# ---- block 1 ----
Figure 1. Gate-type map (block 1).
Bar = 100 um.
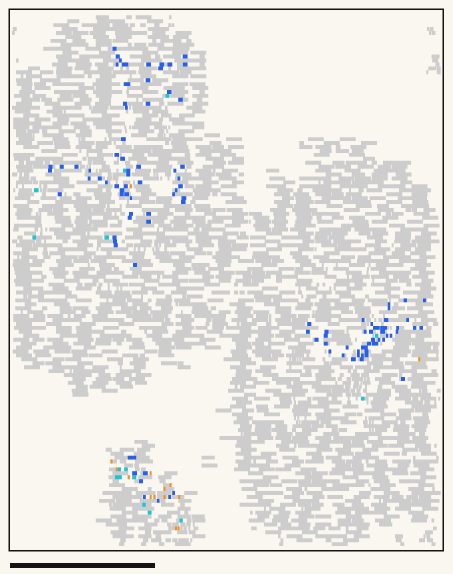

==> src/rtl/lcd_pkg.sv <==
// Shared types for the LCD host agent: command codes, host FSM states, image size.
// Latency: n/a (declarations only).
// Backpressure: n/a.
package lcd_pkg;

    localparam int IMG_SIZE = 64;
    localparam int IMG_AW   = 6;

    // Controller command codes; 4'hC..4'hF are unused and ignored by the controller
    typedef enum logic [3:0] {
        CMD_WRITE       = 4'h0,
        CMD_SHIFT_UP    = 4'h1,
        CMD_SHIFT_DOWN  = 4'h2,
        CMD_SHIFT_LEFT  = 4'h3,
        CMD_SHIFT_RIGHT = 4'h4,
        CMD_MAX         = 4'h5,
        CMD_MIN         = 4'h6,
        CMD_AVERAGE     = 4'h7,
        CMD_ROT_CCW     = 4'h8,
        CMD_ROT_CW      = 4'h9,
        CMD_MIRROR_X    = 4'hA,
        CMD_MIRROR_Y    = 4'hB
    } lcd_cmd_e;

    typedef enum logic [1:0] {
        ST_WAIT_LOAD = 2'd0,
        ST_ISSUE     = 2'd1,
        ST_DRAIN     = 2'd2,
        ST_FINISHED  = 2'd3
    } host_state_e;

endpackage

==> src/rtl/lcd_cmd_fifo.sv <==
// Synchronous command FIFO, DEPTH entries of WIDTH bits, show-ahead read data.
// Latency: pushed entry visible on pop_data one cycle after the push edge.
// Backpressure: full blocks push unless a pop happens in the same cycle; pop on empty is ignored.
module lcd_cmd_fifo #(
    parameter int DEPTH = 4,
    parameter int WIDTH = 4
) (
    input  logic             clk,
    input  logic             reset,
    input  logic             push,
    input  logic [WIDTH-1:0] push_data,
    input  logic             pop,
    output logic [WIDTH-1:0] pop_data,
    output logic             full,
    output logic             empty
);

    localparam int PW = $clog2(DEPTH);

    logic [WIDTH-1:0] mem [DEPTH];
    logic [PW:0]      wr_ptr;
    logic [PW:0]      rd_ptr;
    logic             do_push;
    logic             do_pop;

    // Extra pointer bit distinguishes full from empty when the indices match
    assign empty    = (wr_ptr == rd_ptr);
    assign full     = (wr_ptr[PW] != rd_ptr[PW]) && (wr_ptr[PW-1:0] == rd_ptr[PW-1:0]);
    assign pop_data = mem[rd_ptr[PW-1:0]];
    assign do_pop   = pop && !empty;
    assign do_push  = push && (!full || do_pop);

    // Pointer update; a pop frees a slot for a same-cycle push on a full queue
    always_ff @(posedge clk or posedge reset) begin
        if (reset) begin
            wr_ptr <= '0;
            rd_ptr <= '0;
        end else begin
            if (do_push) wr_ptr <= wr_ptr + 1'b1;
            if (do_pop)  rd_ptr <= rd_ptr + 1'b1;
        end
    end

    // Storage write; contents need no reset since pointers gate visibility
    always_ff @(posedge clk) begin
        if (do_push) mem[wr_ptr[PW-1:0]] <= push_data;
    end

endmodule

==> src/rtl/lcd_host_agent.sv <==
// Host-side agent for the LCD controller: image ROM, queued command issue, result capture.
// Latency: IROM_Q/res_data combinational; cmd one cycle after pop decision; res_ready one cycle after done.
// Backpressure: hcmd_ready low when queue full or sealed by WRITE; controller busy stalls command issue.
// Build option: define LCD_HOST_CKSUM_EN to build the capture checksum (otherwise cksum reads 0).
module lcd_host_agent
    import lcd_pkg::*;
#(
    parameter int FIFO_DEPTH = 4,
    parameter int CKSUM_W    = 16
) (
    input  logic               clk,
    input  logic               reset,
    input  logic               img_we,
    input  logic [5:0]         img_addr,
    input  logic [7:0]         img_wdata,
    input  logic [3:0]         hcmd,
    input  logic               hcmd_valid,
    output logic               hcmd_ready,
    input  logic               IROM_rd,
    input  logic [5:0]         IROM_A,
    output logic [7:0]         IROM_Q,
    output logic [3:0]         cmd,
    output logic               cmd_valid,
    input  logic               busy,
    input  logic               IRAM_valid,
    input  logic [6:0]         IRAM_A,
    input  logic [7:0]         IRAM_D,
    input  logic               done,
    input  logic [5:0]         res_addr,
    output logic [7:0]         res_data,
    output logic               res_ready,
    output logic [6:0]         wr_count,
    output logic [CKSUM_W-1:0] cksum
);

    logic [7:0]  img_mem [IMG_SIZE];
    logic [7:0]  res_mem [IMG_SIZE];

    host_state_e state;
    logic        busy_seen;
    logic        sealed;
    logic        fifo_push;
    logic        fifo_pop;
    logic        fifo_full;
    logic        fifo_empty;
    logic [3:0]  fifo_dout;
    logic        unused_iram_a_msb;

    // Only the low six address bits select a result byte
    assign unused_iram_a_msb = IRAM_A[6];

    assign IROM_Q     = IROM_rd ? img_mem[IROM_A] : 8'h00;
    assign res_data   = res_mem[res_addr];
    assign fifo_pop   = (state == ST_ISSUE) && !busy && !fifo_empty;
    assign hcmd_ready = !sealed && (!fifo_full || fifo_pop);
    assign fifo_push  = hcmd_valid && hcmd_ready;

    lcd_cmd_fifo #(
        .DEPTH (FIFO_DEPTH),
        .WIDTH (4)
    ) u_cmd_fifo (
        .clk       (clk),
        .reset     (reset),
        .push      (fifo_push),
        .push_data (hcmd),
        .pop       (fifo_pop),
        .pop_data  (fifo_dout),
        .full      (fifo_full),
        .empty     (fifo_empty)
    );

    // Image store written by the host at any time
    always_ff @(posedge clk) begin
        if (img_we) img_mem[img_addr] <= img_wdata;
    end

    // Result store written by the controller stream in any state
    always_ff @(posedge clk) begin
        if (IRAM_valid) res_mem[IRAM_A[5:0]] <= IRAM_D;
    end

    // Queue seals after WRITE is accepted; nothing can follow the final command
    always_ff @(posedge clk or posedge reset) begin
        if (reset) begin
            sealed <= 1'b0;
        end else if (fifo_push && (hcmd == CMD_WRITE)) begin
            sealed <= 1'b1;
        end
    end

    // Host FSM: wait for the image load pulse on busy, issue commands, drain until done
    always_ff @(posedge clk or posedge reset) begin
        if (reset) begin
            state     <= ST_WAIT_LOAD;
            busy_seen <= 1'b0;
            cmd       <= 4'h0;
            cmd_valid <= 1'b0;
            res_ready <= 1'b0;
        end else begin
            cmd_valid <= 1'b0;
            case (state)
                ST_WAIT_LOAD: begin
                    if (busy)           busy_seen <= 1'b1;
                    else if (busy_seen) state     <= ST_ISSUE;
                end
                ST_ISSUE: begin
                    if (fifo_pop) begin
                        cmd       <= fifo_dout;
                        cmd_valid <= 1'b1;
                        if (fifo_dout == CMD_WRITE) state <= ST_DRAIN;
                    end
                end
                ST_DRAIN: begin
                    if (done) begin
                        res_ready <= 1'b1;
                        state     <= ST_FINISHED;
                    end
                end
                default: ;
            endcase
        end
    end

    // Count of captured bytes, saturating at a full image
    always_ff @(posedge clk or posedge reset) begin
        if (reset) begin
            wr_count <= 7'd0;
        end else if (IRAM_valid && (wr_count != 7'(IMG_SIZE))) begin
            wr_count <= wr_count + 7'd1;
        end
    end

`ifdef LCD_HOST_CKSUM_EN
    // Running sum of every captured byte, wrapping at the checksum width
    always_ff @(posedge clk or posedge reset) begin
        if (reset) begin
            cksum <= '0;
        end else if (IRAM_valid) begin
            cksum <= cksum + CKSUM_W'(IRAM_D);
        end
    end
`else
    assign cksum = '0;
`endif

endmodule

==> config.mk <==
export PLATFORM = sky130hd
export DESIGN_NAME = lcd_host_agent
export DESIGN_NICKNAME = d
export VERILOG_FILES = /design/src/rtl/lcd_pkg.sv /design/src/rtl/lcd_cmd_fifo.sv /design/src/rtl/lcd_host_agent.sv
export SDC_FILE = /design/constraint.sdc
export NUM_CORES = 1
export LEC_CHECK = 0
export CAP_MARGIN = 10
export CORE_ASPECT_RATIO = 1.25
export CORE_UTILIZATION = 38
export DETAILED_ROUTE_END_ITERATION = 8
export GPL_ROUTABILITY_DRIVEN = 0
export GPL_TIMING_DRIVEN = 0
export HOLD_SLACK_MARGIN = 0.06
export PLACE_DENSITY = 0.59
export SLEW_MARGIN = 20
export SYNTH_ARGS = -nofsm -noshare
export SYNTH_HDL_FRONTEND = slang
export SYNTH_HIERARCHICAL = 1
export SYNTH_SLANG_ARGS = --single-unit
==> constraint.sdc <==
create_clock -name clk -period 8 [get_ports clk]
set_input_delay 1.6 -clock clk [delete_from_list [all_inputs] [get_ports clk]]
set_output_delay 1.6 -clock clk [all_outputs]
set_load 0.01 [all_outputs]
# ---- block 2 ----
<file path="config.mk">
export PLATFORM = sky130hd
export DESIGN_NAME = fifo_mem_ctrl_flat
export DESIGN_NICKNAME = d
export VERILOG_FILES = /design/src/rtl/fifo_mem_ctrl_if.sv /design/src/rtl/fifo_mem_ctrl.sv /design/src/flat_wrapper.sv
export SDC_FILE = /design/constraint.sdc
export NUM_CORES = 1
export LEC_CHECK = 0
export CORE_MARGIN = 3
export CORE_UTILIZATION = 50
export DETAILED_ROUTE_END_ITERATION = 8
export DONT_BUFFER_PORTS = 1
export SYNTH_ARGS = -nofsm -noshare
export SYNTH_HDL_FRONTEND = slang
export SYNTH_SLANG_ARGS = --single-unit
</file>
<file path="constraint.sdc">
create_clock -name Clock -period 3.7 [get_ports Clock]
set_clock_uncertainty 0.15 [all_clocks]
set_input_delay 0.37 -clock Clock [delete_from_list [all_inputs] [get_ports Clock]]
set_output_delay 0.37 -clock Clock [all_outputs]
set_load 0.1 [all_outputs]
</file>
<file path="src/rtl/fifo_mem_ctrl_if.sv">
// FIFO controller bundle: push/pop handshake, external memory port and
// status/error flags. The controller takes the slave side; the user
// (producer/consumer plus the memory model) takes the master side.
interface fifo_mem_ctrl_if #(
    parameter int DATA_WIDTH = 6,
    parameter int ADDR_WIDTH = 3
);
    // Push/pop handshake
    logic                  iPush;
    logic                  iPop;
    logic [DATA_WIDTH-1:0] iDataIn;
    logic                  iClearErr;

    // External memory write/read port (read data is combinational)
    logic                  oMemWriteEnable;
    logic [ADDR_WIDTH-1:0] oMemWriteAddress;
    logic [DATA_WIDTH-1:0] oMemDataIn;
    logic                  oMemReadEnable;
    logic [ADDR_WIDTH-1:0] oMemReadAddress;
    logic [DATA_WIDTH-1:0] iMemDataOut;

    // Pop data and status
    logic [DATA_WIDTH-1:0] oDataOut;
    logic                  oDataValid;
    logic                  oFull;
    logic                  oEmpty;
    logic                  oAlmostFull;
    logic                  oAlmostEmpty;
    logic [ADDR_WIDTH:0]   oCount;
    logic                  oOverflow;
    logic                  oUnderflow;

    modport slave (
        input  iPush, iPop, iDataIn, iClearErr, iMemDataOut,
        output oMemWriteEnable, oMemWriteAddress, oMemDataIn,
               oMemReadEnable, oMemReadAddress,
               oDataOut, oDataValid, oFull, oEmpty, oAlmostFull,
               oAlmostEmpty, oCount, oOverflow, oUnderflow
    );

    modport master (
        output iPush, iPop, iDataIn, iClearErr, iMemDataOut,
        input  oMemWriteEnable, oMemWriteAddress, oMemDataIn,
               oMemReadEnable, oMemReadAddress,
               oDataOut, oDataValid, oFull, oEmpty, oAlmostFull,
               oAlmostEmpty, oCount, oOverflow, oUnderflow
    );
endinterface

</file>
<file path="src/rtl/fifo_mem_ctrl.sv">
// Synchronous FIFO controller driving an external single-clock memory.
// Pointers carry an extra wrap bit so full/empty are decoded from registered
// pointer state. Pop data is registered (one-cycle latency).
// Optional sticky overflow/underflow flags: define FIFO_ERR_FLAGS_EN.
module fifo_mem_ctrl #(
    parameter int DATA_WIDTH      = 6,
    parameter int ADDR_WIDTH      = 3,
    parameter int ALMOST_FULL_TH  = 6,
    parameter int ALMOST_EMPTY_TH = 2
) (
    input  logic              Clock,
    input  logic              Reset,
    fifo_mem_ctrl_if.slave    bus
);
    localparam int PW = ADDR_WIDTH + 1;
    localparam logic [PW-1:0] AF_TH = PW'(ALMOST_FULL_TH);
    localparam logic [PW-1:0] AE_TH = PW'(ALMOST_EMPTY_TH);

    logic [PW-1:0]         wr_ptr;
    logic [PW-1:0]         rd_ptr;
    logic [PW-1:0]         count;
    logic                  empty;
    logic                  full;
    logic                  push_acc;
    logic                  pop_acc;
    logic [DATA_WIDTH-1:0] data_out;
    logic                  data_valid;
    logic                  overflow;
    logic                  underflow;

    // Status decode from registered pointers and count
    always_comb begin
        empty = (wr_ptr == rd_ptr);
        full  = (wr_ptr[ADDR_WIDTH-1:0] == rd_ptr[ADDR_WIDTH-1:0]) &&
                (wr_ptr[ADDR_WIDTH] != rd_ptr[ADDR_WIDTH]);
    end

    // Accept decisions; a pop frees a slot for a same-cycle push when full
    always_comb begin
        pop_acc  = !Reset && bus.iPop && !empty;
        push_acc = !Reset && bus.iPush && (!full || pop_acc);
    end

    // Pointer advance, wrapping naturally across the extra wrap bit
    always_ff @(posedge Clock) begin
        if (Reset) begin
            wr_ptr <= '0;
            rd_ptr <= '0;
        end else begin
            if (push_acc) wr_ptr <= wr_ptr + 1'b1;
            if (pop_acc)  rd_ptr <= rd_ptr + 1'b1;
        end
    end

    // Occupancy counter: net change of accepted push and pop
    always_ff @(posedge Clock) begin
        if (Reset) begin
            count <= '0;
        end else begin
            unique case ({push_acc, pop_acc})
                2'b10:   count <= count + 1'b1;
                2'b01:   count <= count - 1'b1;
                default: count <= count;
            endcase
        end
    end

    // Pop data register: capture memory read data on an accepted pop
    always_ff @(posedge Clock) begin
        if (Reset) begin
            data_out   <= '0;
            data_valid <= 1'b0;
        end else begin
            data_valid <= pop_acc;
            if (pop_acc) data_out <= bus.iMemDataOut;
        end
    end

`ifdef FIFO_ERR_FLAGS_EN
    logic ovf_set;
    logic unf_set;

    // Error events: push dropped while full, pop refused while empty
    always_comb begin
        ovf_set = !Reset && bus.iPush && !push_acc;
        unf_set = !Reset && bus.iPop && empty;
    end

    // Sticky error flags; a new event wins over a same-cycle clear
    always_ff @(posedge Clock) begin
        if (Reset) begin
            overflow  <= 1'b0;
            underflow <= 1'b0;
        end else begin
            if (ovf_set)            overflow <= 1'b1;
            else if (bus.iClearErr) overflow <= 1'b0;
            if (unf_set)            underflow <= 1'b1;
            else if (bus.iClearErr) underflow <= 1'b0;
        end
    end
`else
    logic unused_clear_err;

    assign unused_clear_err = bus.iClearErr;
    assign overflow         = 1'b0;
    assign underflow        = 1'b0;
`endif

    // Memory port and status outputs
    assign bus.oMemWriteEnable  = push_acc;
    assign bus.oMemWriteAddress = wr_ptr[ADDR_WIDTH-1:0];
    assign bus.oMemDataIn       = bus.iDataIn;
    assign bus.oMemReadEnable   = pop_acc;
    assign bus.oMemReadAddress  = rd_ptr[ADDR_WIDTH-1:0];
    assign bus.oDataOut         = data_out;
    assign bus.oDataValid       = data_valid;
    assign bus.oFull            = full;
    assign bus.oEmpty           = empty;
    assign bus.oAlmostFull      = (count >= AF_TH);
    assign bus.oAlmostEmpty     = (count <= AE_TH);
    assign bus.oCount           = count;
    assign bus.oOverflow        = overflow;
    assign bus.oUnderflow       = underflow;

endmodule
</file>
<file path="src/flat_wrapper.sv">
// flat-port wrapper written by rule: the top's interface ports become plain ports
module fifo_mem_ctrl_flat 
#(
    parameter int DATA_WIDTH      = 6,
    parameter int ADDR_WIDTH      = 3,
    parameter int ALMOST_FULL_TH  = 6,
    parameter int ALMOST_EMPTY_TH = 2
)
  (Clock, Reset, bus_iPush, bus_iPop, bus_iDataIn, bus_iClearErr, bus_iMemDataOut, bus_oMemWriteEnable, bus_oMemWriteAddress, bus_oMemDataIn, bus_oMemReadEnable, bus_oMemReadAddress, bus_oDataOut, bus_oDataValid, bus_oFull, bus_oEmpty, bus_oAlmostFull, bus_oAlmostEmpty, bus_oCount, bus_oOverflow, bus_oUnderflow);
  fifo_mem_ctrl_if #(.DATA_WIDTH(DATA_WIDTH), .ADDR_WIDTH(ADDR_WIDTH)) bus_i ();
  input  logic Clock;
  input  logic Reset;
  input wire logic [$bits(bus_i.iPush)-1:0] bus_iPush;
  input wire logic [$bits(bus_i.iPop)-1:0] bus_iPop;
  input wire logic [$bits(bus_i.iDataIn)-1:0] bus_iDataIn;
  input wire logic [$bits(bus_i.iClearErr)-1:0] bus_iClearErr;
  input wire logic [$bits(bus_i.iMemDataOut)-1:0] bus_iMemDataOut;
  output wire logic [$bits(bus_i.oMemWriteEnable)-1:0] bus_oMemWriteEnable;
  output wire logic [$bits(bus_i.oMemWriteAddress)-1:0] bus_oMemWriteAddress;
  output wire logic [$bits(bus_i.oMemDataIn)-1:0] bus_oMemDataIn;
  output wire logic [$bits(bus_i.oMemReadEnable)-1:0] bus_oMemReadEnable;
  output wire logic [$bits(bus_i.oMemReadAddress)-1:0] bus_oMemReadAddress;
  output wire logic [$bits(bus_i.oDataOut)-1:0] bus_oDataOut;
  output wire logic [$bits(bus_i.oDataValid)-1:0] bus_oDataValid;
  output wire logic [$bits(bus_i.oFull)-1:0] bus_oFull;
  output wire logic [$bits(bus_i.oEmpty)-1:0] bus_oEmpty;
  output wire logic [$bits(bus_i.oAlmostFull)-1:0] bus_oAlmostFull;
  output wire logic [$bits(bus_i.oAlmostEmpty)-1:0] bus_oAlmostEmpty;
  output wire logic [$bits(bus_i.oCount)-1:0] bus_oCount;
  output wire logic [$bits(bus_i.oOverflow)-1:0] bus_oOverflow;
  output wire logic [$bits(bus_i.oUnderflow)-1:0] bus_oUnderflow;
  assign bus_i.iPush = bus_iPush;
  assign bus_i.iPop = bus_iPop;
  assign bus_i.iDataIn = bus_iDataIn;
  assign bus_i.iClearErr = bus_iClearErr;
  assign bus_i.iMemDataOut = bus_iMemDataOut;
  assign bus_oMemWriteEnable = bus_i.oMemWriteEnable;
  assign bus_oMemWriteAddress = bus_i.oMemWriteAddress;
  assign bus_oMemDataIn = bus_i.oMemDataIn;
  assign bus_oMemReadEnable = bus_i.oMemReadEnable;
  assign bus_oMemReadAddress = bus_i.oMemReadAddress;
  assign bus_oDataOut = bus_i.oDataOut;
  assign bus_oDataValid = bus_i.oDataValid;
  assign bus_oFull = bus_i.oFull;
  assign bus_oEmpty = bus_i.oEmpty;
  assign bus_oAlmostFull = bus_i.oAlmostFull;
  assign bus_oAlmostEmpty = bus_i.oAlmostEmpty;
  assign bus_oCount = bus_i.oCount;
  assign bus_oOverflow = bus_i.oOverflow;
  assign bus_oUnderflow = bus_i.oUnderflow;
  fifo_mem_ctrl #(.DATA_WIDTH(DATA_WIDTH), .ADDR_WIDTH(ADDR_WIDTH), .ALMOST_FULL_TH(ALMOST_FULL_TH), .ALMOST_EMPTY_TH(ALMOST_EMPTY_TH)) u_core (.Clock(Clock), .Reset(Reset), .bus(bus_i));
endmodule
</file>
# ---- block 3 ----
===== config.mk =====
export PLATFORM = sky130hd
export DESIGN_NAME = slice_serial_logic_unit_flat
export DESIGN_NICKNAME = d
export VERILOG_FILES = /design/src/rtl/slice_serial_logic_unit_if.sv /design/src/rtl/slice_serial_logic_unit.sv /design/src/flat_wrapper.sv
export SDC_FILE = /design/constraint.sdc
export NUM_CORES = 1
export LEC_CHECK = 0
export ABC_AREA = 0
export ABC_CLOCK_PERIOD_IN_PS = 5070
export CAP_MARGIN = 40
export CORE_MARGIN = 1
export CORE_UTILIZATION = 25
export CTS_BUF_LIST = sky130_fd_sc_hd__clkbuf_16
export CTS_CLUSTER_DIAMETER = 120
export DETAILED_ROUTE_END_ITERATION = 8
export HOLD_SLACK_MARGIN = 0.12
export SLEW_MARGIN = 40
export SYNTH_ARGS = -nofsm -noshare
export SYNTH_HDL_FRONTEND = slang
export SYNTH_SLANG_ARGS = --single-unit

===== constraint.sdc =====
create_clock -name clk -period 5.07 [get_ports clk]
set_input_delay 1.014 -clock clk [delete_from_list [all_inputs] [get_ports clk]]
set_output_delay 1.014 -clock clk [all_outputs]
set_load 0.05 [all_outputs]

===== src/rtl/slice_serial_logic_unit_if.sv =====
// rtl/slice_serial_logic_unit_if.sv - start/done handshake and operand/result bus for the slice-serial logic unit
interface slice_serial_logic_unit_if #(
  parameter int WIDTH = 32
);
  logic             start;
  logic [1:0]       op;
  logic [WIDTH-1:0] a;
  logic [WIDTH-1:0] b;
  logic             busy;
  logic             done;
  logic [WIDTH-1:0] y;
  logic             zero;

  modport master (output start, op, a, b, input busy, done, y, zero);
  modport slave  (input start, op, a, b, output busy, done, y, zero);
endinterface


===== src/rtl/slice_serial_logic_unit.sv =====
// rtl/slice_serial_logic_unit.sv - multi-cycle AND/OR/XOR/NOR unit, one SLICE-bit slice per clock, LSB first
module slice_serial_logic_unit #(
  parameter int WIDTH = 32,
  parameter int SLICE = 4
) (
  input  logic                  clk,
  input  logic                  reset,
  slice_serial_logic_unit_if.slave bus
);
  localparam int NSLICE = WIDTH / SLICE;
  localparam int IDXW   = (NSLICE > 1) ? $clog2(NSLICE) : 1;

  typedef enum logic [1:0] {IDLE, RUN, DONE} state_t;

  state_t           state;
  state_t           state_next;
  logic [IDXW-1:0]  idx;
  logic [WIDTH-1:0] a_q;
  logic [WIDTH-1:0] b_q;
  logic [1:0]       op_q;
  logic [WIDTH-1:0] acc;
  logic [WIDTH-1:0] acc_final;
  logic [WIDTH-1:0] y_q;
  logic             zero_q;
  logic             accept;
  logic             last;
  logic [SLICE-1:0] a_sl;
  logic [SLICE-1:0] b_sl;
  logic [SLICE-1:0] f_sl;

  always_ff @(posedge clk or posedge reset) begin
    if (reset) state <= IDLE;
    else       state <= state_next;
  end

  always_comb begin
    state_next = state;
    accept     = 1'b0;
    case (state)
      IDLE: begin
        accept = bus.start;
        if (bus.start) state_next = RUN;
      end
      RUN: begin
        if (last) state_next = DONE;
      end
      DONE: begin
        accept     = bus.start;
        state_next = bus.start ? RUN : IDLE;
      end
      default: state_next = IDLE;
    endcase
  end

  assign last = (idx == IDXW'(NSLICE - 1));
  assign a_sl = a_q[int'(idx) * SLICE +: SLICE];
  assign b_sl = b_q[int'(idx) * SLICE +: SLICE];

  always_comb begin
    f_sl = '0;
    case (op_q)
      2'b00:   f_sl = a_sl & b_sl;
      2'b01:   f_sl = a_sl | b_sl;
      2'b10:   f_sl = a_sl ^ b_sl;
      default: f_sl = ~(a_sl | b_sl);
    endcase
  end

  // Final accumulator value must include the slice being written on this edge.
  always_comb begin
    acc_final = acc;
    acc_final[int'(idx) * SLICE +: SLICE] = f_sl;
  end

  always_ff @(posedge clk or posedge reset) begin
    if (reset) begin
      a_q    <= '0;
      b_q    <= '0;
      op_q   <= '0;
      acc    <= '0;
      idx    <= '0;
      y_q    <= '0;
      zero_q <= 1'b1;
    end else if (accept) begin
      a_q  <= bus.a;
      b_q  <= bus.b;
      op_q <= bus.op;
      idx  <= '0;
    end else if (state == RUN) begin
      acc <= acc_final;
      if (last) begin
        y_q    <= acc_final;
        zero_q <= (acc_final == '0);
      end else begin
        idx <= idx + IDXW'(1);
      end
    end
  end

  assign bus.busy = (state == RUN);
  assign bus.done = (state == DONE);
  assign bus.y    = y_q;
  assign bus.zero = zero_q;
endmodule


===== src/flat_wrapper.sv =====
// flat-port wrapper written by rule: the top's interface ports become plain ports
module slice_serial_logic_unit_flat 
#(
  parameter int WIDTH = 32,
  parameter int SLICE = 4
)
  (clk, reset, bus_start, bus_op, bus_a, bus_b, bus_busy, bus_done, bus_y, bus_zero);
  slice_serial_logic_unit_if #(.WIDTH(WIDTH)) bus_i ();
  input  logic clk;
  input  logic reset;
  input wire logic [$bits(bus_i.start)-1:0] bus_start;
  input wire logic [$bits(bus_i.op)-1:0] bus_op;
  input wire logic [$bits(bus_i.a)-1:0] bus_a;
  input wire logic [$bits(bus_i.b)-1:0] bus_b;
  output wire logic [$bits(bus_i.busy)-1:0] bus_busy;
  output wire logic [$bits(bus_i.done)-1:0] bus_done;
  output wire logic [$bits(bus_i.y)-1:0] bus_y;
  output wire logic [$bits(bus_i.zero)-1:0] bus_zero;
  assign bus_i.start = bus_start;
  assign bus_i.op = bus_op;
  assign bus_i.a = bus_a;
  assign bus_i.b = bus_b;
  assign bus_busy = bus_i.busy;
  assign bus_done = bus_i.done;
  assign bus_y = bus_i.y;
  assign bus_zero = bus_i.zero;
  slice_serial_logic_unit #(.WIDTH(WIDTH), .SLICE(SLICE)) u_core (.clk(clk), .reset(reset), .bus(bus_i));
endmodule

Figure 2. Clock wiring as the flow saved it (block 2).
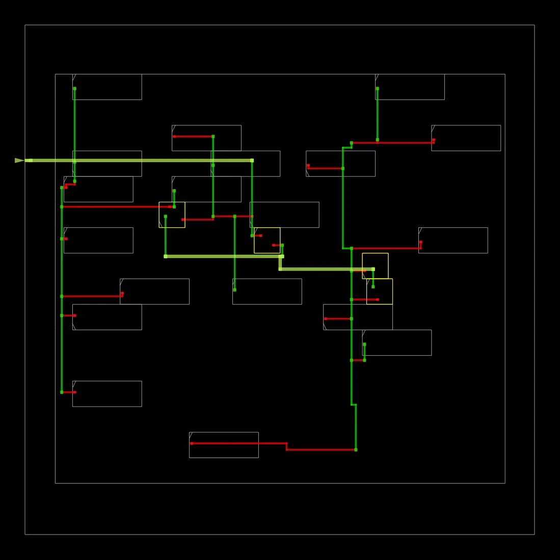
clock tree sinks: 19
flop count: 19

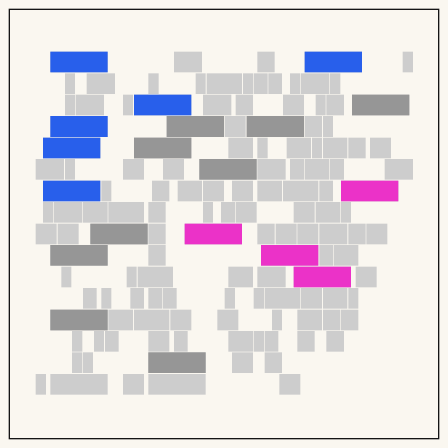
Figure 3: block 2, sequential cells coloured by netlist name.
Other sequential cells in the stronger grey, the rest of the logic in the fainter grey.
legend:
  `u_core.bus.oDataOut`:
    colour: blue
    sequential_cells: 6
    where: top left
  `u_core.wr_ptr`:
    colour: magenta
    sequential_cells: 4
not coloured: 9
sequential fraction of total cell area: 0.313
flip-flop and latch area: 380 um2

==> impl_report.txt, block 2 <==
FLOW METRICS REPORT
----------------------------------------------------
[STA]
  Achievable frequency ........................ 331 MHz
  Post-layout worst setup margin ........................ 682 ps

[Run status]
  Outcome ........................ completed

[Worst setup path]
  Data required time of the critical path ........................ 3790 ps
  Data arrival time of the critical path ........................ 3110 ps
  Start point of the critical path ........................ u_core.wr_ptr[3]$_SDFFE_PP0P_
  Most frequent CP cell ........................ sky130_fd_sc_hd__a21oi_1

[Synthesis]
  Dominant kind of combinational cell ........................ simple AND/OR/NAND/NOR gates
  Post-synthesis simple-gate area fraction ........................ 0.216

[Global routing]
  Aggregate global routing overflow ........................ 0
  Number of antenna violations at the first check in global routing ........................ 0

[Placed design]
  Last weighted congestion value of the routability-driven placer ........................ 0.731
  Number of instances in the placed design ........................ 157

[Power and ir drop]
  Switching part of the total ........................ 0.601

[Clocking]
  Insertion Delay late pin ........................ 300 ps
  Number of gates resized after CTS ........................ 0

[Final layout]
  Number of flip-flops in the largest register ........................ 6

----------------------------------------------------
[block 2: critical path: cells and delay by family, from the launching register on]
family | cells | cell delay [ps]
compound gates | 4 | 780
xor+xnor | 1 | 270
fa+ha+maj | 2 | 470
flops | 1 | 440
simple gates | 3 | 860
[block 2: final cells by class]
| class | instances | area [um2] |
|---|---|---|
| Fill cell | 194 | 868 |
| Multi-Input combinational cell | 91 | 643 |
| Sequential cell | 19 | 380 |
| Timing Repair Buffer | 12 | 92.6 |
| Inverter | 9 | 33.8 |
| Tap cell | 27 | 33.8 |
| Clock buffer | 3 | 22.5 |
| Clock inverter | 1 | 7.51 |
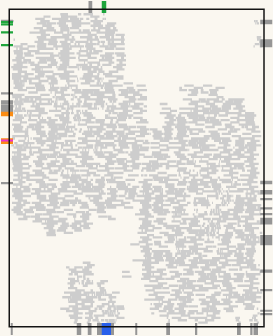
Figure 4: block 1, ports around the boundary.
Pins as bars across the die edge, other pins in grey.
legend:
  `wr_count`:
    colour: blue
    pins: 7
    direction: output
    edge: bottom
  `img_we`:
    colour: magenta
    pins: 1
    direction: input
    edge: left
  `img_addr`:
    colour: orange
    pins: 6
    direction: input
    edge: left
  `img_wdata`:
    colour: green
    pins: 8
    direction: input
    edge: 4 left, 4 top

## Picture notes: Figure 1
legend:
  inverting AOI/OAI gates:
    colour: blue
    cells: 112
    most_used: a21oi_1
  inverters:
    colour: orange
    cells: 14
    most_used: inv_1
  AND and OR gates:
    colour: cyan
    cells: 15
    most_used: and3_1
most instantiated logic cell after routing: sky130_fd_sc_hd__edfxtp_1
logic gate fraction of the total cell area: 0.197
post-route non-filler standard cell count: 3725

==> impl_report.txt, block 1 <==
FLOW METRICS REPORT
----------------------------------------------------
[Run status]
  Outcome ........................ completed

[Clocking]
  CTS tree ........................ done
  CTS Hold Bufs ........................ 0
  Clock transition at the register clock pins on the worst setup and hold paths after CTS ........................ 60 ps

[Global routing]
  First-pass GRT wire length ........................ 152000 um
  Aggregate global routing overflow ........................ 0
  Maximum number of pins on one net before global-route repair ........................ 65
  Met1 layer usage reported by global route ........................ 0.227

[Synthesis]
  Dominant cell area share ........................ 0.744
  List of most frequent post-synthesis cells ........................ sky130_fd_sc_hd__edfxtp_1 (1040), sky130_fd_sc_hd__mux4_2 (251), sky130_fd_sc_hd__nor2_1 (148), sky130_fd_sc_hd__mux2i_1 (94), sky130_fd_sc_hd__buf_4 (42)
  Yosys top cell by instances ........................ sky130_fd_sc_hd__edfxtp_1
  Yosys reg bits ........................ 1063
  Main area contributors after synthesis ........................ sky130_fd_sc_hd__edfxtp_1 (74%), sky130_fd_sc_hd__mux4_2 (13%), sky130_fd_sc_hd__mux2i_1 (2.2%), sky130_fd_sc_hd__dfrtp_1 (1.4%), sky130_fd_sc_hd__nor2_1 (1.3%)

[Placed design]
  Port bufs ........................ 68

[Final layout]
  Final-layout non-clock buffer area share ........................ 0.0335
  Layout cells sized above 1 ........................ 0.238
  Number of diodes added for antenna fixing ........................ 2

[Power and ir drop]
  Power density over the cells ........................ 252 mW/mm2

[STA]
  Achievable frequency ........................ 150 MHz

[Floorplanning]
  I/O pin count ........................ 99
  Number of cell rows ........................ 135
  Inserted tap cell count ........................ 1438

[Worst setup path]
  Buffers plus inverters on the worst setup path ........................ 5
  Worst R2R Start ........................ u_cmd_fifo/rd_ptr[1]$_DFFE_PP0P_
  Crit path to ........................ res_data[7]
  Reg2reg path depth ........................ 9
  Number of cells on the critical path ........................ 9
  CP max stage cell ........................ sky130_fd_sc_hd__clkdlybuf4s50_1

[Detailed routing]
  Remaining number of nets flagged by the antenna check after routing ........................ 0
  Post-detailed-route via-to-cell ratio ........................ 5.54

----------------------------------------------------
==> block 1: cells by family after synthesis <==
| family | count (synthesis) | synth area share |
|---|---|---|
| compound gates | 131 | 0.0228 |
| simple gates | 275 | 0.0296 |
| fa+ha+maj | 12 | 0.00358 |
| flops | 1063 | 0.758 |
| buf+inv | 134 | 0.0183 |
| mux | 367 | 0.164 |
| xor+xnor | 14 | 0.00355 |
| other cells | 1 | 0.0000893 |
==> block 1: power by group <==
part           switching [mW]  internal [mW]  total (mW)
clock                    2.12           2.69        4.82
combinational           0.572          0.429        1.00
sequential             0.0780           6.22        6.29
total                    2.77           9.34        12.1
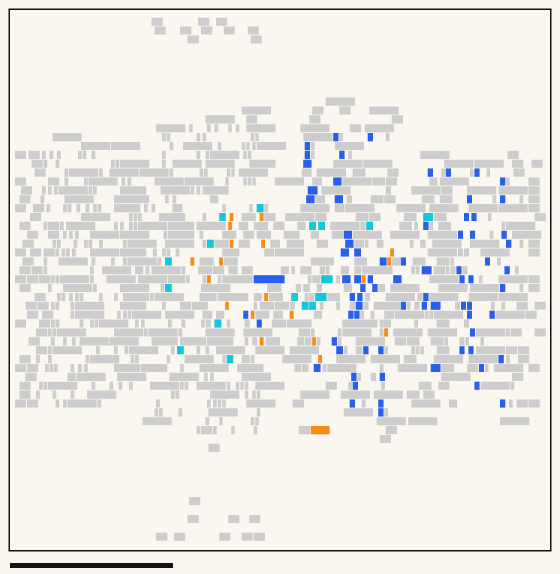
Figure 5: block 3, gate-type map.
Bar = 50 um.
legend:
  AND and OR gates:
    colour: cyan
    cells: 17
    most_used: and2_1
    where: middle
  inverters:
    colour: orange
    cells: 20
    most_used: inv_1
    where: middle
  inverting AOI/OAI gates:
    colour: blue
    cells: 77
    most_used: o21ai_0
post-route non-filler standard cell count: 1138
logic gate fraction of the total cell area: 0.350

==> impl_report.txt, block 3 <==
FLOW METRICS REPORT
----------------------------------------------------
[Run status]
  Outcome ........................ finished, violations left
  Violated checks ........................ design-rule violations

[STA]
  Setup TNS Final ........................ 0 ps
  Number of setup violations in the final report ........................ 0
  Unrepaired setup endpoints after global routing ........................ no
  Final setup skew ........................ 9.60 ps

[Worst setup path]
  Reg2reg path depth ........................ 8
  Critical Path Start Type ........................ flip-flop
  Data required time of the critical path ........................ 4060 ps

[Detailed routing]
  Post-detailed-route via-to-cell ratio ........................ 4.46
  DRC violation count after routing ........................ 10
  Wire length on met2 ........................ 7960 um

[Placed design]
  Port bufs ........................ 103

[Global routing]
  Number of antenna violations at the first check in global routing ........................ 1
  Met1 layer usage reported by global route ........................ 0.183
  Grt met2 use ........................ 0.212

[Final layout]
  Area of the multi-input gates ........................ 0.00303 mm2

[Flow run]
  Reported max-cap violation count ........................ 0

[Synthesis]
  Dominant cell area share ........................ 0.506
  Yosys reg bits ........................ 136
  Yosys Warn Count ........................ 0
  List of most frequent post-synthesis cells ........................ sky130_fd_sc_hd__nand2_1 (259), sky130_fd_sc_hd__dfrtp_1 (135), sky130_fd_sc_hd__o21ai_0 (42), sky130_fd_sc_hd__clkbuf_1 (24), sky130_fd_sc_hd__nor2_1 (22)

[Power and ir drop]
  IR Drop Worst-Case VDD ........................ 0.000343 V

[Clocking]
  Number of gates resized after CTS ........................ 0

----------------------------------------------------
==> block 3: where the power goes <==
| group | switching [mW] | internal, mW | total, mW |
|---|---|---|---|
| clock network | 0.483 | 0.715 | 1.20 |
| registers | 0.383 | 1.54 | 1.92 |
| logic | 1.79 | 1.18 | 2.97 |
==> block 3: through the flow <==
stage,instance area (um2),instances
floorplan,6680,695
global placement,8040,1104
detailed placement,8070,1106
CTS,8640,1138
global route,8640,1138
finish,8640,1138
==> block 3: worst min-delay path: cells and delay by family (launching register included) <==
family	cells	cell delay (ps)
flip-flops	1	330
AND/OR/NAND/NOR	2	100

==> gallery <==
Wiring by layer.
Plate I
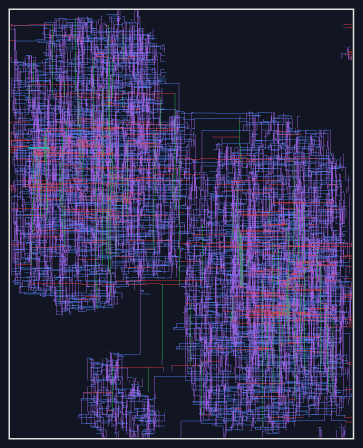
Plate II
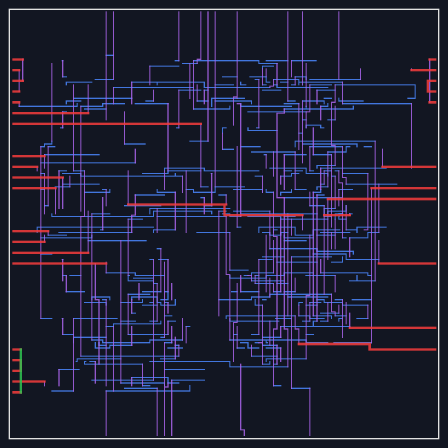
Plate III
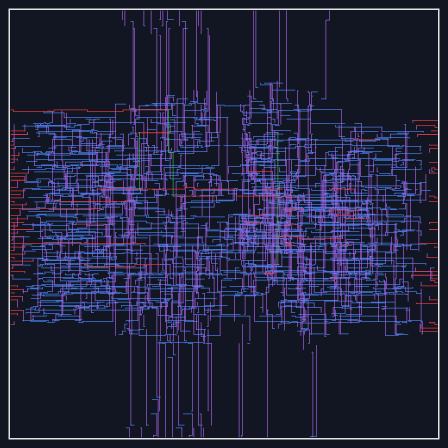
Of these, most wire: Plate I
Of these, least wire: Plate II
- Plate I = block 1
- Plate III = block 3
- Plate II = block 2


# ---- block 4 ----
Figure 6. Ports around the boundary (block 4).
Pins as bars across the die edge, other pins in grey.
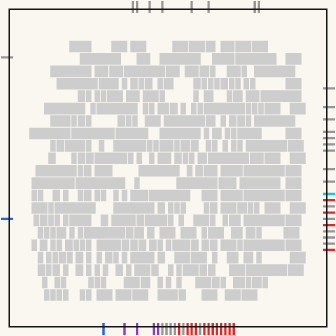

File: src/rtl/transrf_wr_sched.sv
// transrf_wr_sched
//   Write-side scheduler for the transposing register file. Several nibble-stream
//   requesters share the file's single serial write port. Each grant covers one
//   whole GLEN-nibble group, so groups from different sources never interleave.
//   Requesters are served round-robin. No new group starts while rf_full is high.
//
// Ports
//   clk_w       write clock; all logic on its rising edge
//   rst_n       asynchronous active-low reset
//   req_valid   per-requester nibble available
//   req_data    per-requester nibble, requester i at [i*DW +: DW]
//   req_ready   per-requester consume strobe; decoded from registered state only
//   rf_full     register file full flag, sampled only while idle
//   w_en        registered write enable to the register file
//   w_data      registered write data to the register file
//   grant_id    current or most recent granted requester
//   busy        a group is in progress (BURST or SETTLE)
//   group_done  one-cycle pulse alongside the last w_en of a group
//   group_cnt   completed group count, wraps at 16 bits
//
// state  | meaning
// -------+-----------------------------------------------------------------
// IDLE   | waiting for rf_full=0 and any valid requester; arbitrates
// BURST  | granted requester streams GLEN nibbles; bubbles are tolerated
// SETTLE | one dead cycle so rf_full reflects the last write before rearbitration
module transrf_wr_sched #(
  parameter int          NREQ     = 4,
  parameter int          GLEN     = 5,
  parameter int          DW       = 4,
  // Reset value of group_cnt; normally 0.
  parameter logic [15:0] CNT_INIT = 16'h0000,
  localparam int         IDW      = (NREQ > 1) ? $clog2(NREQ) : 1
) (
  input  logic                 clk_w,
  input  logic                 rst_n,
  input  logic [NREQ-1:0]      req_valid,
  input  logic [NREQ*DW-1:0]   req_data,
  output logic [NREQ-1:0]      req_ready,
  input  logic                 rf_full,
  output logic                 w_en,
  output logic [DW-1:0]        w_data,
  output logic [IDW-1:0]       grant_id,
  output logic                 busy,
  output logic                 group_done,
  output logic [15:0]          group_cnt
);

  localparam int BW = (GLEN > 1) ? $clog2(GLEN) : 1;

  typedef enum logic [1:0] {
    S_IDLE   = 2'd0,
    S_BURST  = 2'd1,
    S_SETTLE = 2'd2
  } state_t;

  state_t          r_state;
  state_t          w_state_nxt;
  logic [BW-1:0]   r_beat_cnt;
  logic [IDW-1:0]  r_rr_ptr;

  logic [IDW-1:0]  w_pick;
  logic [IDW-1:0]  w_idx;
  logic            w_any;
  logic            w_xfer;
  logic            w_last;
  logic            w_start;
  logic [DW-1:0]   w_nib;

  // Cyclic search from r_rr_ptr. Walking the offsets downwards lets the
  // smallest offset with a valid request overwrite the others.
  always_comb begin
    w_pick = '0;
    w_idx  = '0;
    for (int k = NREQ - 1; k >= 0; k--) begin
      w_idx = IDW'((int'(r_rr_ptr) + k) % NREQ);
      if (req_valid[w_idx]) begin
        w_pick = w_idx;
      end
    end
  end

  assign w_any = |req_valid;

  // Ready is a pure function of registered state, so there is no valid->ready path.
  always_comb begin
    req_ready = '0;
    for (int i = 0; i < NREQ; i++) begin
      if (r_state == S_BURST && grant_id == IDW'(i)) begin
        req_ready[i] = 1'b1;
      end
    end
  end

  always_comb begin
    w_nib = '0;
    for (int i = 0; i < NREQ; i++) begin
      if (grant_id == IDW'(i)) begin
        w_nib = req_data[i*DW +: DW];
      end
    end
  end

  // req_ready is one-hot on the grant during BURST, so this is the granted valid.
  assign w_xfer = |(req_valid & req_ready);
  assign w_last = w_xfer && (r_beat_cnt == BW'(GLEN - 1));

  always_comb begin
    w_state_nxt = r_state;
    w_start     = 1'b0;
    case (r_state)
      S_IDLE: begin
        if (!rf_full && w_any) begin
          w_state_nxt = S_BURST;
          w_start     = 1'b1;
        end
      end
      S_BURST: begin
        if (w_last) begin
          w_state_nxt = S_SETTLE;
        end
      end
      S_SETTLE: begin
        w_state_nxt = S_IDLE;
      end
      default: begin
        w_state_nxt = S_IDLE;
      end
    endcase
  end

  assign busy = (r_state != S_IDLE);

  always_ff @(posedge clk_w or negedge rst_n) begin
    if (!rst_n) begin
      r_state    <= S_IDLE;
      r_beat_cnt <= '0;
      r_rr_ptr   <= '0;
      grant_id   <= '0;
      w_en       <= 1'b0;
      w_data     <= '0;
      group_done <= 1'b0;
      group_cnt  <= CNT_INIT;
    end else begin
      r_state    <= w_state_nxt;
      w_en       <= w_xfer;
      group_done <= w_last;
      if (w_xfer) begin
        w_data     <= w_nib;
        r_beat_cnt <= r_beat_cnt + BW'(1);
      end
      if (w_start) begin
        grant_id   <= w_pick;
        r_beat_cnt <= '0;
      end
      if (w_last) begin
        group_cnt <= group_cnt + 16'd1;
        r_rr_ptr  <= (grant_id == IDW'(NREQ - 1)) ? '0 : grant_id + IDW'(1);
      end
    end
  end

endmodule

File: config.mk
export PLATFORM = sky130hd
export DESIGN_NAME = transrf_wr_sched
export DESIGN_NICKNAME = d
export VERILOG_FILES = /design/src/rtl/transrf_wr_sched.sv
export SDC_FILE = /design/constraint.sdc
export NUM_CORES = 1
export LEC_CHECK = 0
export ABC_AREA = 1
export CAP_MARGIN = 40
export CORE_MARGIN = 4
export CORE_UTILIZATION = 52
export DETAILED_ROUTE_END_ITERATION = 8
export GPL_TIMING_DRIVEN = 0
export PLACE_DENSITY = 0.85
export SYNTH_ARGS = -nofsm -noshare
export SYNTH_HDL_FRONTEND = slang
export SYNTH_SLANG_ARGS = --single-unit
export TNS_END_PERCENT = 10
File: constraint.sdc
create_clock -name clk_w -period 2.7 [get_ports clk_w]
set_clock_uncertainty 0.2 [all_clocks]
set_input_delay 0.81 -clock clk_w [delete_from_list [all_inputs] [get_ports clk_w]]
set_output_delay 0.81 -clock clk_w [all_outputs]
set_load 0.02 [all_outputs]
# ---- block 5 ----
===== config.mk =====
export PLATFORM = sky130hd
export DESIGN_NAME = busca_instrucao
export DESIGN_NICKNAME = d
export VERILOG_FILES = /design/src/rtl/busca_instrucao.sv
export SDC_FILE = /design/constraint.sdc
export NUM_CORES = 1
export LEC_CHECK = 0
export ABC_AREA = 1
export ABC_CLOCK_PERIOD_IN_PS = 1300
export CORE_MARGIN = 2
export CORE_UTILIZATION = 34
export DETAILED_ROUTE_END_ITERATION = 12
export PLACE_DENSITY = 0.66
export SLEW_MARGIN = 10
export SYNTH_ARGS = -nofsm -noshare
export SYNTH_HDL_FRONTEND = slang
export SYNTH_SLANG_ARGS = --single-unit

===== constraint.sdc =====
create_clock -name clock -period 1.3 [get_ports clock]
set_clock_uncertainty 0.05 [all_clocks]
set_input_delay 0.195 -clock clock [delete_from_list [all_inputs] [get_ports clock]]
set_output_delay 0.195 -clock clock [all_outputs]
set_load 0.005 [all_outputs]

===== src/rtl/busca_instrucao.sv =====
// busca_instrucao: instruction fetch stage feeding the control unit.
// Owns the PC, drives the synchronous program ROM address, absorbs the
// ROM's one-cycle read latency and hands each instruction to the UC
// over a valid/ready handshake. A consumed HALT opcode stops fetch until reset.
module busca_instrucao #(
    parameter int                ADDR_W   = 8,
    parameter int                INSTR_W  = 16,
    parameter int                OPC_W    = 4,
    parameter logic [OPC_W-1:0]  HALT_OPC = 4'hF
) (
    input  logic               clock,
    input  logic               reset,
    output logic [ADDR_W-1:0]  a_rom,
    input  logic [INSTR_W-1:0] data_rom,
    output logic [INSTR_W-1:0] instr,
    output logic               instr_valid,
    input  logic               instr_ready,
    input  logic               jump_en,
    input  logic [ADDR_W-1:0]  jump_addr,
    output logic [ADDR_W-1:0]  pc_atual,
    output logic               halted
);

    typedef enum logic [1:0] {
        BUSCA   = 2'd0,
        ESPERA  = 2'd1,
        ENTREGA = 2'd2,
        PARADO  = 2'd3
    } state_t;

    state_t              r_state;
    state_t              w_state_nxt;

    logic [ADDR_W-1:0]   r_pc;
    logic [INSTR_W-1:0]  r_instr;
    logic [ADDR_W-1:0]   r_pc_atual;
    logic                r_instr_valid;
    logic                r_halted;

    logic [ADDR_W-1:0]   w_pc_nxt;
    logic [INSTR_W-1:0]  w_instr_nxt;
    logic [ADDR_W-1:0]   w_pc_atual_nxt;
    logic                w_instr_valid_nxt;
    logic                w_halted_nxt;

    logic                w_accept;
    logic                w_is_halt;
    logic [ADDR_W-1:0]   w_pc_inc;

    // Handshake only counts while an instruction is actually on offer.
    assign w_accept  = (r_state == ENTREGA) & r_instr_valid & instr_ready;
    assign w_is_halt = (r_instr[INSTR_W-1 -: OPC_W] == HALT_OPC);
    // Sequential successor; natural overflow gives the modulo wrap.
    assign w_pc_inc  = r_pc + {{(ADDR_W-1){1'b0}}, 1'b1};

    // State register and all datapath registers; reset wins over everything.
    always_ff @(posedge clock) begin
        if (reset) begin
            r_state       <= BUSCA;
            r_pc          <= {ADDR_W{1'b0}};
            r_instr       <= {INSTR_W{1'b0}};
            r_pc_atual    <= {ADDR_W{1'b0}};
            r_instr_valid <= 1'b0;
            r_halted      <= 1'b0;
        end else begin
            r_state       <= w_state_nxt;
            r_pc          <= w_pc_nxt;
            r_instr       <= w_instr_nxt;
            r_pc_atual    <= w_pc_atual_nxt;
            r_instr_valid <= w_instr_valid_nxt;
            r_halted      <= w_halted_nxt;
        end
    end

    // Next-state logic: fetch, wait for ROM, deliver, or stay stopped.
    always_comb begin
        w_state_nxt = r_state;
        case (r_state)
            BUSCA:   w_state_nxt = ESPERA;
            ESPERA:  w_state_nxt = ENTREGA;
            ENTREGA: begin
                if (w_accept) begin
                    if (w_is_halt) begin
                        w_state_nxt = PARADO;
                    end else begin
                        w_state_nxt = BUSCA;
                    end
                end else begin
                    w_state_nxt = ENTREGA;
                end
            end
            PARADO:  w_state_nxt = PARADO;
            default: w_state_nxt = BUSCA;
        endcase
    end

    // Output/datapath next values; anything not touched holds its value.
    always_comb begin
        w_pc_nxt          = r_pc;
        w_instr_nxt       = r_instr;
        w_pc_atual_nxt    = r_pc_atual;
        w_instr_valid_nxt = r_instr_valid;
        w_halted_nxt      = r_halted;
        case (r_state)
            BUSCA: begin
                w_instr_valid_nxt = 1'b0;
            end
            ESPERA: begin
                // ROM data now reflects the address issued in BUSCA.
                w_instr_nxt       = data_rom;
                w_pc_atual_nxt    = r_pc;
                w_instr_valid_nxt = 1'b1;
            end
            ENTREGA: begin
                if (w_accept) begin
                    w_instr_valid_nxt = 1'b0;
                    if (w_is_halt) begin
                        // HALT takes precedence over a simultaneous jump.
                        w_halted_nxt = 1'b1;
                    end else if (jump_en) begin
                        w_pc_nxt = jump_addr;
                    end else begin
                        w_pc_nxt = w_pc_inc;
                    end
                end else begin
                    w_instr_valid_nxt = r_instr_valid;
                end
            end
            PARADO: begin
                w_instr_valid_nxt = 1'b0;
                w_halted_nxt      = 1'b1;
            end
            default: begin
                w_instr_valid_nxt = 1'b0;
            end
        endcase
    end

    assign a_rom       = r_pc;
    assign instr       = r_instr;
    assign instr_valid = r_instr_valid;
    assign pc_atual    = r_pc_atual;
    assign halted      = r_halted;

endmodule


# ---- block 6 ----
## src/rtl/dsp48a1_seq_pkg.sv

```systemverilog
// Shared types and constants for the DSP48A1 dot-product job sequencer.
// Slice widths and the two OPMODE encodings the sequencer ever drives.
package dsp48a1_seq_pkg;

   typedef enum logic [1:0] {
      IDLE  = 2'd0,
      FEED  = 2'd1,
      DRAIN = 2'd2,
      DONE  = 2'd3
   } seq_state_e;

   localparam int DSP_AB_W = 18;
   localparam int DSP_P_W  = 48;

   // X=M, Z=0: restart the accumulation from the current product.
   localparam logic [7:0] OPM_MUL = 8'h01;
   // X=M, Z=P: add the current product to the running sum.
   localparam logic [7:0] OPM_MAC = 8'h09;

endpackage

```

## src/rtl/dsp48a1_mac_sequencer.sv

```systemverilog
// Dot-product job controller driving one fully-pipelined DSP48A1 slice.
// Feeds (a,b) beats, drains the pipeline, and returns P on a valid/ready port.
module dsp48a1_mac_sequencer
   import dsp48a1_seq_pkg::*;
#(
   parameter int LEN_W   = 8,
   parameter int DSP_LAT = 4,
   parameter int OPM_LAG = 2
) (
   input  logic                       CLK,
   input  logic                       RST_N,
   input  logic                       start,
   input  logic [LEN_W-1:0]           len,
   output logic                       busy,
   input  logic                       s_valid,
   output logic                       s_ready,
   input  logic signed [DSP_AB_W-1:0] s_a,
   input  logic signed [DSP_AB_W-1:0] s_b,
   output logic                       res_valid,
   input  logic                       res_ready,
   output logic signed [DSP_P_W-1:0]  result,
   output logic signed [DSP_AB_W-1:0] dsp_a,
   output logic signed [DSP_AB_W-1:0] dsp_b,
   output logic [7:0]                 dsp_opmode,
   output logic                       dsp_ce,
   output logic                       dsp_rst,
   input  logic signed [DSP_P_W-1:0]  dsp_p
);

   localparam int                 DCNT_W     = $clog2(DSP_LAT) + 1;
   localparam logic [DCNT_W-1:0]  DRAIN_LAST = DCNT_W'(DSP_LAT - 1);

   seq_state_e                  state_q, state_d;
   logic [LEN_W-1:0]            len_q, len_d;
   logic [LEN_W-1:0]            beat_cnt_q, beat_cnt_d;
   logic [DCNT_W-1:0]           drain_cnt_q, drain_cnt_d;
   logic [OPM_LAG-1:0]          first_line_q, first_line_d;
   logic                        res_valid_q, res_valid_d;
   logic signed [DSP_P_W-1:0]   result_q, result_d;
   logic                        dsp_rst_q;
   logic                        beat_acc;
   logic                        first_in;

   assign busy       = (state_q != IDLE);
   assign s_ready    = (state_q == FEED);
   assign res_valid  = res_valid_q;
   assign result     = result_q;
   assign dsp_rst    = dsp_rst_q;
   assign dsp_opmode = first_line_q[OPM_LAG-1] ? OPM_MUL : OPM_MAC;

   // Job FSM: next state, counters, result capture and slice pin drive.
   always_comb begin
      state_d     = state_q;
      len_d       = len_q;
      beat_cnt_d  = beat_cnt_q;
      drain_cnt_d = drain_cnt_q;
      res_valid_d = res_valid_q;
      result_d    = result_q;
      beat_acc    = 1'b0;
      dsp_ce      = 1'b0;
      dsp_a       = '0;
      dsp_b       = '0;
      case (state_q)
         IDLE: begin
            if (start) begin
               len_d      = len;
               beat_cnt_d = '0;
               if (len != '0) begin
                  state_d = FEED;
               end else begin
                  state_d     = DONE;
                  result_d    = '0;
                  res_valid_d = 1'b1;
               end
            end else begin
               state_d = IDLE;
            end
         end
         FEED: begin
            if (s_valid) begin
               beat_acc   = 1'b1;
               dsp_ce     = 1'b1;
               dsp_a      = s_a;
               dsp_b      = s_b;
               beat_cnt_d = beat_cnt_q + LEN_W'(1);
               if (beat_cnt_d == len_q) begin
                  state_d     = DRAIN;
                  drain_cnt_d = '0;
               end else begin
                  state_d = FEED;
               end
            end else begin
               state_d = FEED;
            end
         end
         DRAIN: begin
            // Zero beats keep the slice clocked so the last product reaches P.
            dsp_ce = 1'b1;
            if (drain_cnt_q == DRAIN_LAST) begin
               result_d    = dsp_p;
               res_valid_d = 1'b1;
               state_d     = DONE;
            end else begin
               drain_cnt_d = drain_cnt_q + DCNT_W'(1);
               state_d     = DRAIN;
            end
         end
         DONE: begin
            if (res_valid_q && res_ready) begin
               res_valid_d = 1'b0;
               if (start) begin
                  len_d      = len;
                  beat_cnt_d = '0;
                  if (len != '0) begin
                     state_d = FEED;
                  end else begin
                     state_d     = DONE;
                     result_d    = '0;
                     res_valid_d = 1'b1;
                  end
               end else begin
                  state_d = IDLE;
               end
            end else begin
               state_d = DONE;
            end
         end
         default: begin
            state_d = IDLE;
         end
      endcase
   end

   // First-beat marker travels with the beat so OPMODE meets its product at P.
   always_comb begin
      first_in     = beat_acc && (beat_cnt_q == '0);
      first_line_d = first_line_q;
      if (dsp_ce) begin
         first_line_d    = first_line_q << 1;
         first_line_d[0] = first_in;
      end else begin
         first_line_d = first_line_q;
      end
   end

   // State and datapath registers; the slice reset is a registered copy of RST_N.
   always_ff @(posedge CLK) begin
      dsp_rst_q <= ~RST_N;
      if (!RST_N) begin
         state_q      <= IDLE;
         len_q        <= '0;
         beat_cnt_q   <= '0;
         drain_cnt_q  <= '0;
         first_line_q <= '0;
         res_valid_q  <= 1'b0;
         result_q     <= '0;
      end else begin
         state_q      <= state_d;
         len_q        <= len_d;
         beat_cnt_q   <= beat_cnt_d;
         drain_cnt_q  <= drain_cnt_d;
         first_line_q <= first_line_d;
         res_valid_q  <= res_valid_d;
         result_q     <= result_d;
      end
   end

endmodule

```

## config.mk

```make
export PLATFORM = sky130hd
export DESIGN_NAME = dsp48a1_mac_sequencer
export DESIGN_NICKNAME = d
export VERILOG_FILES = /design/src/rtl/dsp48a1_seq_pkg.sv /design/src/rtl/dsp48a1_mac_sequencer.sv
export SDC_FILE = /design/constraint.sdc
export NUM_CORES = 1
export LEC_CHECK = 0
export ABC_AREA = 1
export CAP_MARGIN = 20
export CORE_ASPECT_RATIO = 2
export CORE_MARGIN = 1
export CORE_UTILIZATION = 39
export DETAILED_ROUTE_END_ITERATION = 8
export PLACE_DENSITY = 0.8
export SETUP_SLACK_MARGIN = 0.3
export SYNTH_ARGS = -nofsm -noshare
export SYNTH_HDL_FRONTEND = slang
export SYNTH_SLANG_ARGS = --single-unit
```

## constraint.sdc

```tcl
create_clock -name CLK -period 2.2 [get_ports CLK]
set_input_delay 0.33 -clock CLK [delete_from_list [all_inputs] [get_ports CLK]]
set_output_delay 0.33 -clock CLK [all_outputs]
set_load 0.02 [all_outputs]
```

# ---- block 7 ----
**config.mk**
```make
export PLATFORM = sky130hd
export DESIGN_NAME = in_service_control
export DESIGN_NICKNAME = d
export VERILOG_FILES = /design/src/rtl/in_service_control.sv
export SDC_FILE = /design/constraint.sdc
export NUM_CORES = 1
export LEC_CHECK = 0
export ABC_AREA = 1
export CAP_MARGIN = 0
export CORE_MARGIN = 10
export CORE_UTILIZATION = 45
export DETAILED_ROUTE_END_ITERATION = 7
export GPL_ROUTABILITY_DRIVEN = 0
export PLACE_DENSITY = 0.75
export SETUP_SLACK_MARGIN = 0.2
export SYNTH_ARGS = -nofsm -noshare
export SYNTH_HDL_FRONTEND = slang
export SYNTH_SLANG_ARGS = --single-unit
```
**constraint.sdc**
```tcl
create_clock -name clock -period 2.9 [get_ports clock]
set_input_delay 0.725 -clock clock [delete_from_list [all_inputs] [get_ports clock]]
set_output_delay 0.725 -clock clock [all_outputs]
set_load 0.05 [all_outputs]
```
**src/rtl/in_service_control.sv**
```systemverilog
// 8259A in-service control: 8086 two-pulse INTA sequencing, ISR, EOI/rotation, vector byte drive.
// All outputs registered (1-cycle latency from the qualifying sample); no backpressure, INTA edges pace the sequence.
module in_service_control #(
  parameter logic [4:0] VECTOR_RESET = 5'b00000
) (
  input  logic       clock,
  input  logic       reset,
  input  logic [7:0] interrupt,
  input  logic       interrupt_ack_n,
  input  logic [4:0] vector_base,
  input  logic       vector_base_load,
  input  logic       auto_eoi,
  input  logic       rotate_on_aeoi,
  input  logic       eoi_nonspecific,
  input  logic       eoi_specific,
  input  logic       set_priority,
  input  logic       rotate_on_eoi,
  input  logic [2:0] ocw2_level,
  output logic       int_out,
  output logic [7:0] in_service_register,
  output logic [2:0] priority_rotate,
  output logic [7:0] clear_interrupt_request,
  output logic [7:0] data_out,
  output logic       data_out_enable
);

  typedef enum logic [1:0] {IDLE, ACK1, WAIT2, ACK2} state_t;

  state_t     state, state_nxt;
  logic       ack_prev, ack_fall, ack_rise;
  logic [2:0] level, level_nxt;
  logic       spurious, spurious_nxt;
  logic [4:0] base, base_nxt;
  logic [2:0] req_level;
  logic       req_any;
  logic       ns_found;
  logic [2:0] ns_level, ns_idx;
  logic [7:0] isr_nxt, clr_nxt, dout_nxt;
  logic [2:0] rot_nxt;
  logic       int_nxt, den_nxt, cmd_rot;

  assign ack_fall = !interrupt_ack_n && ack_prev;
  assign ack_rise = interrupt_ack_n && !ack_prev;
  assign req_any  = |interrupt;

  // Lowest set index wins if the resolver ever presents more than one bit.
  always_comb begin
    req_level = 3'd0;
    for (int i = 7; i >= 0; i--)
      if (interrupt[i]) req_level = 3'(i);
  end

  // Non-specific EOI target: first set ISR bit above the lowest-priority level, wrapping.
  always_comb begin
    ns_found = 1'b0;
    ns_level = 3'd0;
    ns_idx   = 3'd0;
    for (int k = 1; k <= 8; k++) begin
      ns_idx = priority_rotate + 3'(k);
      if (!ns_found && in_service_register[ns_idx]) begin
        ns_found = 1'b1;
        ns_level = ns_idx;
      end
    end
  end

  always_ff @(posedge clock or posedge reset) begin
    if (reset) state <= IDLE;
    else       state <= state_nxt;
  end

  always_comb begin
    state_nxt = state;
    case (state)
      IDLE:    if (ack_fall) state_nxt = ACK1;
      ACK1:    if (ack_rise) state_nxt = WAIT2;
      WAIT2:   if (ack_fall) state_nxt = ACK2;
      ACK2:    if (ack_rise) state_nxt = IDLE;
      default: state_nxt = IDLE;
    endcase
  end

  always_comb begin
    isr_nxt      = in_service_register;
    rot_nxt      = priority_rotate;
    cmd_rot      = 1'b0;
    clr_nxt      = 8'h00;
    level_nxt    = level;
    spurious_nxt = spurious;
    dout_nxt     = data_out;
    den_nxt      = data_out_enable;
    base_nxt     = vector_base_load ? vector_base : base;
    int_nxt      = (state == IDLE) && !ack_fall && req_any;

    // OCW2 commands act on the pre-update ISR; the INTA set below overrides on the same bit.
    if (eoi_specific) begin
      isr_nxt[ocw2_level] = 1'b0;
      if (rotate_on_eoi) begin
        rot_nxt = ocw2_level;
        cmd_rot = 1'b1;
      end
    end else if (eoi_nonspecific) begin
      if (ns_found) begin
        isr_nxt[ns_level] = 1'b0;
        if (rotate_on_eoi) begin
          rot_nxt = ns_level;
          cmd_rot = 1'b1;
        end
      end
    end else if (set_priority) begin
      rot_nxt = ocw2_level;
      cmd_rot = 1'b1;
    end

    case (state)
      IDLE: if (ack_fall) begin
        if (req_any) begin
          level_nxt          = req_level;
          spurious_nxt       = 1'b0;
          isr_nxt[req_level] = 1'b1;
          clr_nxt            = 8'b1 << req_level;
        end else begin
          level_nxt    = 3'd7;
          spurious_nxt = 1'b1;
        end
      end
      WAIT2: if (ack_fall) begin
        dout_nxt = {base, level};
        den_nxt  = 1'b1;
      end
      ACK2: if (ack_rise) begin
        den_nxt = 1'b0;
        if (auto_eoi && !spurious) begin
          isr_nxt[level] = 1'b0;
          if (rotate_on_aeoi && !cmd_rot) rot_nxt = level;
        end
      end
      default: ;
    endcase
  end

  always_ff @(posedge clock or posedge reset) begin
    if (reset) begin
      ack_prev                <= 1'b1;
      level                   <= 3'd0;
      spurious                <= 1'b0;
      base                    <= VECTOR_RESET;
      int_out                 <= 1'b0;
      in_service_register     <= 8'h00;
      priority_rotate         <= 3'b111;
      clear_interrupt_request <= 8'h00;
      data_out                <= 8'h00;
      data_out_enable         <= 1'b0;
    end else begin
      ack_prev                <= interrupt_ack_n;
      level                   <= level_nxt;
      spurious                <= spurious_nxt;
      base                    <= base_nxt;
      int_out                 <= int_nxt;
      in_service_register     <= isr_nxt;
      priority_rotate         <= rot_nxt;
      clear_interrupt_request <= clr_nxt;
      data_out                <= dout_nxt;
      data_out_enable         <= den_nxt;
    end
  end

endmodule

```
# ---- block 8 ----
File: src/rtl/johnson_pkg.sv
// Shared definitions for the Johnson / one-hot ring sequencer: mode and
// direction encodings plus the state-legality helper.
package johnson_pkg;

  typedef enum logic {
    MODE_JOHNSON = 1'b0,
    MODE_RING    = 1'b1
  } mode_e;

  localparam logic DIR_UP   = 1'b0;
  localparam logic DIR_DOWN = 1'b1;

  // Widest register the legality helper can inspect.
  localparam int MAX_N = 64;

  // Legality of the low n bits of v in the given mode.
  // Johnson: at most one 0/1 boundary between neighbouring bits. That covers
  // all-zeros, all-ones, 0..01..1 and 1..10..0, which are exactly the 2n states
  // reachable from zero.
  // Ring: exactly one bit set.
  function automatic logic johnson_legal(input logic [MAX_N-1:0] v,
                                         input int               n,
                                         input mode_e            m);
    int ones;
    int edges;
    ones  = 0;
    edges = 0;
    for (int i = 0; i < MAX_N; i++) begin
      if (i < n && v[i]) ones++;
    end
    for (int i = 0; i < MAX_N - 1; i++) begin
      if (i + 1 < n && v[i] != v[i+1]) edges++;
    end
    if (m == MODE_RING) return (ones == 1);
    return (edges <= 1);
  endfunction

endpackage

File: src/rtl/johnson_phase_decode.sv
// Combinational decode of the sequencer state into a phase index and a
// legality flag for the current mode. Illegal states decode to phase 0.
module johnson_phase_decode
  import johnson_pkg::*;
#(
  parameter int N  = 10,
  parameter int PW = $clog2(2*N)
) (
  input  logic [N-1:0]  count,
  input  logic          mode,
  output logic [PW-1:0] phase,
  output logic          legal
);

  logic [MAX_N-1:0] count_ext;
  int               pc;
  int               ring_idx;

  // Popcount, set-bit index and legality, then pick the phase for the mode.
  always_comb begin
    count_ext         = '0;
    count_ext[N-1:0]  = count;
    legal             = johnson_legal(count_ext, N, mode_e'(mode));
    pc                = 0;
    ring_idx          = 0;
    for (int i = 0; i < N; i++) begin
      if (count[i]) begin
        pc++;
        ring_idx = i;
      end
    end
    phase = '0;
    if (legal) begin
      if (mode_e'(mode) == MODE_RING) begin
        phase = PW'(ring_idx);
      end else if (!count[N-1]) begin
        phase = PW'(pc);
      end else begin
        phase = PW'(2*N - pc);
      end
    end
  end

endmodule

File: src/rtl/johnson_ring_seq.sv
// Johnson / one-hot ring sequencer: up/down stepping, synchronous load,
// self-correction of illegal states on an enabled step, decoded phase,
// and registered one-cycle wrap / fault strobes.
module johnson_ring_seq
  import johnson_pkg::*;
#(
  parameter  int N  = 10,
  localparam int PW = $clog2(2*N)
) (
  input  logic          clock,
  input  logic          reset,
  input  logic          enable,
  input  logic          dir,
  input  logic          mode,
  input  logic          load,
  input  logic [N-1:0]  load_val,
  output logic [N-1:0]  count,
  output logic [PW-1:0] phase,
  output logic          wrap,
  output logic          fault
);

  localparam logic [PW-1:0] LAST_J = PW'(2*N - 1);
  localparam logic [PW-1:0] LAST_R = PW'(N - 1);

  logic [N-1:0]  count_q, count_d;
  logic          wrap_q,  wrap_d;
  logic          fault_q, fault_d;
  logic          legal;
  logic [PW-1:0] last_phase;

  johnson_phase_decode #(.N(N), .PW(PW)) u_decode (
    .count (count_q),
    .mode  (mode),
    .phase (phase),
    .legal (legal)
  );

  assign last_phase = (mode_e'(mode) == MODE_RING) ? LAST_R : LAST_J;

  // Next state: load beats enable beats hold; illegal states are only
  // repaired when a step is requested, and that cycle takes no step.
  always_comb begin
    count_d = count_q;
    wrap_d  = 1'b0;
    fault_d = 1'b0;
    if (load) begin
      count_d = load_val;
    end else if (enable) begin
      if (!legal) begin
        count_d = (mode_e'(mode) == MODE_RING) ? N'(1) : '0;
        fault_d = 1'b1;
      end else begin
        unique case ({mode_e'(mode) == MODE_RING, dir == DIR_DOWN})
          2'b00: count_d = {count_q[N-2:0], ~count_q[N-1]};
          2'b01: count_d = {~count_q[0], count_q[N-1:1]};
          2'b10: count_d = {count_q[N-2:0], count_q[N-1]};
          default: count_d = {count_q[0], count_q[N-1:1]};
        endcase
        wrap_d = (dir == DIR_DOWN) ? (phase == '0) : (phase == last_phase);
      end
    end
  end

  // State and strobe registers; reset clears everything at once.
  always_ff @(posedge clock or posedge reset) begin
    if (reset) begin
      count_q <= '0;
      wrap_q  <= 1'b0;
      fault_q <= 1'b0;
    end else begin
      count_q <= count_d;
      wrap_q  <= wrap_d;
      fault_q <= fault_d;
    end
  end

  assign count = count_q;
  assign wrap  = wrap_q;
  assign fault = fault_q;

endmodule

File: config.mk
export PLATFORM = sky130hd
export DESIGN_NAME = johnson_ring_seq
export DESIGN_NICKNAME = d
export VERILOG_FILES = /design/src/rtl/johnson_pkg.sv /design/src/rtl/johnson_phase_decode.sv /design/src/rtl/johnson_ring_seq.sv
export SDC_FILE = /design/constraint.sdc
export NUM_CORES = 1
export LEC_CHECK = 0
export CAP_MARGIN = 15
export CORE_AREA = 4 4 91 93
export CTS_BUF_LIST = sky130_fd_sc_hd__clkbuf_4 sky130_fd_sc_hd__clkbuf_8
export DETAILED_ROUTE_END_ITERATION = 10
export DIE_AREA = 0 0 95 97
export GPL_TIMING_DRIVEN = 0
export PLACE_DENSITY = 0.7
export RECOVER_POWER = 25
export SYNTH_ARGS = -nofsm -noshare
export SYNTH_HDL_FRONTEND = slang
export SYNTH_SLANG_ARGS = --single-unit
File: constraint.sdc
create_clock -name clock -period 8.9 [get_ports clock]
set_input_delay 2.225 -clock clock [delete_from_list [all_inputs] [get_ports clock]]
set_output_delay 2.225 -clock clock [all_outputs]
set_load 0.02 [all_outputs]
Figure 7. Ports around the boundary (block 8).
Pins as bars across the die edge, other pins in grey.
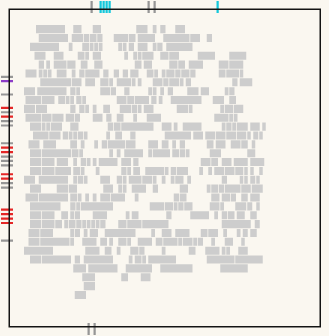
legend:
  `reset`:
    colour: purple
    pins: 1
    direction: input
    edge: left
  `load_val`:
    colour: red
    pins: 10
    direction: input
    edge: left
  `phase`:
    colour: cyan
    pins: 5
    direction: output
    edge: top

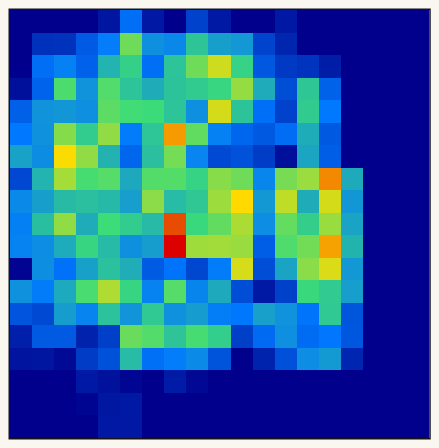
Figure 8: block 8, routed metal per tile.
19 x 19 tiles, from dark blue (low) to red (high), scaled to the fullest tile. Values are wire area over tile area, all layers added.
mean over tiles: 0.13
emptiest ninth of the die: top right
nearly empty tiles: 33%
fullest tile: 0.54
densest ninth of the die: middle
final WL: 7540 um
overall track demand over capacity in global routing: 0.162
DR vias: 2857
average wire per cell in the routed design: 14.5 um

==> impl_report.txt, block 8 <==
FLOW METRICS REPORT
----------------------------------------------------
[Run status]
  Outcome ........................ completed

[Synthesis]
  Synth Net Count ........................ 412
  Post-synthesis cell count from yosys ........................ 375
  Post-synthesis simple-gate area fraction ........................ 0.254

[Placed design]
  Cell area after placement ........................ 0.00335 mm2

[Final layout]
  Clock buffers and inverters, area share ........................ 0.0156
  Count of non-CTS buffers in the layout ........................ 60
  Inverters ........................ 26

[STA]
  Final setup skew ........................ 3.66 ps
  Max-slew violation total from the final report ........................ 0
  Post-layout worst setup margin ........................ 299 ps

[Detailed routing]
  Wire length on met3 ........................ 269 um

[Floorplanning]
  Fp util ........................ 0.386

[Global routing]
  Aggregate global routing overflow ........................ 0

----------------------------------------------------
-- block 8: sequential cells by signal, summed over array words and instances, names as in the netlist --
register,cells
fault,1
count,10
wrap,1
-- block 8: worst max-delay path: cells and delay by family (launching register included) --
kind	cells	cell delay (ps)
adders and majority gates	8	2490
and+or+nand+nor	9	1230
AOI/OAI and AO/OA	6	720
xor gates and xnor gates	2	530
buffers and inverters	3	410
DFF	1	410
muxes	1	360
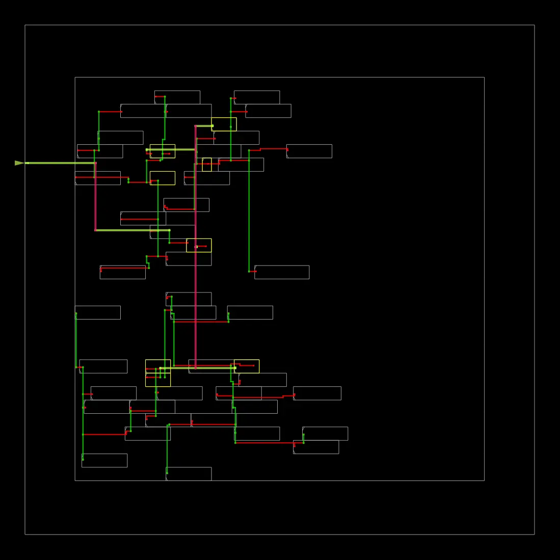
Figure 9: block 7, clock wiring as the flow saved it.
final setup skew: 9.63 ps
flop count: 41
TritonCTS buffer count: 5
Insertion Delay late pin: 300 ps
clkbuf count: 7

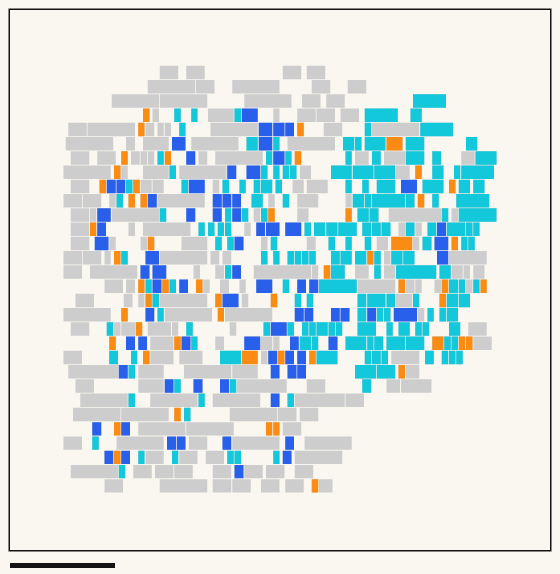
Figure 10: block 7, gate-type map.
Bar = 20 um.
legend:
  inverting AOI/OAI gates:
    colour: blue
    cells: 76
    most_used: o21ai_0
  NAND gates:
    colour: cyan
    cells: 184
    most_used: nand2_1
  inverters:
    colour: orange
    cells: 53
    most_used: inv_1

==> impl_report.txt, block 7 <==
FLOW METRICS REPORT
----------------------------------------------------
[Synthesis]
  Gate count after technology mapping ........................ 435
  Adder Share, Synth ........................ 0.0242
  Yosys-reported design area after synthesis ........................ 0.00310 mm2
  Synth Net Count ........................ 467
  Yosys reg bits ........................ 41
  Mux area share ........................ 0
  Async SR Flop Fraction ........................ 1.00

[Final layout]
  Syn-to-layout area delta ........................ 30.3%
  Count of non-CTS buffers in the layout ........................ 64
  Final standard cell utilization of the core ........................ 0.599
  Total non-filler cell area in the finished layout ........................ 0.00404 mm2
  Largest cell class by area ........................ multi-input combinational cells

[Placed design]
  Number of instances in the placed design ........................ 567
  Cell area after placement ........................ 0.00375 mm2
  Pre-CTS setup slack ........................ 217 ps

[Run status]
  Outcome ........................ completed

[Clocking]
  CTS tree ........................ done

[Worst hold path]
  Cell depth of the worst hold path ........................ 2

[STA]
  Rel. slew slack ........................ 0.650

----------------------------------------------------
[block 7: state kept, by name, indices dropped and copies added, names as in the netlist]
name and flops:
ack_prev 1, base 5, clear_interrupt_request 8, data_out 8, data_out_enable 1, in_service_register 8
int_out 1, level 3, priority_rotate 3, spurious 1, state 2
[block 7: routing by layer]
| layer | vias to the layer above | share of wire |
|---|---|---|
| met5 | - | 0 |
| met4 | 0 | 0.032 |
| met3 | 26 | 0.043 |
| met2 | 88 | 0.51 |
| met1 | 1440 | 0.41 |
| li1 | 1540 | - |
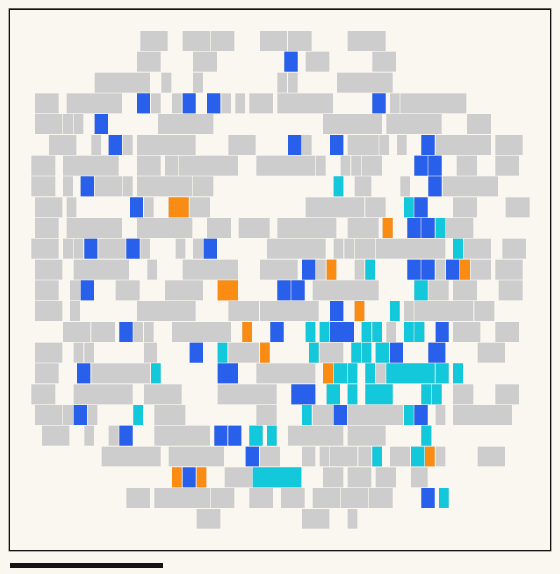
Figure 11: block 5, gate-type map.
Bar = 20 um.
legend:
  inverters:
    colour: orange
    cells: 12
    most_used: inv_1
  inverting AOI/OAI gates:
    colour: blue
    cells: 48
    most_used: o21ai_0
  NAND gates:
    colour: cyan
    cells: 40
    most_used: nand2_1
most instantiated logic cell after routing: sky130_fd_sc_hd__nor2_1
post-route non-filler standard cell count: 339
logic gate fraction of the total cell area: 0.307

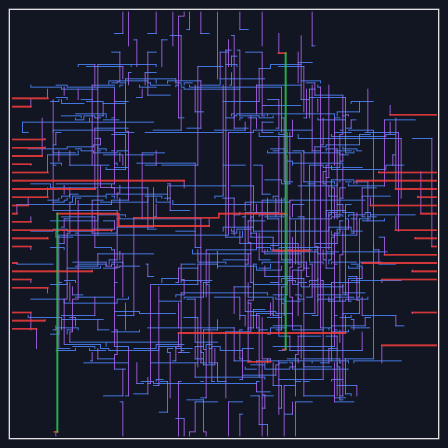
Figure 12: block 5, wiring by layer.
legend:
  met4:
    colour: green
    wire_length: 85.0 um
  met1:
    colour: blue
    wire_length: 1880 um
  met3:
    colour: red
    wire_length: 349 um
  met2:
    colour: purple
    wire_length: 1980 um

==> impl_report.txt, block 5 <==
FLOW METRICS REPORT
----------------------------------------------------
[Run status]
  Outcome ........................ completed

[Worst setup path]
  Endpoint class of the critical path ........................ flip-flop
  CP max stage cell ........................ sky130_fd_sc_hd__dfxtp_2
  FF-to-FF setup slack ........................ 50 ps
  Start point of the critical path ........................ r_state[1]$_SDFF_PP0_

[STA]
  Final critical path time including I/O delays and setup ........................ 1250 ps
  Rel. slew slack ........................ 0.844
  Final Cycle Share ........................ 0.965

[Final layout]
  Sequential fraction of total cell area ........................ 0.306
  Largest cell class by area ........................ multi-input combinational cells
  Inverters ........................ 12

[Placed design]
  Port bufs ........................ 61
  Last weighted congestion value of the routability-driven placer ........................ 0.794

[Flow run]
  Tool warnings ........................ 27

[Global routing]
  Via count of the first global-routing pass ........................ 1456
  GRT Max-Usage Layer ........................ met2
  Met3 routing resource usage after global routing ........................ 0.0570

[Synthesis]
  Synth Net Count ........................ 236
  Yosys reg bits ........................ 36

[Detailed routing]
  Sum of routed wire segments on met1 ........................ 1880 um
  Post-detailed-route via-to-cell ratio ........................ 4.67

[Clocking]
  Clock transition at the register clock pins on the worst setup and hold paths after CTS ........................ 70 ps
  Worst-case clock buffer depth ........................ 2

----------------------------------------------------
block 5: cells by family after synthesis:
family | synth area share
flip-flops | 0.476
AND/OR/NAND/NOR | 0.290
buffers and inverters | 0.0637
adder cells (fa/ha/maj) | 0.00827
AND-OR/OR-AND | 0.161
block 5: tightest hold or removal path, delay by kind of cell (launching register included):
family,cells,cell delay [ps]
DFF,1,310
AOI/OAI and AO/OA,1,50
buffers and inverters,1,40
block 5: state kept, by name, summed over array words and instances (netlist names):
name         count
pc_atual         8
halted           1
r_state          2
instr_valid      1
a_rom            8
instr           16
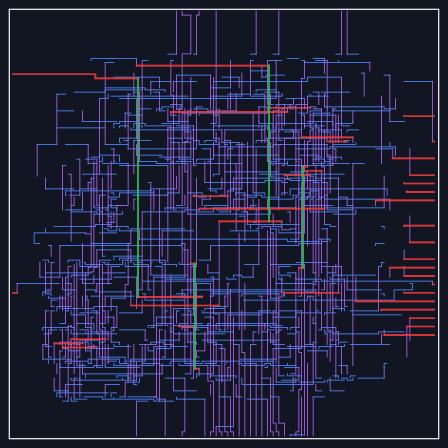
Figure 13: block 4, wiring by layer.
legend:
  met2:
    colour: purple
    wire_length: 2390 um
  met3:
    colour: red
    wire_length: 279 um
  met1:
    colour: blue
    wire_length: 2030 um
  met4:
    colour: green
    wire_length: 93.8 um
average wire per cell in the routed design: 13.2 um
final WL: 4790 um

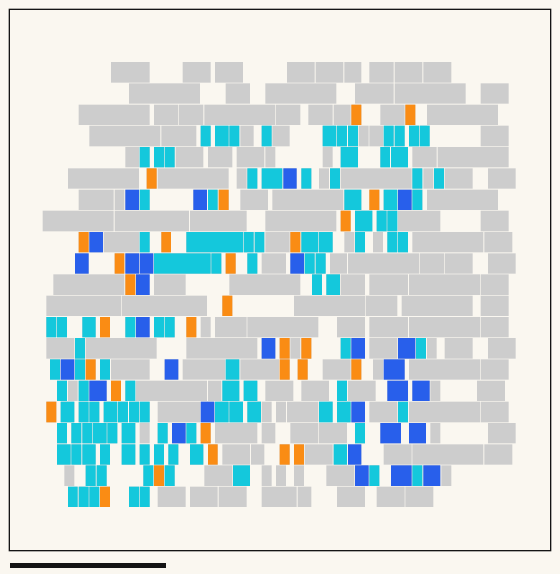
Figure 14: block 4, gate-type map.
Bar = 20 um.
legend:
  inverting AOI/OAI gates:
    colour: blue
    cells: 29
  NAND gates:
    colour: cyan
    cells: 110
    most_used: nand2_1
  inverters:
    colour: orange
    cells: 29
    most_used: inv_1
post-route non-filler standard cell count: 362
logic gate fraction of the total cell area: 0.397
most instantiated logic cell after routing: sky130_fd_sc_hd__nand2_1

About Figure 6:
legend:
  `w_en`:
    colour: cyan
    pins: 1
    direction: output
    edge: right
  `grant_id`:
    colour: blue
    pins: 2
    direction: output
    edge: 1 left, 1 bottom
  `req_valid`:
    colour: purple
    pins: 4
    direction: input
    edge: bottom
  `req_data`:
    colour: red
    pins: 16
    direction: input
    edge: 12 bottom, 4 right
width of the die: 69.2 um
port bufs: 51

==> impl_report.txt, block 4 <==
FLOW METRICS REPORT
----------------------------------------------------
[Synthesis]
  Proportion of synthesized chip area in sequential cells ........................ 0.398
  Yosys reg bits ........................ 31
  Number of distinct standard cells referenced by the synthesized netlist ........................ 25
  Yosys-reported design area after synthesis ........................ 0.00195 mm2
  Yosys top cell by instances ........................ sky130_fd_sc_hd__nand2_1

[Global routing]
  Met1 layer usage reported by global route ........................ 0.261
  Maximum number of pins on one net before global-route repair ........................ 19
  Met3 routing resource usage after global routing ........................ 0.0696

[Clocking]
  CTS tree ........................ done
  Number of gates resized after CTS ........................ 8
  Number of buffers inserted to repair setup after CTS ........................ 0
  Worst-case clock buffer depth ........................ 2
  Number of levels the H-tree was split into ........................ 2
  TritonCTS buffer count ........................ 5

[Final layout]
  Total non-filler cell area in the finished layout ........................ 0.00266 mm2
  NumNets Final ........................ 345
  Sequential fraction of total cell area ........................ 0.293
  Number of flip-flops in the largest register ........................ 16
  Largest registers in the final layout ........................ group_cnt x16, w_data x4, r_beat_cnt x3

[Worst setup path]
  Worst-path fanout max ........................ 6
  Worst R2R Start ........................ grant_id[0]$_DFFE_PN0P_

[Detailed routing]
  Wire length on met2 ........................ 2390 um

[STA]
  Achievable frequency ........................ 392 MHz

[Placed design]
  Last weighted congestion value of the routability-driven placer ........................ 0.828
  Total half-perimeter wirelength after legalization and detailed placement ........................ 3570 um
  Pre-CTS setup slack ........................ -11.9 ps

[Run status]
  Outcome ........................ completed

----------------------------------------------------
[block 4: cell families (layout without fill, tap and decap cells)]
logic type | count (synthesis) | after routing | synth area share
AOI/OAI and AO/OA | 29 | 29 | 0.0829
xor gates and xnor gates | 13 | 13 | 0.0585
adders and majority gates | 7 | 7 | 0.0450
DFF | 31 | 31 | 0.398
buffers and inverters | 32 | 92 | 0.0700
and+or+nand+nor | 144 | 144 | 0.345
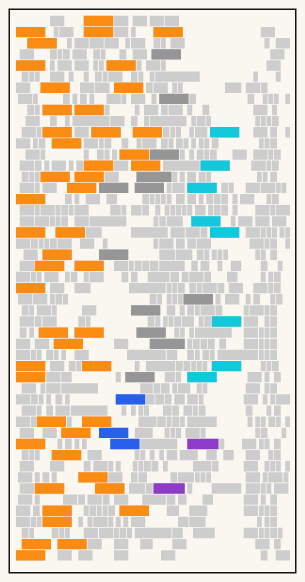
Figure 15: block 6, sequential cells coloured by netlist name.
Other sequential cells in the stronger grey, the rest of the logic in the fainter grey.
legend:
  `drain_cnt_q`:
    colour: blue
    sequential_cells: 3
  `result`:
    colour: orange
    sequential_cells: 48
  `len_q`:
    colour: cyan
    sequential_cells: 8
  `state_q`:
    colour: purple
    sequential_cells: 2
not coloured: 12
flip-flop and latch area: 0.00147 mm2
sequential fraction of total cell area: 0.251

==> impl_report.txt, block 6 <==
FLOW METRICS REPORT
----------------------------------------------------
[Worst setup path]
  Critical Path Start Type ........................ flip-flop
  Reg2reg path depth ........................ 11
  Buffers plus inverters on the worst setup path ........................ 0
  Crit path to ........................ drain_cnt_q[2]$_SDFFE_PN0P_

[Final layout]
  Clkbuf count ........................ 10
  Inverters ........................ 72
  Tally of filler cells in the layout ........................ 782
  Number of flip-flops in the largest register ........................ 48

[Worst hold path]
  Worst hold path endpoint ........................ result[15]$_SDFFE_PN0P_

[Run status]
  Outcome ........................ completed

[Synthesis]
  Async SR Flop Fraction ........................ 0
  EDFF count, synth ........................ 0
  Proportion of synthesized chip area in sequential cells ........................ 0.409
  Yosys top cell by instances ........................ sky130_fd_sc_hd__nand2_1

[Placed design]
  Last weighted congestion value of the routability-driven placer ........................ 0.830
  Pre-CTS setup slack ........................ 2.89 ps

[Floorplanning]
  Inserted tap cell count ........................ 102
  Die outline height ........................ 137 um

[Flow run]
  Reported max-cap violation count ........................ 0

[STA]
  Number of setup violations in the final report ........................ 0

----------------------------------------------------
-- block 6: repair_timing --
action                     in CTS  in global routing
setup endpoints to repair      43                 61
pin swaps                       1                  4
buffers inserted                0                  4
gates cloned                    1                  2
gates resized                 129                 49

# ---- block 9 ----
$ cat src/rtl/saph_fpu_resq.sv
// saph_fpu_resq - FPU result collector: latency-matched tag shadow per lane, credit-gated in-order result FIFO.
// Optional issue/result pairing check enabled by defining SAPH_FPU_RESQ_CHECK_EN.
module saph_fpu_resq #(
   parameter int  LANES   = 2,
   parameter int  LATENCY = 2,
   parameter int  DEPTH   = 8,
   parameter int  TAG_W   = 4,
   localparam int LW      = (LANES > 1) ? $clog2(LANES) : 1
) (
   input  logic                   clk,
   input  logic                   rst_n,
   input  logic [LANES-1:0]       iss_trig,
   input  logic [LANES*TAG_W-1:0] iss_tag,
   output logic                   iss_ok,
   input  logic [LANES-1:0]       res_trig,
   input  logic [LANES*32-1:0]    res_val,
   output logic                   out_valid,
   input  logic                   out_ready,
   output logic [31:0]            out_data,
   output logic [TAG_W-1:0]       out_tag,
   output logic [LW-1:0]          out_lane,
   output logic                   err
);

   localparam int AW = $clog2(DEPTH);
   localparam int PW = AW + 1;

   logic [LANES-1:0]       sh_v   [LATENCY];
   logic [LANES*TAG_W-1:0] sh_tag [LATENCY];

   logic [31:0]      mem_data [DEPTH];
   logic [TAG_W-1:0] mem_tag  [DEPTH];
   logic [LW-1:0]    mem_lane [DEPTH];

   logic [PW-1:0] wptr, rptr, infl, cnt;
   logic [PW-1:0] n_push, n_iss, n_done;
   logic [AW-1:0] head;
   logic [AW-1:0] push_idx [LANES];
   logic [LANES-1:0]       push_en;
   logic [LANES-1:0]       accepted;
   logic [LANES*TAG_W-1:0] acc_tag;
   logic [LANES-1:0]       dv;
   logic [LANES*TAG_W-1:0] dtag;
   logic drop, mism, pop;

   assign dv   = sh_v[LATENCY-1];
   assign dtag = sh_tag[LATENCY-1];

   always_comb begin
      int n;
      int ni;
      int nd;
      cnt       = wptr - rptr;
      out_valid = (cnt != '0);
      pop       = out_valid && out_ready;
      head      = out_valid ? rptr[AW-1:0] : rptr[AW-1:0] - AW'(1);
      iss_ok    = (32'(cnt) + 32'(infl) + 32'(LANES)) <= 32'(DEPTH);
      accepted  = iss_ok ? iss_trig : '0;
      acc_tag   = '0;
      drop      = 1'b0;
      push_en   = '0;
      n  = 0;
      ni = 0;
      nd = 0;
      // Lanes claim consecutive slots in ascending order; anything past free space is dropped.
      for (int i = 0; i < LANES; i++) begin
         if (accepted[i]) acc_tag[i*TAG_W +: TAG_W] = iss_tag[i*TAG_W +: TAG_W];
         if (accepted[i]) ni++;
         if (dv[i]) nd++;
         push_idx[i] = wptr[AW-1:0] + AW'(n);
         if (res_trig[i]) begin
            if (n + int'(cnt) < DEPTH) begin
               push_en[i] = 1'b1;
               n++;
            end else begin
               drop = 1'b1;
            end
         end
      end
      n_push = PW'(n);
      n_iss  = PW'(ni);
      n_done = PW'(nd);
`ifdef SAPH_FPU_RESQ_CHECK_EN
      mism = |(res_trig ^ dv);
`else
      mism = 1'b0;
`endif
   end

   assign out_data = mem_data[head];
   assign out_tag  = mem_tag[head];
   assign out_lane = mem_lane[head];

   always_ff @(posedge clk or negedge rst_n) begin
      if (!rst_n) begin
         wptr <= '0;
         rptr <= '0;
         infl <= '0;
         err  <= 1'b0;
         for (int s = 0; s < LATENCY; s++) begin
            sh_v[s]   <= '0;
            sh_tag[s] <= '0;
         end
         for (int d = 0; d < DEPTH; d++) begin
            mem_data[d] <= '0;
            mem_tag[d]  <= '0;
            mem_lane[d] <= '0;
         end
      end else begin
         sh_v[0]   <= accepted;
         sh_tag[0] <= acc_tag;
         for (int s = 1; s < LATENCY; s++) begin
            sh_v[s]   <= sh_v[s-1];
            sh_tag[s] <= sh_tag[s-1];
         end
         // Unmatched shadow slots carry tag 0, so a result without an issue is queued with tag 0.
         for (int i = 0; i < LANES; i++) begin
            if (push_en[i]) begin
               mem_data[push_idx[i]] <= res_val[i*32 +: 32];
               mem_tag[push_idx[i]]  <= dtag[i*TAG_W +: TAG_W];
               mem_lane[push_idx[i]] <= LW'(i);
            end
         end
         wptr <= wptr + n_push;
         rptr <= rptr + PW'(pop);
         // Retire in-flight ops as their shadow slots reach the compare point.
         infl <= infl + n_iss - n_done;
         err  <= err | ((|iss_trig) & ~iss_ok) | drop | mism;
      end
   end

endmodule

$ cat config.mk
export PLATFORM = sky130hd
export DESIGN_NAME = saph_fpu_resq
export DESIGN_NICKNAME = d
export VERILOG_FILES = /design/src/rtl/saph_fpu_resq.sv
export SDC_FILE = /design/constraint.sdc
export NUM_CORES = 1
export LEC_CHECK = 0
export ABC_AREA = 1
export CORE_MARGIN = 2
export CORE_UTILIZATION = 55
export CTS_CLUSTER_SIZE = 25
export DETAILED_ROUTE_END_ITERATION = 16
export GPL_TIMING_DRIVEN = 0
export HOLD_SLACK_MARGIN = 0.06
export PLACE_DENSITY = 0.79
export SLEW_MARGIN = 20
export SYNTH_ARGS = -nofsm -noshare
export SYNTH_HDL_FRONTEND = slang
export SYNTH_SLANG_ARGS = --single-unit
$ cat constraint.sdc
create_clock -name clk -period 4.82 [get_ports clk]
set_input_delay 0.723 -clock clk [delete_from_list [all_inputs] [get_ports clk]]
set_output_delay 0.723 -clock clk [all_outputs]
set_load 0.05 [all_outputs]
# ---- block 10 ----
**src/rtl/cache_pkg.sv**
```systemverilog
// Shared sizes, FSM state encoding and requester ids for the cache miss handler.
package cache_pkg;

    localparam int unsigned ADDR_W     = 16;
    localparam int unsigned DATA_W     = 16;
    localparam int unsigned OFFSET_W   = 3;
    localparam int unsigned LINE_WORDS = 8;
    localparam int unsigned LINE_W     = LINE_WORDS * DATA_W;

    localparam logic [1:0] ST_IDLE = 2'd0;
    localparam logic [1:0] ST_WB   = 2'd1;
    localparam logic [1:0] ST_RD   = 2'd2;
    localparam logic [1:0] ST_DONE = 2'd3;

    localparam logic REQ_DC = 1'b0;
    localparam logic REQ_IC = 1'b1;

endpackage

```
**src/rtl/cache_line_buffer.sv**
```systemverilog
// 8x16 line register file: bulk load of a victim line, indexed word write on read-ack,
// word read for write-back and a flat view of the whole line.
module cache_line_buffer
    import cache_pkg::*;
(
    input  logic                clk,
    input  logic                rst_n,
    input  logic                load,
    input  logic [LINE_W-1:0]   load_line,
    input  logic                wr_en,
    input  logic [OFFSET_W-1:0] idx,
    input  logic [DATA_W-1:0]   wr_data,
    output logic [DATA_W-1:0]   rd_word,
    output logic [LINE_W-1:0]   line
);

    logic [DATA_W-1:0] mem_q [LINE_WORDS];

    always_ff @(posedge clk or negedge rst_n) begin
        if (!rst_n) begin
            for (int i = 0; i < LINE_WORDS; i++) begin
                mem_q[i] <= '0;
            end
        end else if (load) begin
            for (int i = 0; i < LINE_WORDS; i++) begin
                mem_q[i] <= load_line[i*DATA_W +: DATA_W];
            end
        end else if (wr_en) begin
            mem_q[idx] <= wr_data;
        end
    end

    assign rd_word = mem_q[idx];

    always_comb begin
        line = '0;
        for (int i = 0; i < LINE_WORDS; i++) begin
            line[i*DATA_W +: DATA_W] = mem_q[i];
        end
    end

endmodule

```
**src/rtl/cache_miss_handler.sv**
```systemverilog
// Miss/refill engine shared by dcache and icache: round-robin arbitration, optional
// dirty-victim write-back, word-by-word line fetch and a one-cycle fill pulse.
module cache_miss_handler
    import cache_pkg::*;
(
    input  logic                clk,
    input  logic                rst_n,
    input  logic                dc_miss_req,
    input  logic [ADDR_W-1:0]   dc_miss_addr,
    input  logic                dc_wb_valid,
    input  logic [ADDR_W-1:0]   dc_wb_addr,
    input  logic [LINE_W-1:0]   dc_wb_line,
    input  logic                ic_miss_req,
    input  logic [ADDR_W-1:0]   ic_miss_addr,
    output logic                fill_valid,
    output logic                fill_to_dc,
    output logic [ADDR_W-1:0]   fill_addr,
    output logic [LINE_W-1:0]   fill_line,
    output logic                busy,
    output logic                mem_req,
    output logic                mem_we,
    output logic [ADDR_W-1:0]   mem_addr,
    output logic [DATA_W-1:0]   mem_wdata,
    input  logic                mem_ack,
    input  logic [DATA_W-1:0]   mem_rdata
);

    logic [1:0]          state_q, state_d;
    logic [OFFSET_W-1:0] word_cnt_q, word_cnt_d;
    logic                last_grant_q, req_id_q;
    logic [ADDR_W-1:0]   miss_addr_q, wb_addr_q;
    logic [LINE_W-1:0]   fill_line_q;
    logic [ADDR_W-1:0]   fill_addr_q;
    logic                fill_to_dc_q;

    logic                pick_dc, grant, ack, last_word;
    logic [ADDR_W-1:0]   phase_base, line_base;
    logic [DATA_W-1:0]   buf_word;
    logic [LINE_W-1:0]   buf_line;

    // DC wins when alone or when IC was granted last
    assign pick_dc   = dc_miss_req && (!ic_miss_req || last_grant_q == REQ_IC);
    assign grant     = (state_q == ST_IDLE) && (dc_miss_req || ic_miss_req);
    assign mem_req   = (state_q == ST_WB) || (state_q == ST_RD);
    assign ack       = mem_req && mem_ack;
    assign last_word = &word_cnt_q;

    always_comb begin
        state_d    = state_q;
        word_cnt_d = word_cnt_q;
        unique case (state_q)
            ST_IDLE: if (grant) state_d = (pick_dc && dc_wb_valid) ? ST_WB : ST_RD;
            ST_WB, ST_RD: begin
                if (ack) begin
                    word_cnt_d = word_cnt_q + 1'b1;
                    if (last_word) state_d = (state_q == ST_WB) ? ST_RD : ST_DONE;
                end
            end
            ST_DONE: state_d = ST_IDLE;
            default: state_d = ST_IDLE;
        endcase
    end

    always_ff @(posedge clk or negedge rst_n) begin
        if (!rst_n) begin
            state_q      <= ST_IDLE;
            word_cnt_q   <= '0;
            last_grant_q <= REQ_IC;
            req_id_q     <= REQ_DC;
            miss_addr_q  <= '0;
            wb_addr_q    <= '0;
            fill_line_q  <= '0;
            fill_addr_q  <= '0;
            fill_to_dc_q <= 1'b0;
        end else begin
            state_q    <= state_d;
            word_cnt_q <= word_cnt_d;
            if (grant) begin
                last_grant_q <= pick_dc ? REQ_DC : REQ_IC;
                req_id_q     <= pick_dc ? REQ_DC : REQ_IC;
                miss_addr_q  <= pick_dc ? dc_miss_addr : ic_miss_addr;
                wb_addr_q    <= dc_wb_addr;
            end
            // Snapshot the fill so it survives the next refill overwriting the buffer
            if (state_q == ST_DONE) begin
                fill_line_q  <= buf_line;
                fill_addr_q  <= line_base;
                fill_to_dc_q <= (req_id_q == REQ_DC);
            end
        end
    end

    cache_line_buffer u_line_buffer (
        .clk       (clk),
        .rst_n     (rst_n),
        .load      (grant && pick_dc && dc_wb_valid),
        .load_line (dc_wb_line),
        .wr_en     ((state_q == ST_RD) && ack),
        .idx       (word_cnt_q),
        .wr_data   (mem_rdata),
        .rd_word   (buf_word),
        .line      (buf_line)
    );

    assign line_base  = {miss_addr_q[ADDR_W-1:OFFSET_W], {OFFSET_W{1'b0}}};
    assign phase_base = (state_q == ST_WB) ? wb_addr_q : miss_addr_q;

    assign busy       = (state_q != ST_IDLE);
    assign fill_valid = (state_q == ST_DONE);
    assign fill_line  = fill_valid ? buf_line : fill_line_q;
    assign fill_addr  = fill_valid ? line_base : fill_addr_q;
    assign fill_to_dc = fill_valid ? (req_id_q == REQ_DC) : fill_to_dc_q;
    assign mem_we     = (state_q == ST_WB);
    assign mem_addr   = mem_req ? {phase_base[ADDR_W-1:OFFSET_W], word_cnt_q} : '0;
    assign mem_wdata  = mem_we ? buf_word : '0;

endmodule

```
**config.mk**
```make
export PLATFORM = sky130hd
export DESIGN_NAME = cache_miss_handler
export DESIGN_NICKNAME = d
export VERILOG_FILES = /design/src/rtl/cache_pkg.sv /design/src/rtl/cache_line_buffer.sv /design/src/rtl/cache_miss_handler.sv
export SDC_FILE = /design/constraint.sdc
export NUM_CORES = 1
export LEC_CHECK = 0
export CAP_MARGIN = 0
export CORE_ASPECT_RATIO = 1.25
export CORE_MARGIN = 3
export CORE_UTILIZATION = 45
export DETAILED_ROUTE_END_ITERATION = 16
export PLACE_DENSITY_LB_ADDON = 0.25
export RECOVER_POWER = 100
export SLEW_MARGIN = 20
export SYNTH_ARGS = -nofsm -noshare
export SYNTH_HDL_FRONTEND = slang
export SYNTH_SLANG_ARGS = --single-unit
```
**constraint.sdc**
```tcl
create_clock -name clk -period 2.8 [get_ports clk]
set_clock_uncertainty 0.1 [all_clocks]
set_input_delay 0.42 -clock clk [delete_from_list [all_inputs] [get_ports clk]]
set_output_delay 0.42 -clock clk [all_outputs]
set_load 0.005 [all_outputs]
```
Figure 16. Sequential cells coloured by netlist name (block 10).
Other sequential cells in the stronger grey, the rest of the logic in the fainter grey.
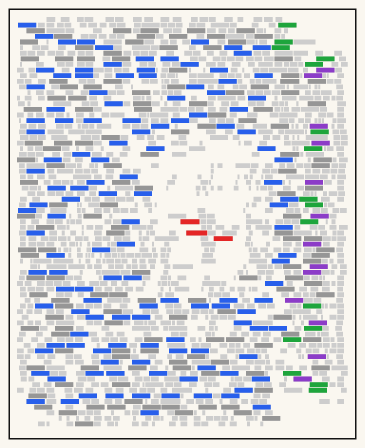
legend:
  `fill_addr_q`:
    colour: green
    sequential_cells: 16
  `word_cnt_q`:
    colour: red
    sequential_cells: 3
  `miss_addr_q`:
    colour: purple
    sequential_cells: 13
  `u_line_buffer.line`:
    colour: blue
    sequential_cells: 128
    where: spread over the die
final standard cell utilization of the core: 0.657
sequential fraction of total cell area: 0.366
flip-flop and latch area: 0.00767 mm2

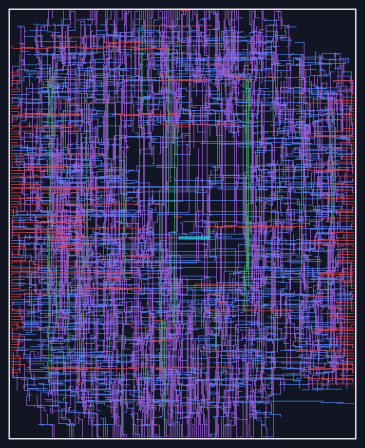
Figure 17: block 10, wiring by layer.
legend:
  met4:
    colour: green
    wire_length: 1760 um
  met2:
    colour: purple
    wire_length: 24.9 mm
  met3:
    colour: red
    wire_length: 3280 um
  met1:
    colour: blue
    wire_length: 17900 um
  met5:
    colour: cyan
    wire_length: 13.8 um
average wire per cell in the routed design: 24.6 um
final WL: 47900 um

==> impl_report.txt, block 10 <==
FLOW METRICS REPORT
----------------------------------------------------
[Final layout]
  Inverters ........................ 13
  NumNets Final ........................ 1716
  Logic gate fraction of the total cell area ........................ 0.324

[Floorplanning]
  DIE AREA ........................ 0.0346 mm2
  Total core area ........................ 0.0319 mm2

[Worst setup path]
  Endpoint class of the critical path ........................ output port
  Data arrival time of the critical path ........................ 2250 ps
  Critical Path Start Type ........................ flip-flop
  Start point of the critical path ........................ state_q[1]$_DFFE_PN0P_

[Clocking]
  Clock tree sinks ........................ 306
  CTS Hold Bufs ........................ 1

[Placed design]
  Pre-CTS setup slack ........................ 36.0 ps

[Global routing]
  Overall track demand over capacity in global routing ........................ 0.268
  Via count of the first global-routing pass ........................ 11400

[Run status]
  Outcome ........................ completed

[Synthesis]
  Number of distinct standard cells referenced by the synthesized netlist ........................ 40
  EDFF count, synth ........................ 0

[STA]
  Unrepaired setup endpoints after global routing ........................ yes
  Max-slew violation total from the final report ........................ 0

[Detailed routing]
  Topmost layer with routed signal wires ........................ met5

----------------------------------------------------
## block 10: per-stage QoR
stage          area [um2]  instances   util  hold slack (ps)  setup TNS, ps
2_1_floorplan       14600       1044      -             24.4              0
3_3_place_gp        19200       1825  0.604              358              0
3_5_place_dp        19200       1825  0.604              376              0
4_1_cts             20900       1921  0.656              335          -3040
5_1_grt             20900       1947  0.657              358          -71.5
6_report            20900       1948  0.657              323              0
## block 10: kinds of logic after synthesis
logic type,Yosys count,synth area share
mux,473,0.369
simple gates,82,0.0280
fa+ha+maj,9,0.00772
xor+xnor,1,0.000601
compound gates,91,0.0439
flops,306,0.525
buf+inv,82,0.0257
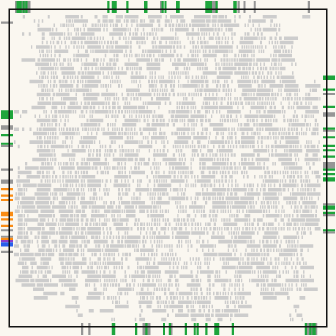
Figure 18: block 9, ports around the boundary.
Pins as bars across the die edge, other pins in grey.
legend:
  `res_val`:
    colour: green
    pins: 64
    direction: input
    edge: 23 top, 18 bottom, 17 right, 6 left
  `iss_tag`:
    colour: orange
    pins: 8
    direction: input
    edge: left
  `iss_ok`:
    colour: purple
    pins: 1
    direction: output
    edge: left
  `iss_trig`:
    colour: blue
    pins: 2
    direction: input
    edge: left
all pins by edge: 36 top, 29 bottom, 27 left, 27 right

==> impl_report.txt, block 9 <==
FLOW METRICS REPORT
----------------------------------------------------
[Run status]
  Outcome ........................ completed

[STA]
  Achievable frequency ........................ 212 MHz
  Transition time at the pin with the least slew margin ........................ 859 ps

[Placed design]
  Cell area after placement ........................ 0.0224 mm2

[Worst setup path]
  Number of cells on the critical path ........................ 15
  Delay of the slowest cell on the worst path ........................ 560 ps
  Endpoint class of the critical path ........................ output port
  Worst R2R Start ........................ wptr[0]$_DFF_PN0_
  Crit path to ........................ iss_ok

[Detailed routing]
  Wire length on met3 ........................ 9910 um
  Remaining number of nets flagged by the antenna check after routing ........................ 0

[Final layout]
  Tally of filler cells in the layout ........................ 3418
  Flip-flop and latch area ........................ 0.00824 mm2
  Layout cells sized above 1 ........................ 0.0933

[Global routing]
  Aggregate global routing overflow ........................ 0
  Maximum number of pins on one net before global-route repair ........................ 96

[Synthesis]
  Main area contributors after synthesis ........................ sky130_fd_sc_hd__dfrtp_1 (40%), sky130_fd_sc_hd__nand2_1 (20%), sky130_fd_sc_hd__nand3_1 (9.1%), sky130_fd_sc_hd__o22ai_1 (6.5%), sky130_fd_sc_hd__inv_1 (6.1%)
  Syn_area_per_cell ........................ 6.73 um2
  Dominant cell area share ........................ 0.395
  Yosys Warn Count ........................ 0
  Async SR Flop Fraction ........................ 1.00
  Dominant kind of combinational cell ........................ simple AND/OR/NAND/NOR gates
  EDFF count, synth ........................ 0

[Floorplanning]
  I/O pin count ........................ 119
  Total core area ........................ 0.0375 mm2

[Clocking]
  Worst-case clock buffer depth ........................ 3

----------------------------------------------------
[block 9: cell type report]
cell class	instances	area share
multi-input cells	2178	0.425
flip-flops and latches	329	0.348
plain buffers	245	0.0566
inverters	343	0.0547
clock buffers	55	0.0481
repair buffers	93	0.0357
well taps	511	0.0270
clock inverters	14	0.00539
diodes	1	0.000106
[block 9: per-layer routing]
layer	track usage	vias up
met5	0.0204	-
met4	0.203	4
met3	0.107	359
met2	0.604	1584
met1	0.492	10400
li1	-	10100

==> screenshots <==
Clock wiring as the flow saved it.
picture 1
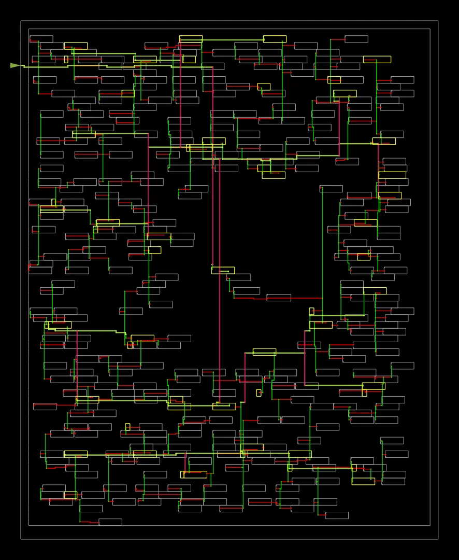
picture 2
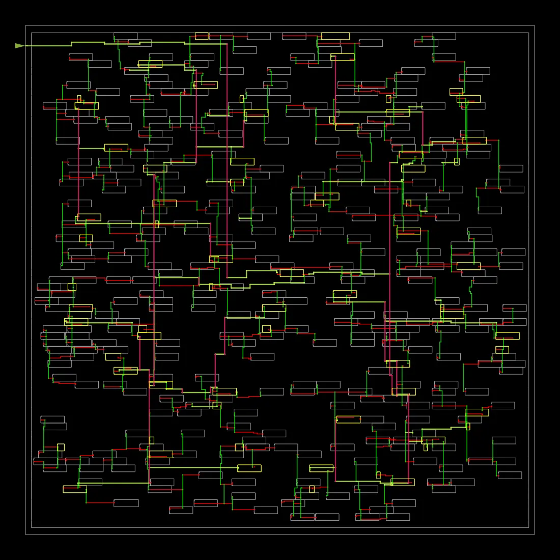
Of these, most clock buffers: picture 2
- picture 1 = block 10
- picture 2 = block 9


# ---- block 11 ----
Figure 19. Ports around the boundary (block 11).
Pins as bars across the die edge, other pins in grey.
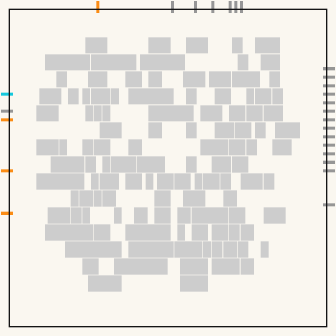
`config.mk`:
```
export PLATFORM = sky130hd
export DESIGN_NAME = slow_access_ctl
export DESIGN_NICKNAME = d
export VERILOG_FILES = /design/src/rtl/slow_pkg.sv /design/src/rtl/slow_timer.sv /design/src/rtl/slow_access_ctl.sv
export SDC_FILE = /design/constraint.sdc
export NUM_CORES = 1
export LEC_CHECK = 0
export ABC_AREA = 0
export CAP_MARGIN = 40
export CORE_MARGIN = 4
export CORE_UTILIZATION = 35
export CTS_CLUSTER_DIAMETER = 60
export DETAILED_ROUTE_END_ITERATION = 12
export HOLD_SLACK_MARGIN = 0.12
export PLACE_DENSITY = 0.67
export SLEW_MARGIN = 40
export SYNTH_ARGS = -nofsm -noshare
export SYNTH_HDL_FRONTEND = slang
export SYNTH_HIERARCHICAL = 1
export SYNTH_SLANG_ARGS = --single-unit
```
`constraint.sdc`:
```
create_clock -name CLK -period 2.5 [get_ports CLK]
set_clock_uncertainty 0.2 [all_clocks]
set_input_delay 0.75 -clock CLK [delete_from_list [all_inputs] [get_ports CLK]]
set_output_delay 0.75 -clock CLK [all_outputs]
set_load 0.01 [all_outputs]
```
`src/rtl/slow_pkg.sv`:
```
// Shared encodings and defaults for the slow-access controller.
package slow_pkg;

   // Default width of the timeout field and hold counter.
   localparam int unsigned TwDefault = 4;

   // Controller state encodings.
   localparam logic [1:0] StIdle = 2'd0;
   localparam logic [1:0] StReq  = 2'd1;
   localparam logic [1:0] StHold = 2'd2;
   localparam logic [1:0] StRel  = 2'd3;

endpackage

```
`src/rtl/slow_timer.sv`:
```
// Hold counter: loadable down counter that decrements on a tick strobe and
// saturates at zero.
module slow_timer
   import slow_pkg::*;
#(
   parameter int unsigned TW = TwDefault
) (
   input  logic          clk_i,
   input  logic          rst_ni,
   input  logic          load_i,
   input  logic [TW-1:0] load_val_i,
   input  logic          tick_i,
   output logic          zero_o
);

   logic [TW-1:0] count_q, count_d;

   // Next count: load has priority over a tick; never wrap below zero.
   always_comb begin
      count_d = count_q;
      if (load_i) begin
         count_d = load_val_i;
      end else if (tick_i && (count_q != '0)) begin
         count_d = count_q - TW'(1);
      end
   end

   // Counter register with synchronous active-low reset.
   always_ff @(posedge clk_i) begin
      if (!rst_ni) begin
         count_q <= '0;
      end else begin
         count_q <= count_d;
      end
   end

   assign zero_o = (count_q == '0);

endmodule

```
`src/rtl/slow_access_ctl.sv`:
```
// Slow-access controller: qualifies bus accesses against per-device slow
// enables, handshakes with the clock switcher and holds the slow window open
// for a programmable number of timebase ticks after the last slow access.
module slow_access_ctl
   import slow_pkg::*;
#(
   parameter int unsigned TW = TwDefault
) (
   input  logic          CLK,
   input  logic          nPOR,
   input  logic          BACT,
   input  logic          IACKCyc,
   input  logic          VIACS,
   input  logic          IWMCS,
   input  logic          SCCCS,
   input  logic          SCSICS,
   input  logic          SndCS,
   input  logic          SlowIACK,
   input  logic          SlowVIA,
   input  logic          SlowIWM,
   input  logic          SlowSCC,
   input  logic          SlowSCSI,
   input  logic          SlowSnd,
   input  logic          SlowClockGate,
   input  logic [TW-1:0] SlowTimeout,
   input  logic          Tick,
   input  logic          SlowAck,
   output logic          SlowReq,
   output logic          SlowActive,
   output logic          SlowWait,
   output logic          ClockGate
);

   logic [1:0] state_q, state_d;
   logic       slow_req_q, slow_req_d;
   logic       slow_active_q, slow_active_d;
   logic       clock_gate_q, clock_gate_d;
   logic       match;
   logic       tmr_load, tmr_tick, tmr_zero;

   // Access to a device whose slow enable is set.
   assign match = BACT && ((IACKCyc && SlowIACK) || (VIACS && SlowVIA) ||
                           (IWMCS && SlowIWM) || (SCCCS && SlowSCC) ||
                           (SCSICS && SlowSCSI) || (SndCS && SlowSnd));

   // Next-state logic and hold-counter control.
   always_comb begin
      state_d  = state_q;
      tmr_load = 1'b0;
      tmr_tick = 1'b0;
      case (state_q)
         StIdle: begin
            if (match) state_d = StReq;
         end
         StReq: begin
            if (SlowAck) begin
               state_d  = StHold;
               tmr_load = 1'b1;
            end
         end
         StHold: begin
            // A slow access restarts the window; a tick at zero closes it.
            // A dropped SlowAck here is ignored: the request stays asserted.
            if (match) begin
               tmr_load = 1'b1;
            end else if (Tick) begin
               if (tmr_zero) state_d = StRel;
               else          tmr_tick = 1'b1;
            end
         end
         StRel: begin
            // Wait for the switcher to finish releasing before re-requesting.
            if (!SlowAck) state_d = match ? StReq : StIdle;
         end
         default: state_d = StIdle;
      endcase
   end

   // Registered outputs derived from the next state.
   always_comb begin
      slow_req_d    = (state_d == StReq) || (state_d == StHold);
      slow_active_d = (state_d == StHold);
      clock_gate_d  = SlowClockGate && slow_active_d;
   end

   // State and output registers with synchronous active-low reset.
   always_ff @(posedge CLK) begin
      if (!nPOR) begin
         state_q       <= StIdle;
         slow_req_q    <= 1'b0;
         slow_active_q <= 1'b0;
         clock_gate_q  <= 1'b0;
      end else begin
         state_q       <= state_d;
         slow_req_q    <= slow_req_d;
         slow_active_q <= slow_active_d;
         clock_gate_q  <= clock_gate_d;
      end
   end

   slow_timer #(
      .TW (TW)
   ) u_timer (
      .clk_i      (CLK),
      .rst_ni     (nPOR),
      .load_i     (tmr_load),
      .load_val_i (SlowTimeout),
      .tick_i     (tmr_tick),
      .zero_o     (tmr_zero)
   );

   assign SlowReq    = slow_req_q;
   assign SlowActive = slow_active_q;
   assign ClockGate  = clock_gate_q;
   // Stall the access until the slow window is established.
   assign SlowWait   = match && !slow_active_q;

endmodule

```
==> impl_report.txt <==
FLOW METRICS REPORT
----------------------------------------------------
[Power and ir drop]
  Clock power share ........................ 0.287
  Fraction of power consumed by combinational cells ........................ 0.309

[Final layout]
  Tally of filler cells in the layout ........................ 165
  NumNets Final ........................ 143

[Clocking]
  Number of levels the H-tree was split into ........................ 1

[Synthesis]
  Area fraction in compound gates after synthesis ........................ 0.263
  Main area contributors after synthesis ........................ sky130_fd_sc_hd__dfxtp_1 (28%), sky130_fd_sc_hd__ha_1 (12%), sky130_fd_sc_hd__inv_1 (4.7%), sky130_fd_sc_hd__a22o_1 (4.2%), sky130_fd_sc_hd__and2_1 (4.0%)

[Worst setup path]
  Worst-path fanout max ........................ 2
  Reg2reg path depth ........................ 10
  Endpoint class of the critical path ........................ output port

[STA]
  Number of setup violations in the final report ........................ 1
  Post-layout worst setup margin ........................ -2.38 ps

[Run status]
  Violated checks ........................ negative setup slack
  Outcome ........................ finished, violations left

[Placed design]
  Pre-CTS setup slack ........................ -713 ps

[Floorplanning]
  Width of the die ........................ 50.5 um

----------------------------------------------------
## Picture notes: Figure 19
legend:
  `CLK`:
    colour: cyan
    pins: 1
    direction: input
    edge: left
  `SlowTimeout`:
    colour: orange
    pins: 4
    direction: input
    edge: 3 left, 1 top
all pins by edge: 14 right, 7 top, 5 left
port bufs: 25
die outline height: 50.5 um

cell type report:
class | count | area (um2) | area share
Clock buffer | 4 | 26.3 | 0.0257
Inverter | 9 | 36.3 | 0.0355
Multi-Input combinational cell | 56 | 462 | 0.452
Sequential cell | 9 | 183 | 0.179
Tap cell | 25 | 31.3 | 0.0306
Timing Repair Buffer | 36 | 284 | 0.278
metal layers:
| metal | routed length, um | GRT usage |
|---|---|---|
| met5 | 0 | 0 |
| met4 | 15 | 0.0762 |
| met3 | 107 | 0.0504 |
| met2 | 915 | 0.248 |
| met1 | 733 | 0.150 |


## Gallery

Ports around the boundary.
Pins as bars across the die edge, other pins in grey.
image #1
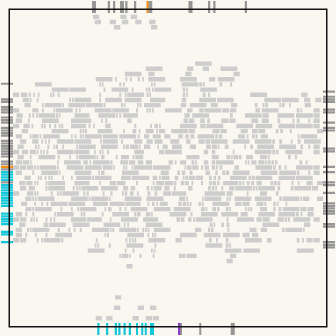
image #2
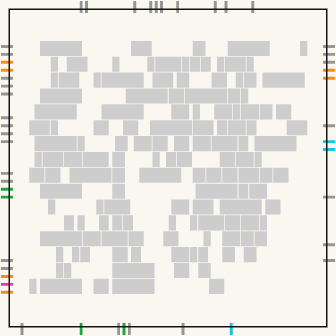
image #3
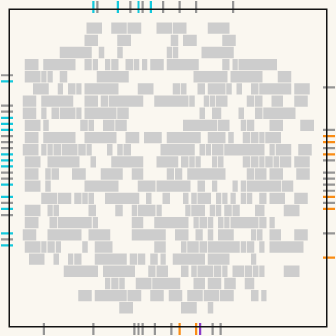
image #4
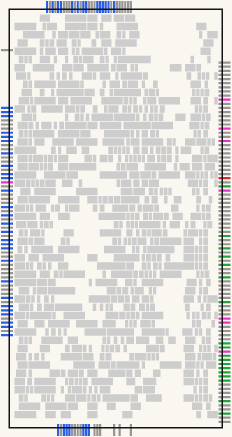
image #5
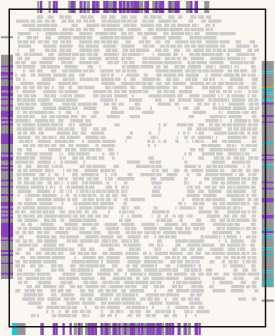
image #6
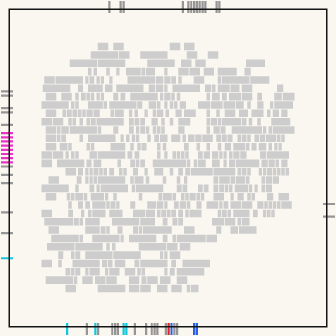
Image #6 is block 7.
Image #1 is block 3.
Image #4 is block 6.
Image #5 is block 10.
Image #3 is block 5.
Image #2 is block 2.
The one with the most pins is image #5.


==> screenshots <==
Clock wiring as the flow saved it.
(a)
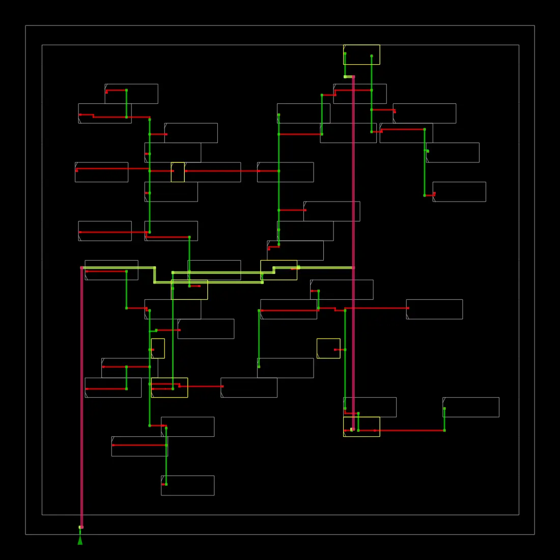
(b)
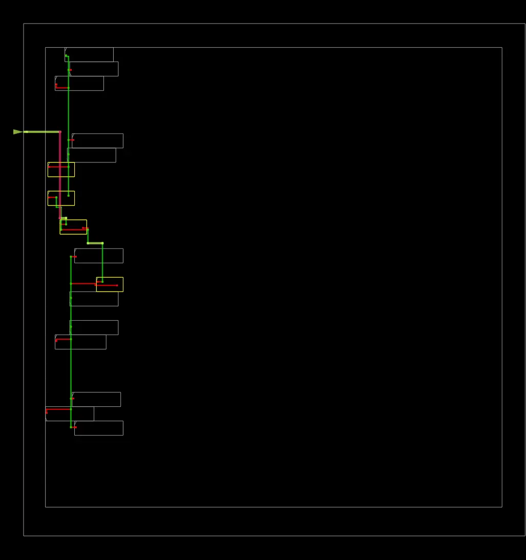
(c)
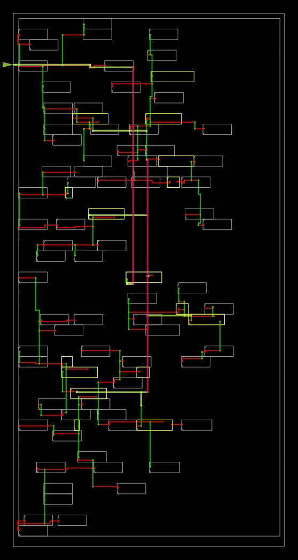
(d)
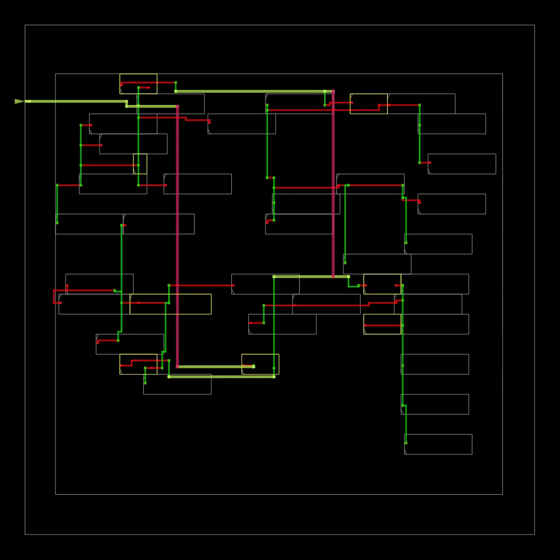
(e)
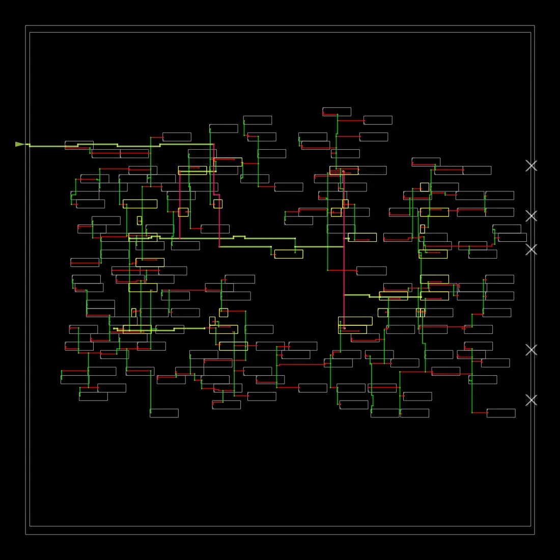
(f)
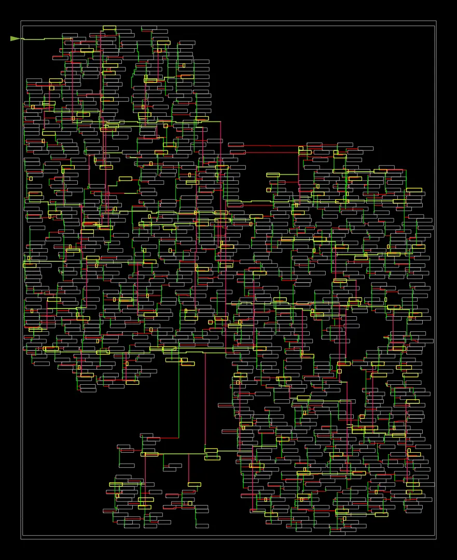
(e): block 3
(a): block 5
(b): block 8
(f): block 1
(c): block 6
(d): block 4
- most clock buffers: (f)

No activity file was given, so power comes from the tool's default toggle rates.
